# matrix_morph3x3

===== src/rtl/matrix_morph3x3.sv =====
// matrix_morph3x3
//   3x3 grey-scale morphology engine. Each accepted pixel brings in one
//   vertically aligned column (rows y-1, y, y+1) from the line buffer. Once
//   three columns of the current line are held, the window centred on the
//   middle column is reduced with min (erode) or max (dilate) over a cross
//   (5 taps) or square (9 taps) structuring element.
//
//   Optional feature macro: MORPH_BIN_OUT_EN
//     defined   -> dout is all-ones when the reduced value >= THRESH, else 0
//     undefined -> dout is the reduced grey value (THRESH ignored)
//
// Ports
//   clk        clock
//   rst_n      asynchronous active-low reset
//   valid_in   pixel strobe; all other inputs are sampled only when high
//   sol        start-of-line, forces the accepted pixel to column 0
//   din_top    row y-1 pixel
//   din_mid    row y pixel
//   din_bot    row y+1 pixel
//   mode       0 = erode (min), 1 = dilate (max); latched at column 0
//   shape      0 = cross, 1 = square; latched at column 0
//   valid_out  one-cycle strobe per result
//   dout       filtered centre pixel, held between results
//
// Timing: a pixel sampled at edge N yields its result at edge N+2
// (window register, then reduction register, then output register).
module matrix_morph3x3 #(
  parameter int WIDTH     = 8,
  parameter int PIC_WIDTH = 250,
  parameter int THRESH    = 128
) (
  input  logic             clk,
  input  logic             rst_n,
  input  logic             valid_in,
  input  logic             sol,
  input  logic [WIDTH-1:0] din_top,
  input  logic [WIDTH-1:0] din_mid,
  input  logic [WIDTH-1:0] din_bot,
  input  logic             mode,
  input  logic             shape,
  output logic             valid_out,
  output logic [WIDTH-1:0] dout
);

  localparam int CW     = (PIC_WIDTH > 2) ? $clog2(PIC_WIDTH) : 2;
  localparam int STAGES = 2;

`ifdef MORPH_BIN_OUT_EN
  localparam bit BinOut = 1'b1;
`else
  localparam bit BinOut = 1'b0;
`endif

  typedef struct packed {
    logic [WIDTH-1:0] top;
    logic [WIDTH-1:0] mid;
    logic [WIDTH-1:0] bot;
  } col_t;

  // win_q[0] = right (newest) column, [1] = centre, [2] = left
  col_t [2:0]        win_q;
  logic [CW-1:0]     col_q, col_d, col_cur;
  logic              mode_q, shape_q;
  logic [STAGES:0]   vld_pipe_q;
  logic [WIDTH-1:0]  red_q;
  logic [WIDTH-1:0]  dout_q, dout_d;
  logic              win_done;

  // Tap order: row-major, index = row*3 + col with col 0 = left.
  // Cross mask selects top_c, mid_l, mid_c, mid_r, bot_c.
  localparam logic [8:0] CrossMask = 9'b010_111_010;

  function automatic logic [WIDTH-1:0] reduce(input col_t [2:0] w,
                                              input logic dil,
                                              input logic sq);
    logic [8:0][WIDTH-1:0] tap;
    logic [WIDTH-1:0]      acc;
    tap[0] = w[2].top; tap[1] = w[1].top; tap[2] = w[0].top;
    tap[3] = w[2].mid; tap[4] = w[1].mid; tap[5] = w[0].mid;
    tap[6] = w[2].bot; tap[7] = w[1].bot; tap[8] = w[0].bot;
    // identity element of the chosen operation
    acc = dil ? '0 : '1;
    for (int i = 0; i < 9; i++) begin
      if (sq || CrossMask[i]) begin
        if (dil) acc = (tap[i] > acc) ? tap[i] : acc;
        else     acc = (tap[i] < acc) ? tap[i] : acc;
      end
    end
    return acc;
  endfunction

  // Column of the pixel currently presented; sol overrides the running count.
  always_comb begin
    col_cur = sol ? '0 : col_q;
    col_d   = col_q;
    if (valid_in) col_d = (col_cur == CW'(PIC_WIDTH - 1)) ? '0 : col_cur + CW'(1);
  end

  // Columns 0 and 1 only fill the window; from column 2 on every pixel
  // completes a window lying wholly inside the current line.
  assign win_done = valid_in && (col_cur >= CW'(2));

  always_comb begin
    dout_d = dout_q;
    if (vld_pipe_q[1]) begin
      if (BinOut) dout_d = ({1'b0, red_q} >= (WIDTH+1)'(THRESH)) ? '1 : '0;
      else        dout_d = red_q;
    end
  end

  always_ff @(posedge clk or negedge rst_n) begin
    if (!rst_n) begin
      col_q      <= '0;
      win_q      <= '0;
      mode_q     <= 1'b0;
      shape_q    <= 1'b0;
      vld_pipe_q <= '0;
      red_q      <= '0;
      dout_q     <= '0;
    end else begin
      col_q <= col_d;
      if (valid_in) begin
        win_q <= {win_q[1], win_q[0], col_t'{din_top, din_mid, din_bot}};
        if (col_cur == '0) begin
          mode_q  <= mode;
          shape_q <= shape;
        end
      end
      // valid shift register drains independently of valid_in
      vld_pipe_q <= {vld_pipe_q[STAGES-1:0], win_done};
      // window and latched controls are still those of the completing pixel
      // here, even if the next line's column 0 is accepted on this edge
      if (vld_pipe_q[0]) red_q <= reduce(win_q, mode_q, shape_q);
      dout_q <= dout_d;
    end
  end

  assign valid_out = vld_pipe_q[STAGES];
  assign dout      = dout_q;

endmodule

===== config.mk =====
export PLATFORM = sky130hd
export DESIGN_NAME = matrix_morph3x3
export DESIGN_NICKNAME = d
export VERILOG_FILES = /design/src/rtl/matrix_morph3x3.sv
export SDC_FILE = /design/constraint.sdc
export NUM_CORES = 1
export LEC_CHECK = 0
export CAP_MARGIN = 20
export CORE_MARGIN = 2
export CORE_UTILIZATION = 55
export CTS_CLUSTER_DIAMETER = 80
export CTS_CLUSTER_SIZE = 8
export DETAILED_ROUTE_END_ITERATION = 6
export GPL_ROUTABILITY_DRIVEN = 0
export PLACE_DENSITY = 0.74
export SYNTH_ARGS = -nofsm -noshare
export SYNTH_HDL_FRONTEND = slang
export SYNTH_SLANG_ARGS = --single-unit

===== constraint.sdc =====
create_clock -name clk -period 29 [get_ports clk]
set_input_delay 5.8 -clock clk [delete_from_list [all_inputs] [get_ports clk]]
set_output_delay 5.8 -clock clk [all_outputs]
set_load 0.03 [all_outputs]

# gpsreceiver2_capture_flat

===== src/rtl/gpsreceiver2_capture_if.sv =====
// Sample-stream, capture-control and ping-pong bank handshake bundle for gpsreceiver2_capture.
// The capture block takes the slave view; the stream/consumer side takes the master view.
interface gpsreceiver2_capture_if #(
  parameter int adr_width = 11,
  parameter int len_width = 16
);
  logic                 byte_stb;
  logic [7:0]           byte_dat;
  logic                 start;
  logic                 abort;
  logic [len_width-1:0] nbytes;
  logic [1:0]           bank_release;
  logic                 buf_we;
  logic                 buf_bank;
  logic [adr_width-1:0] buf_adr;
  logic [7:0]           buf_dat;
  logic [1:0]           bank_full;
  logic [adr_width:0]   last_level;
  logic [len_width-1:0] count;
  logic                 busy;
  logic                 overflow;
  logic                 irq;

  modport slave (
    input  byte_stb, byte_dat, start, abort, nbytes, bank_release,
    output buf_we, buf_bank, buf_adr, buf_dat, bank_full, last_level,
           count, busy, overflow, irq
  );

  modport master (
    output byte_stb, byte_dat, start, abort, nbytes, bank_release,
    input  buf_we, buf_bank, buf_adr, buf_dat, bank_full, last_level,
           count, busy, overflow, irq
  );
endinterface


===== src/rtl/gpsreceiver2_capture.sv =====
// Capture sequencer: writes the IQ byte stream into a ping-pong sample RAM,
// hands full banks to the consumer, enforces capture length and flags overflow.
module gpsreceiver2_capture #(
  parameter int adr_width = 11,
  parameter int len_width = 16
) (
  input  logic                   sys_clk,
  input  logic                   sys_rst_n,
  gpsreceiver2_capture_if.slave  cap
);

  localparam logic [1:0] S_IDLE = 2'd0;
  localparam logic [1:0] S_RUN  = 2'd1;
  localparam logic [1:0] S_DONE = 2'd2;

  localparam logic [adr_width-1:0] ADR_LAST   = '1;
  localparam logic [adr_width:0]   BANK_BYTES = {1'b1, {adr_width{1'b0}}};

  logic [1:0]           r_state;
  logic                 r_bank;
  logic [adr_width-1:0] r_adr;
  logic [len_width-1:0] r_count;
  logic [1:0]           r_full;
  logic [adr_width:0]   r_level;
  logic                 r_ovf;
  logic                 r_we;
  logic                 r_wbank;
  logic [adr_width-1:0] r_wadr;
  logic [7:0]           r_wdat;

  logic                 w_run;
  logic                 w_accept;
  logic                 w_refuse;
  logic                 w_wrap;
  logic [adr_width-1:0] w_adr_nxt;
  logic [len_width-1:0] w_count_nxt;
  logic                 w_len_end;
  logic                 w_end;
  logic                 w_partial;
  logic [1:0]           w_bank_1h;
  logic [1:0]           w_set;
  logic [adr_width:0]   w_level_nxt;

  always_comb begin
    w_run       = (r_state == S_RUN);
    w_accept    = w_run && cap.byte_stb && !r_full[r_bank];
    w_refuse    = w_run && cap.byte_stb &&  r_full[r_bank];
    w_wrap      = w_accept && (r_adr == ADR_LAST);
    w_adr_nxt   = r_adr;
    if (w_accept)
      w_adr_nxt = w_wrap ? {adr_width{1'b0}} : r_adr + 1'b1;
    w_count_nxt = r_count;
    if (w_accept && (r_count != {len_width{1'b1}}))
      w_count_nxt = r_count + 1'b1;
    w_len_end   = w_accept && (cap.nbytes != '0) && (w_count_nxt == cap.nbytes);
    w_end       = w_run && (w_len_end || cap.abort);
    // A wrap already closed the bank and left adr at 0, so no partial close follows it.
    w_partial   = w_end && (w_adr_nxt != '0);
    w_bank_1h   = r_bank ? 2'b10 : 2'b01;
    w_set       = (w_wrap || w_partial) ? w_bank_1h : 2'b00;
    w_level_nxt = r_level;
    if (w_wrap)
      w_level_nxt = BANK_BYTES;
    else if (w_partial)
      w_level_nxt = {1'b0, w_adr_nxt};
  end

  always_ff @(posedge sys_clk) begin
    if (!sys_rst_n) begin
      r_state <= S_IDLE;
      r_bank  <= 1'b0;
      r_adr   <= '0;
      r_count <= '0;
      r_full  <= 2'b00;
      r_level <= '0;
      r_ovf   <= 1'b0;
      r_we    <= 1'b0;
      r_wbank <= 1'b0;
      r_wadr  <= '0;
      r_wdat  <= 8'h00;
    end else begin
      r_we   <= w_accept;
      // Set beats release when the same bank is closed and released together.
      r_full <= (r_full & ~cap.bank_release) | w_set;
      if (w_accept) begin
        r_wdat  <= cap.byte_dat;
        r_wbank <= r_bank;
        r_wadr  <= r_adr;
      end
      case (r_state)
        S_IDLE: begin
          if (cap.start) begin
            r_state <= S_RUN;
            r_count <= '0;
            r_ovf   <= 1'b0;
            r_level <= '0;
            r_adr   <= '0;
            r_bank  <= 1'b0;
            r_wbank <= 1'b0;
            r_wadr  <= '0;
          end
        end
        S_RUN: begin
          r_adr   <= w_adr_nxt;
          r_count <= w_count_nxt;
          r_level <= w_level_nxt;
          if (w_wrap)
            r_bank <= ~r_bank;
          if (w_refuse)
            r_ovf <= 1'b1;
          if (w_end)
            r_state <= S_DONE;
        end
        S_DONE:  r_state <= S_IDLE;
        default: r_state <= S_IDLE;
      endcase
    end
  end

  assign cap.buf_we     = r_we;
  assign cap.buf_bank   = r_wbank;
  assign cap.buf_adr    = r_wadr;
  assign cap.buf_dat    = r_wdat;
  assign cap.bank_full  = r_full;
  assign cap.last_level = r_level;
  assign cap.count      = r_count;
  assign cap.busy       = (r_state == S_RUN);
  assign cap.overflow   = r_ovf;
  assign cap.irq        = (r_state == S_DONE);

endmodule


===== src/flat_wrapper.sv =====
// flat-port wrapper written by rule: the top's interface ports become plain ports
module gpsreceiver2_capture_flat 
#(
  parameter int adr_width = 11,
  parameter int len_width = 16
)
  (sys_clk, sys_rst_n, cap_byte_stb, cap_byte_dat, cap_start, cap_abort, cap_nbytes, cap_bank_release, cap_buf_we, cap_buf_bank, cap_buf_adr, cap_buf_dat, cap_bank_full, cap_last_level, cap_count, cap_busy, cap_overflow, cap_irq);
  gpsreceiver2_capture_if #(.adr_width(adr_width), .len_width(len_width)) cap_i ();
  input  logic sys_clk;
  input  logic sys_rst_n;
  input wire logic [$bits(cap_i.byte_stb)-1:0] cap_byte_stb;
  input wire logic [$bits(cap_i.byte_dat)-1:0] cap_byte_dat;
  input wire logic [$bits(cap_i.start)-1:0] cap_start;
  input wire logic [$bits(cap_i.abort)-1:0] cap_abort;
  input wire logic [$bits(cap_i.nbytes)-1:0] cap_nbytes;
  input wire logic [$bits(cap_i.bank_release)-1:0] cap_bank_release;
  output wire logic [$bits(cap_i.buf_we)-1:0] cap_buf_we;
  output wire logic [$bits(cap_i.buf_bank)-1:0] cap_buf_bank;
  output wire logic [$bits(cap_i.buf_adr)-1:0] cap_buf_adr;
  output wire logic [$bits(cap_i.buf_dat)-1:0] cap_buf_dat;
  output wire logic [$bits(cap_i.bank_full)-1:0] cap_bank_full;
  output wire logic [$bits(cap_i.last_level)-1:0] cap_last_level;
  output wire logic [$bits(cap_i.count)-1:0] cap_count;
  output wire logic [$bits(cap_i.busy)-1:0] cap_busy;
  output wire logic [$bits(cap_i.overflow)-1:0] cap_overflow;
  output wire logic [$bits(cap_i.irq)-1:0] cap_irq;
  assign cap_i.byte_stb = cap_byte_stb;
  assign cap_i.byte_dat = cap_byte_dat;
  assign cap_i.start = cap_start;
  assign cap_i.abort = cap_abort;
  assign cap_i.nbytes = cap_nbytes;
  assign cap_i.bank_release = cap_bank_release;
  assign cap_buf_we = cap_i.buf_we;
  assign cap_buf_bank = cap_i.buf_bank;
  assign cap_buf_adr = cap_i.buf_adr;
  assign cap_buf_dat = cap_i.buf_dat;
  assign cap_bank_full = cap_i.bank_full;
  assign cap_last_level = cap_i.last_level;
  assign cap_count = cap_i.count;
  assign cap_busy = cap_i.busy;
  assign cap_overflow = cap_i.overflow;
  assign cap_irq = cap_i.irq;
  gpsreceiver2_capture #(.adr_width(adr_width), .len_width(len_width)) u_core (.sys_clk(sys_clk), .sys_rst_n(sys_rst_n), .cap(cap_i));
endmodule

===== config.mk =====
export PLATFORM = sky130hd
export DESIGN_NAME = gpsreceiver2_capture_flat
export DESIGN_NICKNAME = d
export VERILOG_FILES = /design/src/rtl/gpsreceiver2_capture_if.sv /design/src/rtl/gpsreceiver2_capture.sv /design/src/flat_wrapper.sv
export SDC_FILE = /design/constraint.sdc
export NUM_CORES = 1
export LEC_CHECK = 0
export ABC_AREA = 1
export CORE_MARGIN = 1
export CORE_UTILIZATION = 34
export DETAILED_ROUTE_END_ITERATION = 8
export GPL_TIMING_DRIVEN = 0
export PLACE_DENSITY = 0.62
export SYNTH_ARGS = -nofsm -noshare
export SYNTH_HDL_FRONTEND = slang
export SYNTH_SLANG_ARGS = --single-unit

===== constraint.sdc =====
create_clock -name sys_clk -period 6.6 [get_ports sys_clk]
set_clock_uncertainty 0.1 [all_clocks]
set_input_delay 1.32 -clock sys_clk [delete_from_list [all_inputs] [get_ports sys_clk]]
set_output_delay 1.32 -clock sys_clk [all_outputs]
set_load 0.05 [all_outputs]

# lcd_stream_monitor

<file path="src/rtl/lcd_stream_monitor.sv">
// LCD pixel-stream monitor: recovers frame/line timing, measures active size, flags bad frames, Avalon-MM readout.
// Optional per-frame CRC-16-CCITT signature is built only when LCD_MON_CRC_EN is defined.
module lcd_stream_monitor #(
    parameter int H_ACTIVE         = 800,
    parameter int V_ACTIVE         = 480,
    parameter int VSYNC_ACTIVE_LOW = 1,
    parameter int LOCK_FRAMES      = 2
) (
    input  logic        clk,
    input  logic        reset_n,
    input  logic        pix_valid,
    input  logic [7:0]  lcd_red,
    input  logic [7:0]  lcd_green,
    input  logic [7:0]  lcd_blue,
    input  logic        lcd_hsync,
    input  logic        lcd_vsync,
    input  logic        lcd_de,
    input  logic [1:0]  avs_address,
    input  logic        avs_read,
    input  logic        avs_write,
    input  logic [31:0] avs_writedata,
    output logic [31:0] avs_readdata,
    output logic        frame_irq
);

    localparam int               GW        = $clog2(LOCK_FRAMES + 1);
    localparam logic [GW-1:0]    LOCK_N    = GW'(LOCK_FRAMES);
    localparam logic [11:0]      H_ACT12   = 12'(H_ACTIVE);
    localparam logic [11:0]      V_ACT12   = 12'(V_ACTIVE);
    localparam logic [11:0]      CNT_MAX   = 12'hFFF;

    typedef enum logic {UNLOCKED = 1'b0, LOCKED = 1'b1} lock_state_e;

    lock_state_e   state_q, state_d;
    logic          vs_act_q, de_q, hsync_q, seen_q;
    logic [11:0]   pix_cnt_q, pix_cnt_d, line_cnt_q, line_cnt_d;
    logic [11:0]   width_q, width_d, height_q, height_d;
    logic [15:0]   frame_cnt_q, frame_cnt_d, err_cnt_q, err_cnt_d;
    logic          frame_bad_q, frame_bad_d, err_sticky_q, err_sticky_d;
    logic [GW-1:0] good_run_q, good_run_d;
    logic          irq_q;
    logic [31:0]   readdata_q, readdata_d;
    logic [15:0]   crc_rd;

    logic vs_act, frame_start, line_start, line_end, latch, line_bad, bad_now;
    logic clr_cnt, clr_sticky;

    assign vs_act      = (VSYNC_ACTIVE_LOW != 0) ? ~lcd_vsync : lcd_vsync;
    assign frame_start = pix_valid && vs_act && !vs_act_q;
    assign line_start  = pix_valid && lcd_de && !de_q;
    assign line_end    = pix_valid && !lcd_de && de_q;
    // The first frame start after reset only arms the monitor; its partial frame is never reported.
    assign latch       = frame_start && seen_q;
    assign line_bad    = line_end && (pix_cnt_q != H_ACT12);
    assign bad_now     = frame_bad_q || line_bad || (line_cnt_q != V_ACT12);
    assign clr_cnt     = avs_write && (avs_address == 2'd0) && avs_writedata[0];
    assign clr_sticky  = avs_write && (avs_address == 2'd0) && avs_writedata[1];

    // NOTE: every output of an always_comb gets a default first, so no path can infer a latch.
    always_comb begin
        pix_cnt_d    = pix_cnt_q;
        line_cnt_d   = line_cnt_q;
        frame_bad_d  = frame_bad_q;
        width_d      = width_q;
        height_d     = height_q;
        frame_cnt_d  = frame_cnt_q;
        err_cnt_d    = err_cnt_q;
        err_sticky_d = err_sticky_q;
        good_run_d   = good_run_q;
        state_d      = state_q;

        if (line_start)
            pix_cnt_d = 12'd1;
        else if (pix_valid && lcd_de && pix_cnt_q != CNT_MAX)
            pix_cnt_d = pix_cnt_q + 12'd1;

        if (frame_start)
            line_cnt_d = {11'd0, line_start};
        else if (line_start && line_cnt_q != CNT_MAX)
            line_cnt_d = line_cnt_q + 12'd1;

        if (line_bad)
            frame_bad_d = 1'b1;
        if (frame_start)
            frame_bad_d = lcd_de;

        if (latch) begin
            width_d     = pix_cnt_q;
            height_d    = line_cnt_q;
            frame_cnt_d = frame_cnt_q + 16'd1;
            if (bad_now) begin
                if (err_cnt_q != 16'hFFFF)
                    err_cnt_d = err_cnt_q + 16'd1;
                err_sticky_d = 1'b1;
                good_run_d   = '0;
                state_d      = UNLOCKED;
            end else begin
                if (good_run_q != LOCK_N)
                    good_run_d = good_run_q + 1'b1;
                if (good_run_d == LOCK_N)
                    state_d = LOCKED;
            end
        end

        // A host clear in the same cycle as a frame latch overrides the cleared fields.
        if (clr_sticky)
            err_sticky_d = 1'b0;
        if (clr_cnt) begin
            frame_cnt_d = '0;
            err_cnt_d   = '0;
            good_run_d  = '0;
            state_d     = UNLOCKED;
        end
    end

    always_comb begin
        readdata_d = readdata_q;
        if (avs_read) begin
            unique case (avs_address)
                2'd0:    readdata_d = {frame_cnt_q, 13'd0, hsync_q, err_sticky_q, state_q == LOCKED};
                2'd1:    readdata_d = {4'd0, height_q, 4'd0, width_q};
                2'd2:    readdata_d = {16'd0, err_cnt_q};
                default: readdata_d = {16'd0, crc_rd};
            endcase
        end
    end

    // NOTE: sequential state uses non-blocking assignments so all flops update from pre-edge values.
    always_ff @(posedge clk or negedge reset_n) begin
        if (!reset_n) begin
            state_q      <= UNLOCKED;
            vs_act_q     <= 1'b0;
            de_q         <= 1'b0;
            hsync_q      <= 1'b0;
            seen_q       <= 1'b0;
            pix_cnt_q    <= '0;
            line_cnt_q   <= '0;
            width_q      <= '0;
            height_q     <= '0;
            frame_cnt_q  <= '0;
            err_cnt_q    <= '0;
            frame_bad_q  <= 1'b0;
            err_sticky_q <= 1'b0;
            good_run_q   <= '0;
            irq_q        <= 1'b0;
            readdata_q   <= '0;
        end else begin
            if (pix_valid) begin
                vs_act_q <= vs_act;
                de_q     <= lcd_de;
                hsync_q  <= lcd_hsync;
            end
            seen_q       <= seen_q || frame_start;
            state_q      <= state_d;
            pix_cnt_q    <= pix_cnt_d;
            line_cnt_q   <= line_cnt_d;
            width_q      <= width_d;
            height_q     <= height_d;
            frame_cnt_q  <= frame_cnt_d;
            err_cnt_q    <= err_cnt_d;
            frame_bad_q  <= frame_bad_d;
            err_sticky_q <= err_sticky_d;
            good_run_q   <= good_run_d;
            irq_q        <= latch;
            readdata_q   <= readdata_d;
        end
    end

    assign avs_readdata = readdata_q;
    assign frame_irq    = irq_q;

`ifdef LCD_MON_CRC_EN
    logic [15:0] crc_acc_q, crc_acc_d, crc_base, crc_lat_q, pix_word;

    // CRC-16-CCITT, polynomial 0x1021, one 16-bit word shifted in MSB first.
    function automatic logic [15:0] crc16_word(input logic [15:0] crc, input logic [15:0] word);
        logic [15:0] c;
        c = crc;
        for (int i = 15; i >= 0; i--) begin
            if (c[15] ^ word[i]) c = {c[14:0], 1'b0} ^ 16'h1021;
            else                 c = {c[14:0], 1'b0};
        end
        return c;
    endfunction

    assign pix_word = {lcd_red[7:3], lcd_green[7:2], lcd_blue[7:3]};

    always_comb begin
        crc_base  = frame_start ? 16'hFFFF : crc_acc_q;
        crc_acc_d = crc_base;
        if (pix_valid && lcd_de)
            crc_acc_d = crc16_word(crc_base, pix_word);
    end

    always_ff @(posedge clk or negedge reset_n) begin
        if (!reset_n) begin
            crc_acc_q <= 16'hFFFF;
            crc_lat_q <= '0;
        end else begin
            crc_acc_q <= crc_acc_d;
            if (latch)
                crc_lat_q <= crc_acc_q;
        end
    end

    assign crc_rd = crc_lat_q;

    logic unused_bits;
    assign unused_bits = ^{avs_writedata[31:2], lcd_red[2:0], lcd_green[1:0], lcd_blue[2:0]};
`else
    assign crc_rd = '0;

    logic unused_bits;
    assign unused_bits = ^{avs_writedata[31:2], lcd_red, lcd_green, lcd_blue};
`endif

endmodule

</file>
<file path="config.mk">
export PLATFORM = sky130hd
export DESIGN_NAME = lcd_stream_monitor
export DESIGN_NICKNAME = d
export VERILOG_FILES = /design/src/rtl/lcd_stream_monitor.sv
export SDC_FILE = /design/constraint.sdc
export NUM_CORES = 1
export LEC_CHECK = 0
export CORE_AREA = 10 10 119 121
export CTS_CLUSTER_DIAMETER = 150
export DETAILED_ROUTE_END_ITERATION = 8
export DIE_AREA = 0 0 129 131
export PLACE_DENSITY = 0.75
export SLEW_MARGIN = 20
export SYNTH_ARGS = -nofsm -noshare
export SYNTH_HDL_FRONTEND = slang
export SYNTH_SLANG_ARGS = --single-unit
</file>
<file path="constraint.sdc">
create_clock -name clk -period 3.6 [get_ports clk]
set_input_delay 0.72 -clock clk [delete_from_list [all_inputs] [get_ports clk]]
set_output_delay 0.72 -clock clk [all_outputs]
set_load 0.01 [all_outputs]
</file>
# spi_burst_ram_slave

`src/rtl/spi_burst_pkg.sv`:
```
// rtl/spi_burst_pkg.sv - command encodings and FSM states for the SPI burst RAM slave
package spi_burst_pkg;

  localparam int CMD_BITS = 2;

  localparam logic [CMD_BITS-1:0] CMD_WR   = 2'b00;
  localparam logic [CMD_BITS-1:0] CMD_RD   = 2'b01;
  localparam logic [CMD_BITS-1:0] CMD_RSV  = 2'b10;
  localparam logic [CMD_BITS-1:0] CMD_STAT = 2'b11;

  typedef enum logic [2:0] {
    IDLE,
    CMD,
    ADDR,
    WDATA,
    DUMMY,
    RDATA,
    STATUS,
    IGNORE
  } state_e;

endpackage

```
`src/rtl/burst_sp_ram.sv`:
```
// rtl/burst_sp_ram.sv - single-port synchronous RAM with registered read data
module burst_sp_ram #(
  parameter int ADDR_WIDTH = 8,
  parameter int DATA_WIDTH = 8,
  parameter int MEM_DEPTH  = 256
) (
  input  logic                  clk,
  input  logic                  we,
  input  logic                  re,
  input  logic [ADDR_WIDTH-1:0] addr,
  input  logic [DATA_WIDTH-1:0] din,
  output logic [DATA_WIDTH-1:0] dout
);

  logic [DATA_WIDTH-1:0] mem [MEM_DEPTH];
  logic [DATA_WIDTH-1:0] dout_q;

  always_ff @(posedge clk) begin
    if (we) begin
      mem[addr] <= din;
    end else if (re) begin
      dout_q <= mem[addr];
    end
  end

  assign dout = dout_q;

endmodule

```
`src/rtl/spi_burst_ram_slave.sv`:
```
// rtl/spi_burst_ram_slave.sv - SPI slave with burst auto-increment access to an internal RAM
module spi_burst_ram_slave
  import spi_burst_pkg::*;
#(
  parameter int ADDR_WIDTH   = 8,
  parameter int DATA_WIDTH   = 8,
  parameter int MEM_DEPTH    = 256,
  parameter int DUMMY_CYCLES = 2
) (
  input  logic clk,
  input  logic rst_n,
  input  logic SS_n,
  input  logic MOSI,
  output logic MISO
);

  localparam int TW = (ADDR_WIDTH > DATA_WIDTH) ? ADDR_WIDTH : DATA_WIDTH;
  localparam int CW = 16;

  state_e                state_q, state_d;
  logic [ADDR_WIDTH-1:0] ptr_q, ptr_d, ptr_inc, addr_in;
  logic [TW-2:0]         rx_q, rx_d;
  logic [TW-1:0]         rx_next, tx_q, tx_d;
  logic [CW-1:0]         cnt_q, cnt_d;
  logic                  rd_q, rd_d;
  logic                  wr_pend_q, wr_pend_d;
  logic [DATA_WIDTH-1:0] wr_data_q, wr_data_d, word_in, ram_dout;
  logic                  miso_q, miso_d;
  logic [CMD_BITS-1:0]   cmd_in;
  logic                  ram_re;
  logic [ADDR_WIDTH-1:0] ram_addr;

  burst_sp_ram #(
    .ADDR_WIDTH(ADDR_WIDTH),
    .DATA_WIDTH(DATA_WIDTH),
    .MEM_DEPTH (MEM_DEPTH)
  ) u_ram (
    .clk (clk),
    .we  (wr_pend_q),
    .re  (ram_re),
    .addr(ram_addr),
    .din (wr_data_q),
    .dout(ram_dout)
  );

  always_comb begin
    rx_next   = {rx_q, MOSI};
    cmd_in    = rx_next[CMD_BITS-1:0];
    addr_in   = rx_next[ADDR_WIDTH-1:0];
    word_in   = rx_next[DATA_WIDTH-1:0];
    ptr_inc   = (ptr_q == ADDR_WIDTH'(MEM_DEPTH - 1)) ? '0 : ptr_q + ADDR_WIDTH'(1);
    state_d   = state_q;
    ptr_d     = ptr_q;
    rx_d      = rx_next[TW-2:0];
    tx_d      = tx_q << 1;
    cnt_d     = cnt_q + CW'(1);
    rd_d      = rd_q;
    wr_pend_d = 1'b0;
    wr_data_d = wr_data_q;
    miso_d    = 1'b0;
    ram_re    = 1'b0;
    ram_addr  = ptr_q;

    // A completed word commits even if the frame ends on the same edge.
    if (wr_pend_q) begin
      ptr_d = ptr_inc;
    end

    if (SS_n) begin
      state_d = IDLE;
      rx_d    = '0;
      tx_d    = '0;
      cnt_d   = '0;
    end else begin
      case (state_q)
        IDLE: begin
          state_d = CMD;
          rx_d    = '0;
          cnt_d   = '0;
        end
        CMD: begin
          if (cnt_q == CW'(CMD_BITS - 1)) begin
            cnt_d = '0;
            rd_d  = (cmd_in == CMD_RD);
            case (cmd_in)
              CMD_WR, CMD_RD: state_d = ADDR;
              CMD_RSV:        state_d = IGNORE;
              default: begin
                state_d = STATUS;
                tx_d    = TW'(ptr_q) << (TW - ADDR_WIDTH);
              end
            endcase
          end
        end
        ADDR: begin
          if (cnt_q == CW'(ADDR_WIDTH - 1)) begin
            cnt_d   = '0;
            ptr_d   = ADDR_WIDTH'(32'(addr_in) % MEM_DEPTH);
            state_d = rd_q ? DUMMY : WDATA;
          end
        end
        WDATA: begin
          if (cnt_q == CW'(DATA_WIDTH - 1)) begin
            cnt_d     = '0;
            wr_pend_d = 1'b1;
            wr_data_d = word_in;
          end
        end
        DUMMY: begin
          ram_re = 1'b1;
          if (cnt_q == CW'(DUMMY_CYCLES - 1)) begin
            cnt_d   = '0;
            state_d = RDATA;
          end
        end
        RDATA: begin
          // Word launch: the prefetched word goes out and the next one is fetched.
          if (cnt_q == '0) begin
            miso_d   = ram_dout[DATA_WIDTH-1];
            tx_d     = TW'(ram_dout) << (TW - DATA_WIDTH + 1);
            ptr_d    = ptr_inc;
            ram_re   = 1'b1;
            ram_addr = ptr_inc;
          end else begin
            miso_d = tx_q[TW-1];
          end
          if (cnt_q == CW'(DATA_WIDTH - 1)) begin
            cnt_d = '0;
          end
        end
        STATUS: begin
          miso_d = tx_q[TW-1];
          cnt_d  = cnt_q;
        end
        IGNORE: begin
          cnt_d = cnt_q;
        end
        default: state_d = IDLE;
      endcase
    end
  end

  always_ff @(posedge clk or negedge rst_n) begin
    if (!rst_n) begin
      state_q   <= IDLE;
      ptr_q     <= '0;
      rx_q      <= '0;
      tx_q      <= '0;
      cnt_q     <= '0;
      rd_q      <= 1'b0;
      wr_pend_q <= 1'b0;
      wr_data_q <= '0;
      miso_q    <= 1'b0;
    end else begin
      state_q   <= state_d;
      ptr_q     <= ptr_d;
      rx_q      <= rx_d;
      tx_q      <= tx_d;
      cnt_q     <= cnt_d;
      rd_q      <= rd_d;
      wr_pend_q <= wr_pend_d;
      wr_data_q <= wr_data_d;
      miso_q    <= miso_d;
    end
  end

  assign MISO = miso_q;

endmodule

```
`config.mk`:
```
export PLATFORM = sky130hd
export DESIGN_NAME = spi_burst_ram_slave
export DESIGN_NICKNAME = d
export VERILOG_FILES = /design/src/rtl/spi_burst_pkg.sv /design/src/rtl/burst_sp_ram.sv /design/src/rtl/spi_burst_ram_slave.sv
export SDC_FILE = /design/constraint.sdc
export NUM_CORES = 2
export LEC_CHECK = 0
export ABC_AREA = 1
export CAP_MARGIN = 20
export CELL_PAD_IN_SITES_DETAIL_PLACEMENT = 2
export CELL_PAD_IN_SITES_GLOBAL_PLACEMENT = 2
export CORE_ASPECT_RATIO = 1.1
export CORE_MARGIN = 1.5
export CORE_UTILIZATION = 40
export DETAILED_ROUTE_END_ITERATION = 6
export PLACE_DENSITY_LB_ADDON = 0.12
export SLEW_MARGIN = 30
export SYNTH_ARGS = -nofsm -noshare
export SYNTH_HDL_FRONTEND = slang
export SYNTH_SLANG_ARGS = --single-unit
```
`constraint.sdc`:
```
create_clock -name clk -period 8.9 [get_ports clk]
set_input_delay 1.78 -clock clk [delete_from_list [all_inputs] [get_ports clk]]
set_output_delay 1.78 -clock clk [all_outputs]
set_load 0.005 [all_outputs]
```
### Signal wires on met2, gpsreceiver2_capture_flat

Scale bar: 20 um.
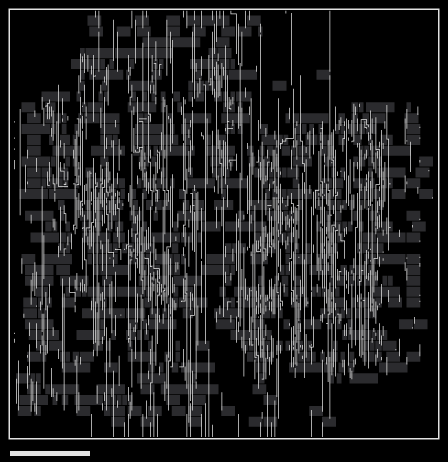
longest straight run = 64.9 um
nets with wire on the layer = 594

==> results.toml, gpsreceiver2_capture_flat <==
# synthesis and place-and-route metrics
[power_and_ir_drop]
pg_seq_mw = 0.418

[run_status]
status = "complete, no violations"

[cells_and_area]
sh_seq_area_pct = 26.45
fillers = 1172
seq_cells = 66
final_nets = 734
largest_class = "multi-input combinational cells"
mi_logic_area_sq_mm = 0.002133
lay_top_cells = "176 x nand2_1, 102 x nor2_1, 84 x clkdlybuf4s50_1"
clock_area_share_pct = 4.058
fin_util_pct = 46.08
buffer_area_share_pct = 18.69

[die]
n_tap_cell = 140
rows = 38

[critical_path]
cpLargestDelayFamily = "buffers and inverters"
rrSetupSlack_ns = 3.49
critical_path.slowest_cell = "clkdlybuf4s50_1"
endpoint_kind = "output port"
cp_num_buf_inv = 3
path_cells = "nand2_1, inv_1, clkbuf_1, clkdlybuf4s50_1"
cp-startpoint = "u_core.r_state[0]$_SDFFE_PN0P_"

[global_routing]
grt_use_total_pct = 20.74
grt_max_degree = 13

[route]
ant_nets = 0
drt_iter0_drc = 188

[worst_hold_path]
hold_class = "reg2reg"

[clock_network]
cts_resized = 0
htree_levels = 3

[synthesis]
ys_ff = 66
syn_inst = 606

[final_timing]
finalSetupViolCount = 0

[placed_design]
dp_slack_ns = 2.505
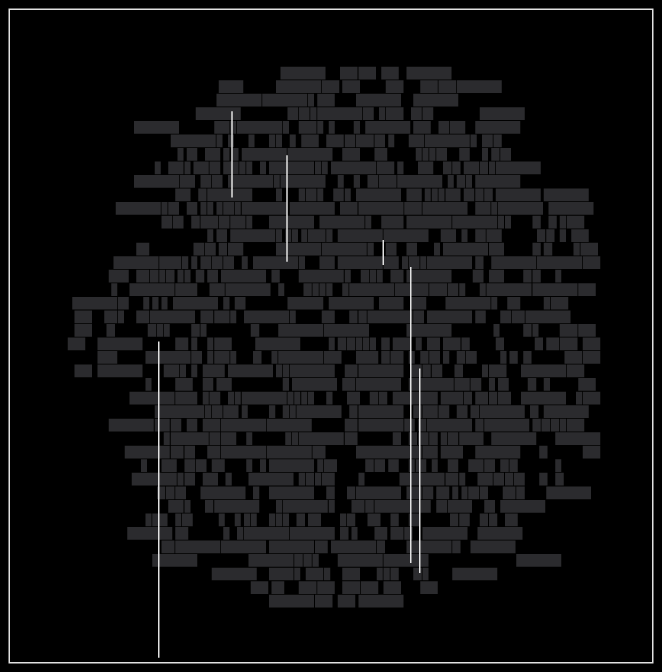
*Metal 4, lcd_stream_monitor*
nets with wire on the layer = 3
wire length on this layer = 206 um
main direction = vertical
share of all routed wire = 1.6%
longest straight run = 63.2 um

==> results.toml, lcd_stream_monitor <==
# synthesis and place-and-route metrics
[cells_and_area]
mi_logic_area_sq_mm = 0.002496
n_antenna_cell = 0
largest_class = "sequential cells"
lay_top_cells = "122 x dfrtp_1, 91 x nand2_1, 59 x nor2_1"
drive_above_1_share_pct = 6.949
flop_area_sq_mm = 0.003053
sh_seq_area_pct = 44.11

[die]
die_x_um = 129
initCoreUtil_pct = 49.17
n_tap_cell = 147

[critical_path]
crit_path_max_fanout = 10
endpoint_kind = "register"

[run_status]
status = "complete, no violations"

[route]
avgRoutedWirePerCell_um = 16.12
totalWireLength_um = 13040
drc_errors = 0
firstDrtPassIters = 5

[synthesis]
ys_chip_area_sq_mm = 0.005808
ys_ff = 122
syn_inst = 613

[clock_network]
cts_tree = "done"
clock-root-buffer = "clkbuf_16"
clock-sinks = 122
cts_setup_buffers = 0

[global_routing]
grt-ovfl-total = 0
grt.met1_usage_pct = 21.43
grt_max_degree = 69

[final_timing]
tightest_slew_ns = 0.8952
relSlewSlack_pct = 40.32

[power_and_ir_drop]
switchingPower_mw = 0.8943
p_sw_share_pct = 25.11
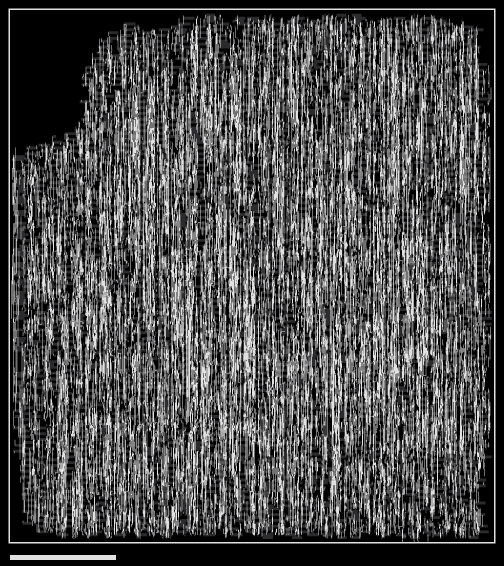
*Signal wires on met2, spi_burst_ram_slave*
Scale bar: 100 um.
nets with wire on the layer = 7545
longest straight run = 179 um

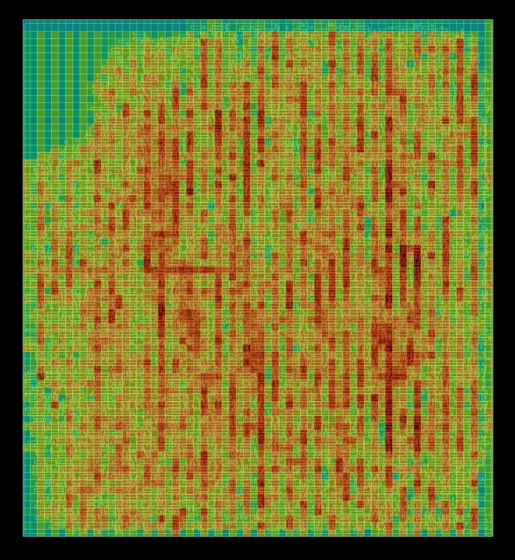
*Congestion heat map, spi_burst_ram_slave*
met1 GRT Util: 35.75%
met3 GRT Util: 2.501%

==> results.toml, spi_burst_ram_slave <==
# synthesis and place-and-route metrics
[run_status]
status = "complete, no violations"

[critical_path]
rrSetupSlack_ns = 3.16
critical_path.slowest_cell = "clkdlybuf4s50_1"

[final_timing]
hold_viol = 0
clock-skew-final_ns = 0.03972
fin_crit_sh_pct = 74.38

[synthesis]
synth_top_cell_by_count = "nand2_1"
ys_chip_area_sq_mm = 0.09033
ff_type = "edfxtp_1"
synth_cell_types = 48

[cells_and_area]
flop_area_sq_mm = 0.06310
largest_register_ffs = 2048
lay_top_count = "nand2_1"

[power_and_ir_drop]
powerClk_mw = 9.16
p_int_mw = 19.16
p_leak_nw = 37.42

[die]
rows = 182

[placed_design]
dp_cells = 11470

[route]
drt_iter0_drc = 4488
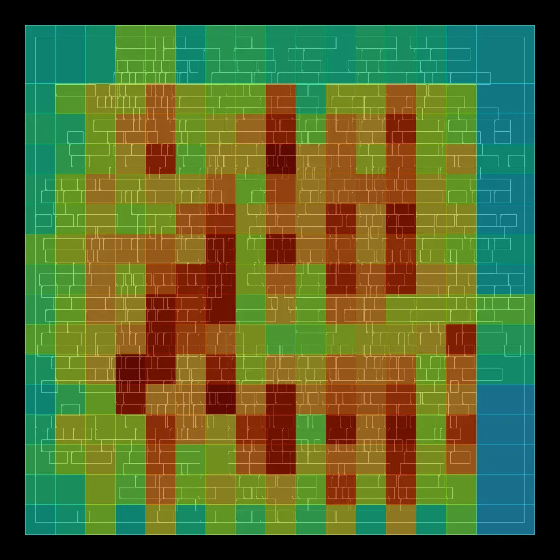
*Congestion heat map, matrix_morph3x3*
GR peak layer: met2
GRT Total Usage: 25.41%
drt wl/cell: 18.19 um

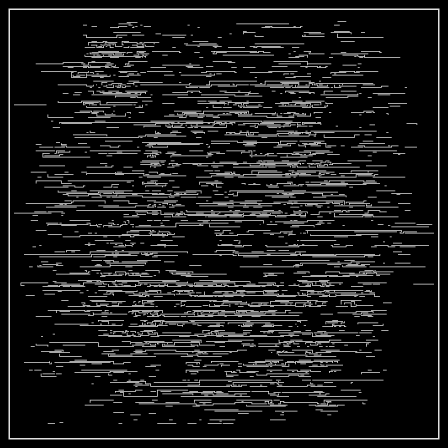
*Signal wires on met1, matrix_morph3x3*
wire length on this layer = 7360 um
main direction = horizontal
longest straight run = 32.2 um

==> results.toml, matrix_morph3x3 <==
# synthesis and place-and-route metrics
[cells_and_area]
mi_logic_area_sq_mm = 0.004240
seq_cells = 101
buffers = 45
lay_top_cells = "101 x dfrtp_1, 76 x ha_1, 72 x nand2_1"
comb_share_pct = 54.35
largest_class = "multi-input combinational cells"

[route]
totalWireLength_um = 16410
drt_iter0_drc = 393
highest_layer = "met4"
drc_errors = 0

[critical_path]
cp_num_buf_inv = 7
crit_path_max_fanout = 27

[run_status]
status = "complete, no violations"

[power_and_ir_drop]
p_per_area_mw_per_mm2 = 124.9
power_leader = "combinational cells"
p_int_mw = 0.5215
pg_seq_mw = 0.196

[clock_network]
cts_resized = 0

[final_timing]
fin_ws_ns = 11.67
final_max_slew_viol_count = 0

[global_routing]
use_met3_pct = 4.274

[run]
warnings = 29

==> gallery <==
The metal 3 layer.
(a)
Scale bar: 20 um.
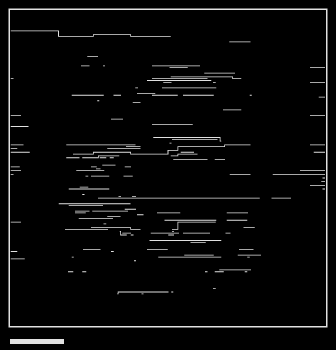
(b)
Scale bar: 20 um.
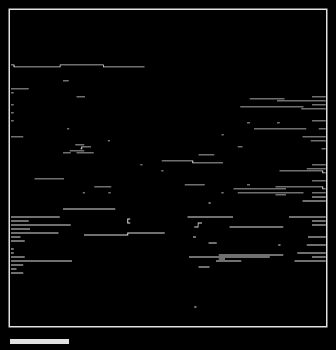
(c)
Scale bar: 100 um.
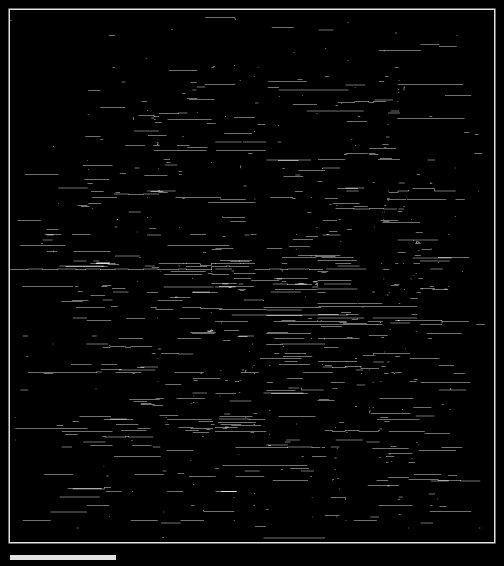
(d)
Scale bar: 50 um.
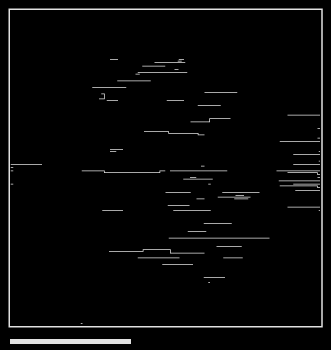
- smallest die: (b)
- largest die: (c)
(b) -> gpsreceiver2_capture_flat
(d) -> lcd_stream_monitor
(c) -> spi_burst_ram_slave
(a) -> matrix_morph3x3


# apb_master_ctrl

### Signal wires on met1, apb_master_ctrl

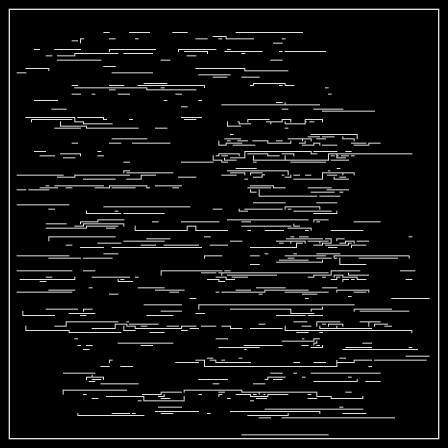

$ cat config.mk
export PLATFORM = sky130hd
export DESIGN_NAME = apb_master_ctrl
export DESIGN_NICKNAME = d
export VERILOG_FILES = /design/src/rtl/apb_pkg.sv /design/src/rtl/apb_decoder.sv /design/src/rtl/apb_master_ctrl.sv
export SDC_FILE = /design/constraint.sdc
export NUM_CORES = 1
export LEC_CHECK = 0
export ABC_AREA = 1
export CORE_UTILIZATION = 40
export DETAILED_ROUTE_END_ITERATION = 8
export PLACE_DENSITY = 0.71
export SKIP_LAST_GASP = 1
export SLEW_MARGIN = 10
export SYNTH_ARGS = -nofsm -noshare
export SYNTH_HDL_FRONTEND = slang
export SYNTH_SLANG_ARGS = --single-unit
$ cat constraint.sdc
create_clock -name PCLK -period 2.6 [get_ports PCLK]
set_clock_uncertainty 0.15 [all_clocks]
set_input_delay 0.26 -clock PCLK [delete_from_list [all_inputs] [get_ports PCLK]]
set_output_delay 0.26 -clock PCLK [all_outputs]
set_load 0.01 [all_outputs]
$ cat src/rtl/apb_pkg.sv
// Shared types and widths for the APB master controller and its slave decoder.
package apb_pkg;

    typedef enum logic [1:0] {
        ST_IDLE   = 2'd0,
        ST_SETUP  = 2'd1,
        ST_ACCESS = 2'd2
    } state_t;

    localparam int ADDR_W      = 8;
    localparam int DATA_W      = 8;
    localparam int SLV_IDX_BIT = 8;

endpackage

$ cat src/rtl/apb_decoder.sv
// Maps the registered slave index to a one-hot PSEL and selects that slave's read data.
module apb_decoder
    import apb_pkg::*;
#(
    parameter int NSLV = 2
) (
    input  logic                     i_idx,
    input  logic [NSLV*DATA_W-1:0]   i_prdata,
    output logic [NSLV-1:0]          o_sel,
    output logic [DATA_W-1:0]        o_rdata
);

    // An index with no matching slave leaves every select low, so the
    // controller only ever leaves such a transfer through its timeout.
    always_comb begin
        // NOTE: every combinational output gets a default first so no path
        // through the block leaves it unassigned (which would infer a latch).
        o_sel   = '0;
        o_rdata = '0;
        for (int i = 0; i < NSLV; i++) begin
            if (i == int'(i_idx)) begin
                o_sel[i] = 1'b1;
                o_rdata  = i_prdata[i*DATA_W +: DATA_W];
            end
        end
    end

endmodule

$ cat src/rtl/apb_master_ctrl.sv
// Single-request APB master: accepts one transfer in IDLE, runs SETUP/ACCESS,
// and reports completion or a wait-state timeout with a one-cycle done pulse.
module apb_master_ctrl
    import apb_pkg::*;
#(
    parameter int TIMEOUT = 15,
    parameter int NSLV    = 2
) (
    input  logic                     PCLK,
    input  logic                     PRST,
    input  logic                     req_valid,
    output logic                     req_ready,
    input  logic                     req_write,
    input  logic [SLV_IDX_BIT:0]     req_addr,
    input  logic [DATA_W-1:0]        req_wdata,
    output logic [NSLV-1:0]          PSEL,
    output logic                     PENABLE,
    output logic                     PWRITE,
    output logic [ADDR_W-1:0]        padd,
    output logic [DATA_W-1:0]        pwdata,
    input  logic                     PREADY,
    input  logic [NSLV*DATA_W-1:0]   prdata,
    output logic [DATA_W-1:0]        rd_data,
    output logic                     done,
    output logic                     err
);

    localparam logic [7:0] WAIT_LAST = 8'(TIMEOUT - 1);

    state_t              r_state;
    state_t              w_next;
    logic                r_write;
    logic                r_idx;
    logic [ADDR_W-1:0]   r_addr;
    logic [DATA_W-1:0]   r_wdata;
    logic [DATA_W-1:0]   r_rd_data;
    logic                r_done;
    logic                r_err;
    logic [7:0]          r_wait_cnt;

    logic                w_accept;
    logic                w_in_access;
    logic                w_complete;
    logic                w_abort;
    logic [NSLV-1:0]     w_sel;
    logic [DATA_W-1:0]   w_slv_rdata;

    apb_decoder #(
        .NSLV (NSLV)
    ) u_decoder (
        .i_idx    (r_idx),
        .i_prdata (prdata),
        .o_sel    (w_sel),
        .o_rdata  (w_slv_rdata)
    );

    assign w_accept    = req_valid && req_ready;
    assign w_in_access = (r_state == ST_ACCESS);
    assign w_complete  = w_in_access && PREADY;
    // Abort on the ACCESS cycle whose stall would bring the counter to TIMEOUT;
    // PREADY in that same cycle wins and the transfer completes normally.
    assign w_abort     = w_in_access && !PREADY && (r_wait_cnt == WAIT_LAST);

    always_ff @(posedge PCLK or negedge PRST) begin
        // NOTE: sequential state uses non-blocking assignments so every
        // register samples pre-edge values regardless of statement order.
        if (!PRST) r_state <= ST_IDLE;
        else       r_state <= w_next;
    end

    always_comb begin
        w_next = r_state;
        unique case (r_state)
            ST_IDLE:   if (w_accept) w_next = ST_SETUP;
            ST_SETUP:  w_next = ST_ACCESS;
            ST_ACCESS: if (w_complete || w_abort) w_next = ST_IDLE;
            default:   w_next = ST_IDLE;
        endcase
    end

    always_comb begin
        req_ready = 1'b0;
        PSEL      = '0;
        PENABLE   = 1'b0;
        unique case (r_state)
            ST_IDLE:   req_ready = 1'b1;
            ST_SETUP:  PSEL = w_sel;
            ST_ACCESS: begin
                PSEL    = w_sel;
                PENABLE = 1'b1;
            end
            default:   ;
        endcase
    end

    // Request fields are captured only on accept, so the APB address, data and
    // direction stay frozen for the whole transfer even if the requester moves on.
    always_ff @(posedge PCLK or negedge PRST) begin
        if (!PRST) begin
            r_write <= 1'b0;
            r_idx   <= 1'b0;
            r_addr  <= '0;
            r_wdata <= '0;
        end else if (w_accept) begin
            r_write <= req_write;
            r_idx   <= req_addr[SLV_IDX_BIT];
            r_addr  <= req_addr[ADDR_W-1:0];
            r_wdata <= req_wdata;
        end
    end

    always_ff @(posedge PCLK or negedge PRST) begin
        if (!PRST) begin
            r_wait_cnt <= '0;
        end else if (r_state == ST_SETUP) begin
            r_wait_cnt <= '0;
        end else if (w_in_access && !PREADY) begin
            r_wait_cnt <= r_wait_cnt + 8'd1;
        end
    end

    always_ff @(posedge PCLK or negedge PRST) begin
        if (!PRST) begin
            r_done    <= 1'b0;
            r_err     <= 1'b0;
            r_rd_data <= '0;
        end else begin
            r_done <= w_complete || w_abort;
            r_err  <= w_abort;
            if (w_complete && !r_write) r_rd_data <= w_slv_rdata;
        end
    end

    assign PWRITE  = r_write;
    assign padd    = r_addr;
    assign pwdata  = r_wdata;
    assign rd_data = r_rd_data;
    assign done    = r_done;
    assign err     = r_err;

endmodule
# hv_scan_rd_rsp

## src/rtl/hv_scan_rd_rsp_pkg.sv

```systemverilog
//------------------------------------------------------------------------------
// Module   : hv_scan_rd_rsp_pkg
// Brief    : Shared HV register-scan constants and FSM state type.
// Revision : 1.0 - initial release
//------------------------------------------------------------------------------
`default_nettype none

package hv_scan_rd_rsp_pkg;

  localparam int HV_REG_AW         = 7;
  localparam int HV_REG_DW         = 8;
  localparam int HV_REG_CRC_W      = 8;
  localparam int HV_RD_TMO_CYC_DEF = 8;

  // CRC8 generator x^8 + x^2 + x + 1, MSB first, zero seed
  localparam logic [7:0] HV_CRC8_POLY = 8'h07;

  typedef enum logic [1:0] {
    ST_IDLE = 2'd0,
    ST_RD   = 2'd1,
    ST_WAIT = 2'd2,
    ST_RSP  = 2'd3
  } scan_st_e;

endpackage

`default_nettype wire

```

## src/rtl/hv_scan_rd_rsp_crc16to8_parallel.sv

```systemverilog
//------------------------------------------------------------------------------
// Module   : crc16to8_parallel
// Brief    : Combinational CRC over a DIN_W-bit word, unrolled MSB-first LFSR.
// Revision : 1.0 - initial release
//------------------------------------------------------------------------------
`default_nettype none

module crc16to8_parallel #(
  parameter int               DIN_W = 16,
  parameter int               CRC_W = 8,
  parameter logic [CRC_W-1:0] POLY  = 8'h07
) (
  input  logic [DIN_W-1:0] i_din,
  output logic [CRC_W-1:0] o_crc
);

  logic [CRC_W-1:0] w_crc;
  logic             w_fb;

  always_comb begin
    w_crc = '0;
    w_fb  = 1'b0;
    for (int i = DIN_W - 1; i >= 0; i--) begin
      w_fb  = w_crc[CRC_W-1] ^ i_din[i];
      w_crc = {w_crc[CRC_W-2:0], 1'b0} ^ ({CRC_W{w_fb}} & POLY);
    end
  end

  assign o_crc = w_crc;

endmodule

`default_nettype wire

```

## src/rtl/hv_scan_rd_rsp.sv

```systemverilog
//------------------------------------------------------------------------------
// Module   : hv_scan_rd_rsp
// Brief    : Watchdog scan read responder; arbitrates against host accesses,
//            issues one register-file read and returns data + CRC8 with ack.
//            Optional macro HV_SCAN_RSP_CRC_INJ_EN adds a one-shot CRC inject.
// Revision : 1.0 - initial release
//------------------------------------------------------------------------------
`default_nettype none

module hv_scan_rd_rsp
  import hv_scan_rd_rsp_pkg::*;
#(
  parameter int REG_AW     = hv_scan_rd_rsp_pkg::HV_REG_AW,
  parameter int REG_DW     = hv_scan_rd_rsp_pkg::HV_REG_DW,
  parameter int REG_CRC_W  = hv_scan_rd_rsp_pkg::HV_REG_CRC_W,
  parameter int RD_TMO_CYC = hv_scan_rd_rsp_pkg::HV_RD_TMO_CYC_DEF
) (
  input  logic                 i_clk,
  input  logic                 i_rst_n,
  input  logic                 i_wdg_scan_rac_rd_req,
  input  logic [REG_AW-1:0]    i_wdg_scan_rac_addr,
  output logic                 o_rac_wdg_scan_ack,
  output logic [REG_DW-1:0]    o_rac_wdg_scan_data,
  output logic [REG_CRC_W-1:0] o_rac_wdg_scan_crc,
  input  logic                 i_host_acc_busy,
  output logic                 o_rf_rd_en,
  output logic [REG_AW-1:0]    o_rf_addr,
  input  logic                 i_rf_rd_vld,
  input  logic [REG_DW-1:0]    i_rf_rd_data,
  input  logic                 i_crc_inj,
  output logic                 o_rd_tmo_err
);

  localparam int c_CNT_W = $clog2(RD_TMO_CYC);
  localparam int c_DIN_W = 1 + REG_AW + REG_DW;

  scan_st_e             state_q, state_d;
  logic [c_CNT_W-1:0]   cnt_q, cnt_d;
  logic [REG_AW-1:0]    addr_q, addr_d;
  logic                 rd_en_q, rd_en_d;
  logic                 ack_q, ack_d;
  logic [REG_DW-1:0]    data_q, data_d;
  logic [REG_CRC_W-1:0] crc_q, crc_d;
  logic                 tmo_err_q, tmo_err_d;
  logic                 abort_q, abort_d;

  logic                 w_abort;
  logic                 w_tmo_hit;
  logic [REG_DW-1:0]    w_crc_data;
  logic [REG_CRC_W-1:0] w_crc;
  logic [REG_CRC_W-1:0] w_crc_flip;

  // A timed-out read is checksummed as if the register returned zero
  assign w_crc_data = i_rf_rd_vld ? i_rf_rd_data : '0;
  assign w_tmo_hit  = (cnt_q == c_CNT_W'(RD_TMO_CYC - 1));
  assign w_abort    = abort_q | ~i_wdg_scan_rac_rd_req;

  crc16to8_parallel #(
    .DIN_W (c_DIN_W),
    .CRC_W (REG_CRC_W),
    .POLY  (REG_CRC_W'(HV_CRC8_POLY))
  ) u_crc (
    .i_din ({1'b1, addr_q, w_crc_data}),
    .o_crc (w_crc)
  );

`ifdef HV_SCAN_RSP_CRC_INJ_EN
  logic inj_d1_q;
  logic inj_arm_q;

  always_ff @(posedge i_clk or negedge i_rst_n) begin
    if (!i_rst_n) begin
      inj_d1_q  <= 1'b0;
      inj_arm_q <= 1'b0;
    end else begin
      inj_d1_q  <= i_crc_inj;
      inj_arm_q <= (inj_arm_q & ~ack_d) | (i_crc_inj & ~inj_d1_q);
    end
  end

  assign w_crc_flip = {{(REG_CRC_W-1){1'b0}}, inj_arm_q};
`else
  logic w_unused_crc_inj;
  assign w_unused_crc_inj = i_crc_inj;
  assign w_crc_flip       = '0;
`endif

  always_comb begin
    state_d   = state_q;
    cnt_d     = cnt_q;
    addr_d    = addr_q;
    rd_en_d   = 1'b0;
    ack_d     = 1'b0;
    data_d    = data_q;
    crc_d     = crc_q;
    tmo_err_d = tmo_err_q;
    abort_d   = abort_q;
    case (state_q)
      ST_IDLE: begin
        if (i_wdg_scan_rac_rd_req && !i_host_acc_busy) begin
          state_d = ST_RD;
          addr_d  = i_wdg_scan_rac_addr;
          rd_en_d = 1'b1;
        end
      end
      ST_RD: begin
        state_d = ST_WAIT;
        cnt_d   = '0;
        abort_d = 1'b0;
      end
      ST_WAIT: begin
        cnt_d   = cnt_q + 1'b1;
        abort_d = w_abort;
        if (i_rf_rd_vld) begin
          state_d = w_abort ? ST_IDLE : ST_RSP;
          if (!w_abort) begin
            ack_d  = 1'b1;
            data_d = i_rf_rd_data;
            crc_d  = w_crc ^ w_crc_flip;
          end
        end else if (w_tmo_hit) begin
          state_d   = w_abort ? ST_IDLE : ST_RSP;
          tmo_err_d = 1'b1;
          if (!w_abort) begin
            ack_d  = 1'b1;
            data_d = '0;
            crc_d  = ~w_crc ^ w_crc_flip;
          end
        end
      end
      ST_RSP: begin
        state_d = ST_IDLE;
      end
      default: begin
        state_d = ST_IDLE;
      end
    endcase
  end

  always_ff @(posedge i_clk or negedge i_rst_n) begin
    if (!i_rst_n) begin
      state_q   <= ST_IDLE;
      cnt_q     <= '0;
      addr_q    <= '0;
      rd_en_q   <= 1'b0;
      ack_q     <= 1'b0;
      data_q    <= '0;
      crc_q     <= '0;
      tmo_err_q <= 1'b0;
      abort_q   <= 1'b0;
    end else begin
      state_q   <= state_d;
      cnt_q     <= cnt_d;
      addr_q    <= addr_d;
      rd_en_q   <= rd_en_d;
      ack_q     <= ack_d;
      data_q    <= data_d;
      crc_q     <= crc_d;
      tmo_err_q <= tmo_err_d;
      abort_q   <= abort_d;
    end
  end

  assign o_rac_wdg_scan_ack  = ack_q;
  assign o_rac_wdg_scan_data = data_q;
  assign o_rac_wdg_scan_crc  = crc_q;
  assign o_rf_rd_en          = rd_en_q;
  assign o_rf_addr           = addr_q;
  assign o_rd_tmo_err        = tmo_err_q;

endmodule

`default_nettype wire

```

## config.mk

```make
export PLATFORM = sky130hd
export DESIGN_NAME = hv_scan_rd_rsp
export DESIGN_NICKNAME = d
export VERILOG_FILES = /design/src/rtl/hv_scan_rd_rsp_pkg.sv /design/src/rtl/hv_scan_rd_rsp_crc16to8_parallel.sv /design/src/rtl/hv_scan_rd_rsp.sv
export SDC_FILE = /design/constraint.sdc
export NUM_CORES = 1
export LEC_CHECK = 0
export CAP_MARGIN = 20
export CORE_MARGIN = 3
export CORE_UTILIZATION = 50
export CTS_CLUSTER_DIAMETER = 40
export DETAILED_ROUTE_END_ITERATION = 8
export GPL_TIMING_DRIVEN = 0
export PLACE_DENSITY = 0.88
export SLEW_MARGIN = 20
export SYNTH_ARGS = -nofsm -noshare
export SYNTH_HDL_FRONTEND = slang
export SYNTH_HIERARCHICAL = 1
export SYNTH_SLANG_ARGS = --single-unit
```

## constraint.sdc

```tcl
create_clock -name i_clk -period 5.33 [get_ports i_clk]
set_input_delay 0.533 -clock i_clk [delete_from_list [all_inputs] [get_ports i_clk]]
set_output_delay 0.533 -clock i_clk [all_outputs]
set_load 0.1 [all_outputs]
```

# sprite_index_pipe

File: src/rtl/sprite_index_pipe.sv
// Sprite compositor: maps the VGA draw stream to a 6-bit palette address with
// up to NUM_SPRITES 16x16 sprites over a flat background, double-buffered attributes.

module sprite_index_slot #(
   parameter int SPR_W = 16,
   parameter int SPR_H = 16,
   parameter int XB    = 4,
   parameter int YB    = 4,
   parameter int AW    = 2 + YB + XB
) (
   input  logic          en,
   input  logic [9:0]    sx,
   input  logic [9:0]    sy,
   input  logic [1:0]    frame,
   input  logic [9:0]    px,
   input  logic [9:0]    py,
   output logic          hit,
   output logic [AW-1:0] addr
);
   logic [XB-1:0] ox;
   logic [YB-1:0] oy;

   // 11-bit right/bottom bounds keep a sprite near 1023 from wrapping to 0
   assign hit = en && (px >= sx) && ({1'b0, px} < ({1'b0, sx} + 11'(SPR_W)))
                   && (py >= sy) && ({1'b0, py} < ({1'b0, sy} + 11'(SPR_H)));
   assign ox   = px[XB-1:0] - sx[XB-1:0];
   assign oy   = py[YB-1:0] - sy[YB-1:0];
   assign addr = hit ? {frame, oy, ox} : '0;
endmodule

module sprite_index_pipe #(
   parameter int         NUM_SPRITES  = 4,
   parameter int         SPR_W        = 16,
   parameter int         SPR_H        = 16,
   parameter logic [5:0] TRANSP_INDEX = 6'd0,
   parameter logic [5:0] BG_INDEX     = 6'd30,
   localparam int IDW = (NUM_SPRITES > 1) ? $clog2(NUM_SPRITES) : 1,
   localparam int XB  = $clog2(SPR_W),
   localparam int YB  = $clog2(SPR_H),
   localparam int AW  = 2 + YB + XB
) (
   input  logic                      Clk,
   input  logic                      Reset_n,
   input  logic [9:0]                draw_x,
   input  logic [9:0]                draw_y,
   input  logic                      de_in,
   input  logic                      hs_in,
   input  logic                      vs_in,
   input  logic                      attr_valid,
   output logic                      attr_ready,
   input  logic [IDW-1:0]            attr_id,
   input  logic [9:0]                attr_x,
   input  logic [9:0]                attr_y,
   input  logic                      attr_en,
   input  logic [1:0]                attr_frame,
   output logic [NUM_SPRITES*AW-1:0] spr_rom_addr,
   input  logic [NUM_SPRITES*6-1:0]  spr_rom_data,
   output logic [5:0]                palette_addr,
   output logic                      de_out,
   output logic                      hs_out,
   output logic                      vs_out
);
   typedef struct packed {
      logic       en;
      logic [9:0] x;
      logic [9:0] y;
      logic [1:0] frame;
   } attr_t;

   typedef enum logic {ACCEPT, COPY} state_t;

   localparam logic [IDW:0] NSLOT = (IDW+1)'(NUM_SPRITES);

   attr_t [NUM_SPRITES-1:0] act, pend;
   state_t state, state_n;
   logic   dirty, ready_q, xfer, id_ok, vs_fall;

   logic [9:0] px, py;
   logic [3:0] de_p, hs_p, vs_p;
   logic [NUM_SPRITES-1:0]         hit_c, hit1, hit2;
   logic [NUM_SPRITES-1:0][AW-1:0] addr_c, addr_q;
   logic [NUM_SPRITES-1:0][5:0]    rdat;
   logic [5:0] pix_c, pal_q;
   logic       found;

   assign rdat         = spr_rom_data;
   assign spr_rom_addr = addr_q;
   assign palette_addr = pal_q;
   assign de_out       = de_p[3];
   assign hs_out       = hs_p[3];
   assign vs_out       = vs_p[3];
   assign attr_ready   = ready_q;
   assign xfer         = attr_valid && ready_q;
   assign id_ok        = {1'b0, attr_id} < NSLOT;
   // vs_p[0] is the registered vs_in, vs_p[1] its previous value
   assign vs_fall      = vs_p[1] && !vs_p[0];

   for (genvar i = 0; i < NUM_SPRITES; i++) begin : g_slot
      sprite_index_slot #(.SPR_W(SPR_W), .SPR_H(SPR_H), .XB(XB), .YB(YB), .AW(AW)) u_slot (
         .en    (act[i].en),
         .sx    (act[i].x),
         .sy    (act[i].y),
         .frame (act[i].frame),
         .px    (px),
         .py    (py),
         .hit   (hit_c[i]),
         .addr  (addr_c[i])
      );
   end

   // lowest slot index with an opaque pixel wins
   always_comb begin
      pix_c = BG_INDEX;
      found = 1'b0;
      for (int i = 0; i < NUM_SPRITES; i++) begin
         if (!found && hit2[i] && rdat[i] != TRANSP_INDEX) begin
            pix_c = rdat[i];
            found = 1'b1;
         end
      end
   end

   always_ff @(posedge Clk or negedge Reset_n) begin
      if (!Reset_n) begin
         px     <= '0;
         py     <= '0;
         de_p   <= '0;
         hs_p   <= '1;
         vs_p   <= '1;
         hit1   <= '0;
         hit2   <= '0;
         addr_q <= '0;
         pal_q  <= '0;
      end else begin
         px     <= draw_x;
         py     <= draw_y;
         de_p   <= {de_p[2:0], de_in};
         hs_p   <= {hs_p[2:0], hs_in};
         vs_p   <= {vs_p[2:0], vs_in};
         hit1   <= hit_c;
         addr_q <= addr_c;
         hit2   <= hit1;
         pal_q  <= de_p[2] ? pix_c : 6'd0;
      end
   end

   // a transfer on the detecting edge is already counted in dirty's intent
   always_comb begin
      state_n = state;
      case (state)
         ACCEPT:  if (vs_fall && (dirty || (xfer && id_ok))) state_n = COPY;
         COPY:    state_n = ACCEPT;
         default: state_n = ACCEPT;
      endcase
   end

   always_ff @(posedge Clk or negedge Reset_n) begin
      if (!Reset_n) begin
         state   <= ACCEPT;
         ready_q <= 1'b0;
      end else begin
         state   <= state_n;
         ready_q <= (state_n == ACCEPT);
      end
   end

   always_ff @(posedge Clk or negedge Reset_n) begin
      if (!Reset_n) begin
         act   <= '0;
         pend  <= '0;
         dirty <= 1'b0;
      end else begin
         if (xfer && id_ok) begin
            pend[attr_id] <= {attr_en, attr_x, attr_y, attr_frame};
            dirty         <= 1'b1;
         end
         if (state == COPY) begin
            act   <= pend;
            dirty <= 1'b0;
         end
      end
   end
endmodule

File: config.mk
export PLATFORM = sky130hd
export DESIGN_NAME = sprite_index_pipe
export DESIGN_NICKNAME = d
export VERILOG_FILES = /design/src/rtl/sprite_index_pipe.sv
export SDC_FILE = /design/constraint.sdc
export NUM_CORES = 1
export LEC_CHECK = 0
export CAP_MARGIN = 20
export CORE_MARGIN = 8
export CORE_UTILIZATION = 62
export DETAILED_ROUTE_END_ITERATION = 10
export MAX_ROUTING_LAYER = met4
export PLACE_DENSITY = 0.91
export SLEW_MARGIN = 30
export SYNTH_ARGS = -nofsm -noshare
export SYNTH_HDL_FRONTEND = slang
export SYNTH_SLANG_ARGS = --single-unit
File: constraint.sdc
create_clock -name Clk -period 5.2 [get_ports Clk]
set_clock_uncertainty 0.2 [all_clocks]
set_input_delay 1.04 -clock Clk [delete_from_list [all_inputs] [get_ports Clk]]
set_output_delay 1.04 -clock Clk [all_outputs]
set_load 0.05 [all_outputs]
# tis_stack_node_flat

==> config.mk <==
export PLATFORM = sky130hd
export DESIGN_NAME = tis_stack_node_flat
export DESIGN_NICKNAME = d
export VERILOG_FILES = /design/src/rtl/tis_stack_if.sv /design/src/rtl/tis_stack_node.sv /design/src/flat_wrapper.sv
export SDC_FILE = /design/constraint.sdc
export NUM_CORES = 1
export LEC_CHECK = 0
export CAP_MARGIN = 10
export CELL_PAD_IN_SITES_DETAIL_PLACEMENT = 1
export CELL_PAD_IN_SITES_GLOBAL_PLACEMENT = 1
export CORE_MARGIN = 2
export CORE_UTILIZATION = 45
export DETAILED_ROUTE_END_ITERATION = 6
export PLACE_DENSITY = 0.85
export SLEW_MARGIN = 40
export SYNTH_ARGS = -nofsm -noshare
export SYNTH_HDL_FRONTEND = slang
export SYNTH_SLANG_ARGS = --single-unit
==> constraint.sdc <==
create_clock -name clk -period 6.4 [get_ports clk]
set_clock_uncertainty 0.15 [all_clocks]
set_input_delay 1.28 -clock clk [delete_from_list [all_inputs] [get_ports clk]]
set_output_delay 1.28 -clock clk [all_outputs]
set_load 0.01 [all_outputs]
==> src/rtl/tis_stack_if.sv <==
// tis_stack_if: neighbour-link bundle between a tis_stack_node and its neighbours.
//   in_data  [NPORTS][WIDTH] push word per port
//   in_valid [NPORTS]        push request per port, held until in_ready
//   in_ready [NPORTS]        push accepted this cycle (combinational grant)
//   rd_req   [NPORTS]        pop request per port, held until rd_valid seen
//   rd_valid [NPORTS]        one-cycle pulse marking rd_data for that port
//   rd_data  [WIDTH]         popped word, shared by all ports
// master = neighbours side, slave = stack node side.
interface tis_stack_if #(
   parameter int WIDTH  = 11,
   parameter int NPORTS = 4
);
   logic [NPORTS-1:0][WIDTH-1:0] in_data;
   logic [NPORTS-1:0]            in_valid;
   logic [NPORTS-1:0]            in_ready;
   logic [NPORTS-1:0]            rd_req;
   logic [NPORTS-1:0]            rd_valid;
   logic [WIDTH-1:0]             rd_data;

   modport master (
      output in_data, in_valid, rd_req,
      input  in_ready, rd_valid, rd_data
   );

   modport slave (
      input  in_data, in_valid, rd_req,
      output in_ready, rd_valid, rd_data
   );
endinterface

==> src/rtl/tis_stack_node.sv <==
// tis_stack_node: LIFO stack memory node with NPORTS blocking neighbour links.
// A neighbour write pushes one word, a neighbour read pops one word. At most
// one push or pop happens per cycle; when both kinds are requesting, the kind
// not granted last time wins, and within a kind the lowest port index wins.
// Ports:
//   clk   - clock, all state on rising edge
//   rst   - synchronous active-high reset
//   bus   - tis_stack_if.slave neighbour links (push/pop handshakes, rd_data)
//   count - current occupancy
//   full  - count == DEPTH
//   empty - count == 0
module tis_stack_node #(
   parameter int WIDTH  = 11,
   parameter int DEPTH  = 15,
   parameter int NPORTS = 4,
   localparam int CW    = $clog2(DEPTH + 1)
) (
   input  logic            clk,
   input  logic            rst,
   tis_stack_if.slave      bus,
   output logic [CW-1:0]   count,
   output logic            full,
   output logic            empty
);
   localparam int AW = (DEPTH > 1) ? $clog2(DEPTH) : 1;
   localparam int IW = (NPORTS > 1) ? $clog2(NPORTS) : 1;

   typedef enum logic {OP_PUSH, OP_POP} op_e;

   logic [WIDTH-1:0]  mem [DEPTH];
   logic [CW-1:0]     count_q, count_d;
   logic [NPORTS-1:0] rd_valid_q, rd_valid_d;
   logic [WIDTH-1:0]  rd_data_q, rd_data_d;
   op_e               last_type_q, last_type_d;

   logic [NPORTS-1:0] p_cand, q_cand, in_ready;
   logic [IW-1:0]     push_idx, pop_idx;
   logic              do_push, do_pop;
   logic [AW-1:0]     wr_addr, rd_addr;

   assign full  = (count_q == CW'(DEPTH));
   assign empty = (count_q == '0);
   assign count = count_q;

   assign bus.in_ready = in_ready;
   assign bus.rd_valid = rd_valid_q;
   assign bus.rd_data  = rd_data_q;

   // NOTE: every signal written here gets a default first so no path can leave
   // it unassigned and infer a latch.
   always_comb begin
      p_cand      = bus.in_valid & {NPORTS{!full}};
      // A port that is seeing its rd_valid this cycle still has rd_req high;
      // masking it prevents popping a second word for the same request.
      q_cand      = bus.rd_req & ~rd_valid_q & {NPORTS{!empty}};
      push_idx    = '0;
      pop_idx     = '0;
      // Scan downwards so the lowest requesting index is the one left standing.
      for (int i = NPORTS - 1; i >= 0; i--) begin
         if (p_cand[i]) push_idx = IW'(i);
         if (q_cand[i]) pop_idx  = IW'(i);
      end
      // When both kinds request, alternate against the last granted kind.
      do_push     = !rst && (|p_cand) && (!(|q_cand) || (last_type_q == OP_POP));
      do_pop      = !rst && (|q_cand) && !do_push;
      wr_addr     = AW'(count_q);
      rd_addr     = AW'(count_q - CW'(1));

      in_ready    = '0;
      rd_valid_d  = '0;
      rd_data_d   = rd_data_q;
      count_d     = count_q;
      last_type_d = last_type_q;

      if (do_push) begin
         in_ready[push_idx] = 1'b1;
         count_d            = count_q + CW'(1);
         last_type_d        = OP_PUSH;
      end else if (do_pop) begin
         rd_valid_d[pop_idx] = 1'b1;
         rd_data_d           = mem[rd_addr];
         count_d             = count_q - CW'(1);
         last_type_d         = OP_POP;
      end
   end

   // NOTE: state registers use non-blocking assignments so every flop samples
   // the pre-edge value of every other flop.
   always_ff @(posedge clk) begin
      if (rst) begin
         count_q     <= '0;
         rd_valid_q  <= '0;
         rd_data_q   <= '0;
         last_type_q <= OP_POP;
      end else begin
         count_q     <= count_d;
         rd_valid_q  <= rd_valid_d;
         rd_data_q   <= rd_data_d;
         last_type_q <= last_type_d;
      end
   end

   // NOTE: the word array has no reset; count alone defines which entries are
   // live, so stale contents are never observable.
   always_ff @(posedge clk) begin
      if (do_push) mem[wr_addr] <= bus.in_data[push_idx];
   end
endmodule

==> src/flat_wrapper.sv <==
// flat-port wrapper written by rule: the top's interface ports become plain ports
module tis_stack_node_flat 
#(
   parameter int WIDTH  = 11,
   parameter int DEPTH  = 15,
   parameter int NPORTS = 4,
   localparam int CW    = $clog2(DEPTH + 1)
)
  (clk, rst, count, full, empty, bus_in_data, bus_in_valid, bus_rd_req, bus_in_ready, bus_rd_valid, bus_rd_data);
  tis_stack_if #(.WIDTH(WIDTH), .NPORTS(NPORTS)) bus_i ();
  input  logic clk;
  input  logic rst;
  output logic [CW-1:0] count;
  output logic full;
  output logic empty;
  input wire logic [$bits(bus_i.in_data)-1:0] bus_in_data;
  input wire logic [$bits(bus_i.in_valid)-1:0] bus_in_valid;
  input wire logic [$bits(bus_i.rd_req)-1:0] bus_rd_req;
  output wire logic [$bits(bus_i.in_ready)-1:0] bus_in_ready;
  output wire logic [$bits(bus_i.rd_valid)-1:0] bus_rd_valid;
  output wire logic [$bits(bus_i.rd_data)-1:0] bus_rd_data;
  assign bus_i.in_data = bus_in_data;
  assign bus_i.in_valid = bus_in_valid;
  assign bus_i.rd_req = bus_rd_req;
  assign bus_in_ready = bus_i.in_ready;
  assign bus_rd_valid = bus_i.rd_valid;
  assign bus_rd_data = bus_i.rd_data;
  tis_stack_node #(.WIDTH(WIDTH), .DEPTH(DEPTH), .NPORTS(NPORTS)) u_core (.clk(clk), .rst(rst), .bus(bus_i), .count(count), .full(full), .empty(empty));
endmodule
### Signal wires on met2, tis_stack_node_flat

Scale bar: 50 um.
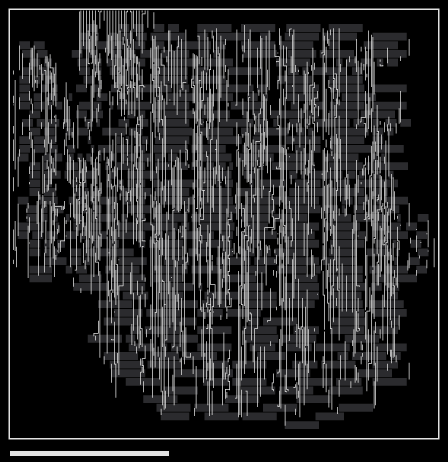
nets with wire on the layer = 541
wire length on this layer = 9740 um
main direction = vertical
longest straight run = 75.6 um
share of all routed wire = 52%

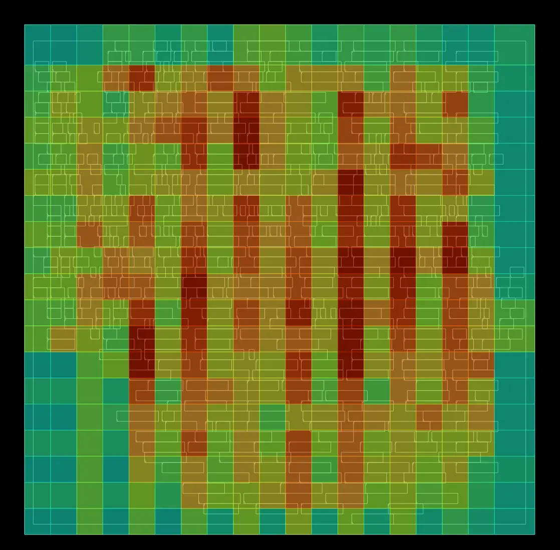
*Congestion heat map, tis_stack_node_flat*
GR Util met2: 37.59%
drt wl/cell: 24.21 um

==> results.toml, tis_stack_node_flat <==
# synthesis and place-and-route metrics
[global_routing]
grt.met1_usage_pct = 26.87
grt_pass1_vias = 4951
grt_pass1_wl_um = 28680
antenna_found_initial = 0

[cells_and_area]
final_nets = 601
final_area_sq_mm = 0.009323
comb_share_pct = 23.58
sh_seq_area_pct = 57.46
buffer_area_share_pct = 9.261
nClkBuffers = 18
n_antenna_cell = 0

[placed_design]
place.gp.congestion = 0.7738
dp_slack_ns = 1.497

[final_timing]
relSlewSlack_pct = 49.32
fmax_ghz = 0.2038

[clock_network]
cts_buffers = 17
cts_resized = 0
cts_setup_buffers = 0

[route]
ant_nets = 0
wl_met2_um = 9735

[die]
rows = 47
ios = 79

[worst_hold_path]
worst_hold_path.endpoint = "u_core.bus.rd_data[8]$_SDFFE_PP0P_"

[synthesis]
adder_share_pct = 0.8117
yosys-top-cells-count = "165 x edfxtp_1, 44 x mux2i_1, 28 x nand2_1"
ys_sh_aoi_pct = 8.182
ys_warn_count = 0

[run_status]
status = "complete, no violations"

[critical_path]
rr_startpoint = "u_core.count[0]$_SDFFE_PP0P_"
crit_cells = 7
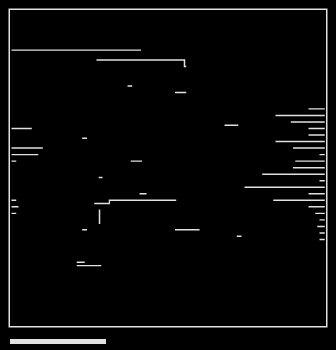
*The metal 3 layer, hv_scan_rd_rsp*
Scale bar: 20 um.
nets with wire on the layer = 36
share of all routed wire = 5.7%
wire length on this layer = 214 um
longest straight run = 26.7 um
main direction = horizontal

==> results.toml, hv_scan_rd_rsp <==
# synthesis and place-and-route metrics
[run_status]
status = "complete, no violations"

[global_routing]
grt.met1_usage_pct = 23.33

[die]
die_x_um = 65.82
die_h_um = 65.82
rows = 21

[cells_and_area]
final_area_sq_mm = 0.002347
syn2layout_area_growth_pct = 31.19
drive_above_1_share_pct = 18.04
logic_gates = 95
comb_share_pct = 38.97
seq_cells = 32
fin_util_pct = 69.25
inverters_excl_clock = 9
instances_no_fill = 240

[critical_path]
setup.worst_path.end = "o_rf_addr[3]"
rr_startpoint = "o_rf_addr[6]$_DFFE_PN0P_"
r2r-end = "o_rac_wdg_scan_crc[1]$_DFFE_PN0P_"
cpPeakStageDelay_ns = 1.18
endpoint_kind = "output port"
path_cells = "clkdlybuf4s50_1"
worstSetupStartpointType = "register"

[final_timing]
finalSetupViolCount = 0
setup_tns_ns = 0
rsz0062_at_grt = "no"
final_max_slew_viol_count = 0

[synthesis]
yosysTopAreaCell = "dfrtp_1"
syn_area_sq_mm = 0.001789
ys_warn_count = 6
ys_chip_area_sq_mm = 0.001789
ff_type = "dfrtp_1"
adder_share_pct = 3.497
synth_simple_gate_area_share_pct = 5.944

[clock_network]
cts_setup_buffers = 0
cts_buffers = 5
cts_resized = 0
ctsHoldBuffers = 0

[route]
ant_nets = 0
vias = 1216
drt_iter0_drc = 40

[worst_hold_path]
hold_class = "in2async"

[placed_design]
dp_slack_ns = 2.496
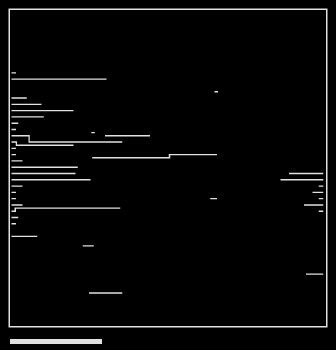
*The metal 3 layer, apb_master_ctrl*
Scale bar: 20 um.
longest straight run = 22.5 um
nets with wire on the layer = 34
share of all routed wire = 6.8%

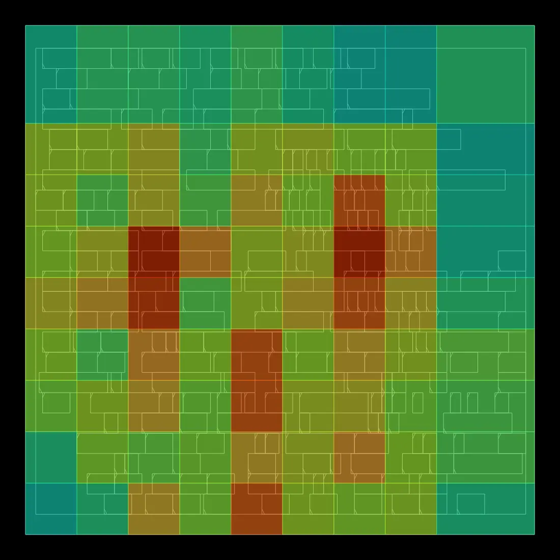
*Congestion heat map, apb_master_ctrl*
met1 GRT Util: 24.03%
GRT Total Usage: 18.31%
GR Util met2: 26.84%

About 'Signal wires on met1' of apb_master_ctrl:
longest straight run = 24.8 um
share of all routed wire = 47%

==> results.toml, apb_master_ctrl <==
# synthesis and place-and-route metrics
[synthesis]
yosys-top-cells-count = "38 x dfrtp_1, 28 x nand2_1, 20 x nor2_1"
ys_seq_share_pct = 54.02
ys_cells = 169
ys_chip_area_sq_mm = 0.001760

[critical_path]
rrSetupSlack_ns = 0.82
crit_cells = 5
cp-startpoint = "r_state[0]$_DFFE_PN0P_"

[cells_and_area]
logic_gates = 110

[worst_hold_path]
hp-start = "padd[4]$_DFFE_PN0P_"
worst_hold_path.endpoint = "padd[4]$_DFFE_PN0P_"

[final_timing]
relSlewSlack_pct = 43.64

[route]
ant_nets = 0

[clock_network]
cts.reportedPaths.clkPinSlew_ns = 0.08
clockBufferDepth = 2
clock.latency.late_pin_ns = 0.29

[run_status]
status = "complete, no violations"
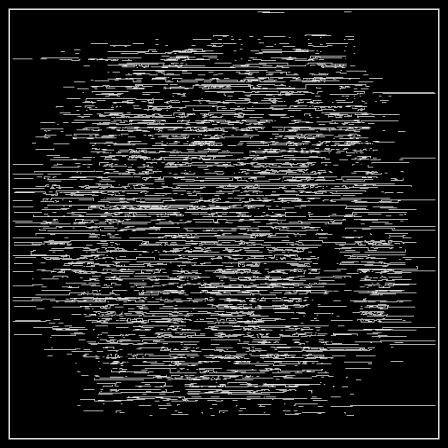
*Signal wires on met1, sprite_index_pipe*
longest straight run = 85.1 um
share of all routed wire = 42%
wire length on this layer = 14000 um

==> results.toml, sprite_index_pipe <==
# synthesis and place-and-route metrics
[run_status]
status = "complete, no violations"

[critical_path]
endpoint_kind = "register"
crit_required_ns = 5.41
crit_path_max_fanout = 11
setup.worst_path.end = "spr_rom_addr[3]$_DFF_PN0_"
rr_startpoint = "px[1]$_DFF_PN0_"
cpLargestDelayFamily = "AND-OR/OR-AND gates"

[final_timing]
relSlewSlack_pct = 38.22
rsz0062_at_grt = "no"
fmax_ghz = 0.2857
final_max_slew_viol_count = 0

[clock_network]
cts.reportedPaths.clkPinSlew_ns = 0.06
cts_tree = "done"

[synthesis]
ff_type = "dfrtp_1"
ys_seq_share_pct = 50.34
ys_ff = 273
ys_warn_count = 0
synth_simple_gate_area_share_pct = 9.896
top_cells_by_area = "dfrtp_1 49%, ha_1 13%, mux2_2 9.1%"
syn_inst = 1208

[global_routing]
antenna_found_initial = 0
grt.busiest_layer = "met2"

[route]
drc_errors = 0
routed-wl-met3_um = 2490
firstDrtPassIters = 5

[cells_and_area]
comb_share_pct = 38.61
fillers = 1391
lay_top_cells = "264 x dfrtp_1, 136 x ha_1, 123 x clkdlybuf4s50_1"
lay_top_count = "dfrtp_1"

[die]
initCoreUtil_pct = 62.67

[placed_design]
dp_cells = 1586

[run]
warnings = 34


==> screenshots <==
Signal wires on met1.
Plate I
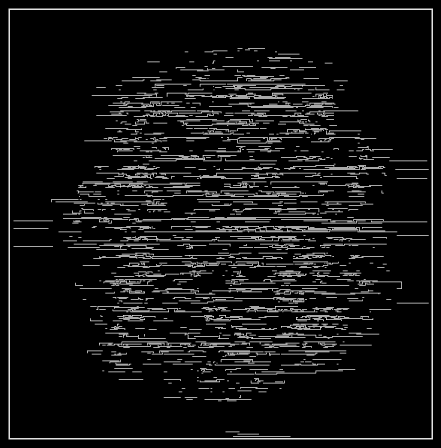
Plate II
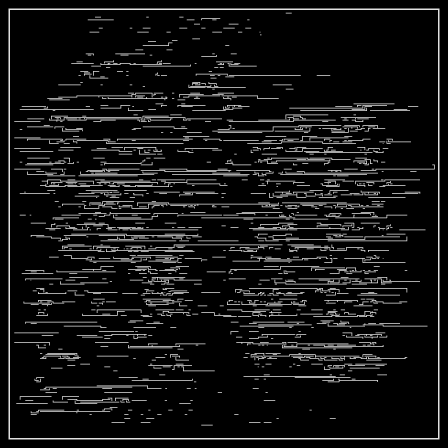
Plate III
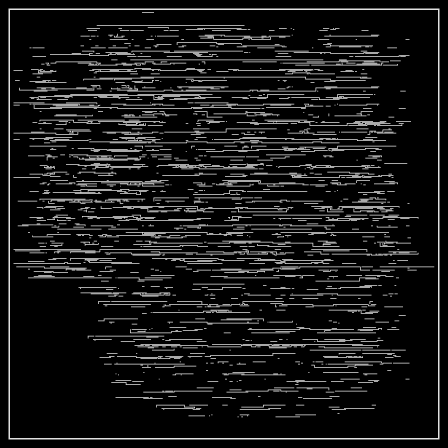
Plate IV
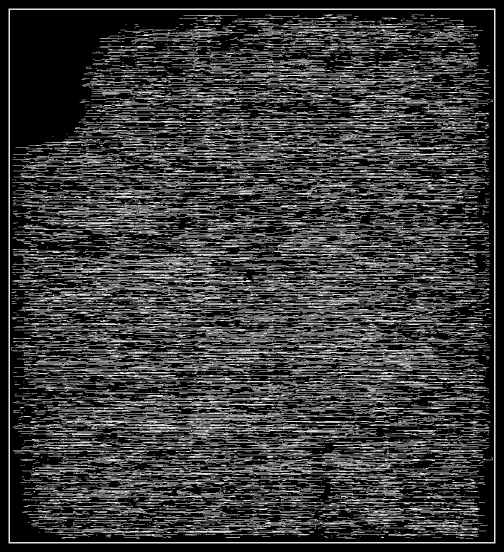
Plate V
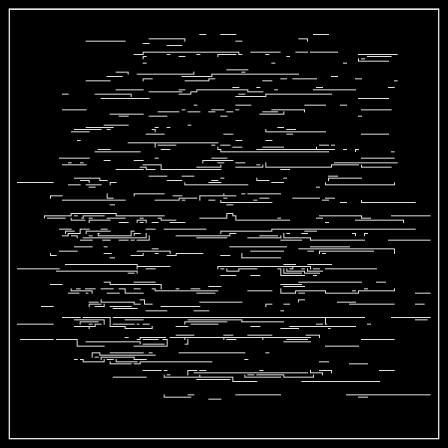
For lcd_stream_monitor, see Plate I.
For gpsreceiver2_capture_flat, see Plate II.
For hv_scan_rd_rsp, see Plate V.
For tis_stack_node_flat, see Plate III.
For spi_burst_ram_slave, see Plate IV.

Key to Plate III:
longest straight run = 60.7 um
main direction = horizontal


==> gallery <==
Signal wires on met2.
shot_01.png
Scale bar: 20 um.
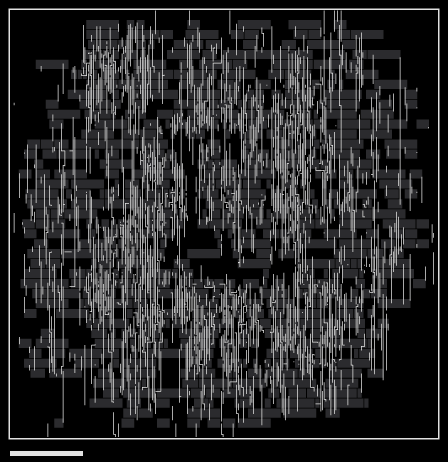
shot_02.png
Scale bar: 50 um.
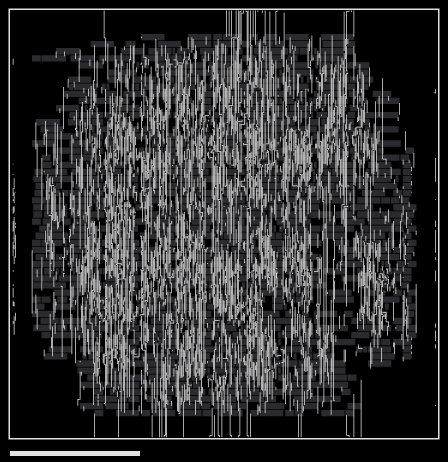
shot_03.png
Scale bar: 20 um.
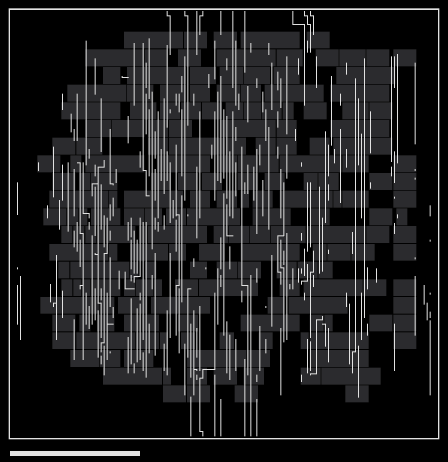
shot_04.png
Scale bar: 20 um.
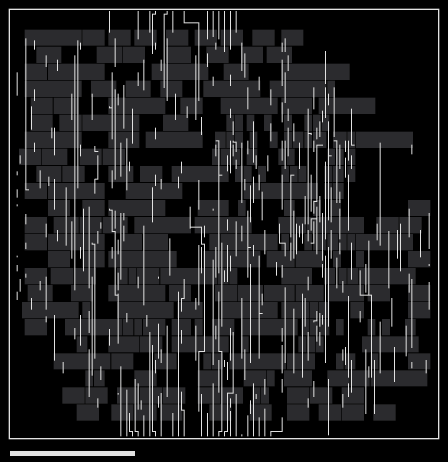
shot_05.png
Scale bar: 50 um.
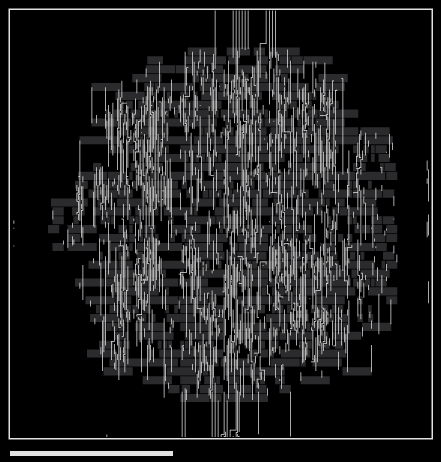
- largest die: shot_02.png
| picture | from |
|---|---|
| shot_02.png | sprite_index_pipe |
| shot_03.png | hv_scan_rd_rsp |
| shot_04.png | apb_master_ctrl |
| shot_05.png | lcd_stream_monitor |
| shot_01.png | matrix_morph3x3 |

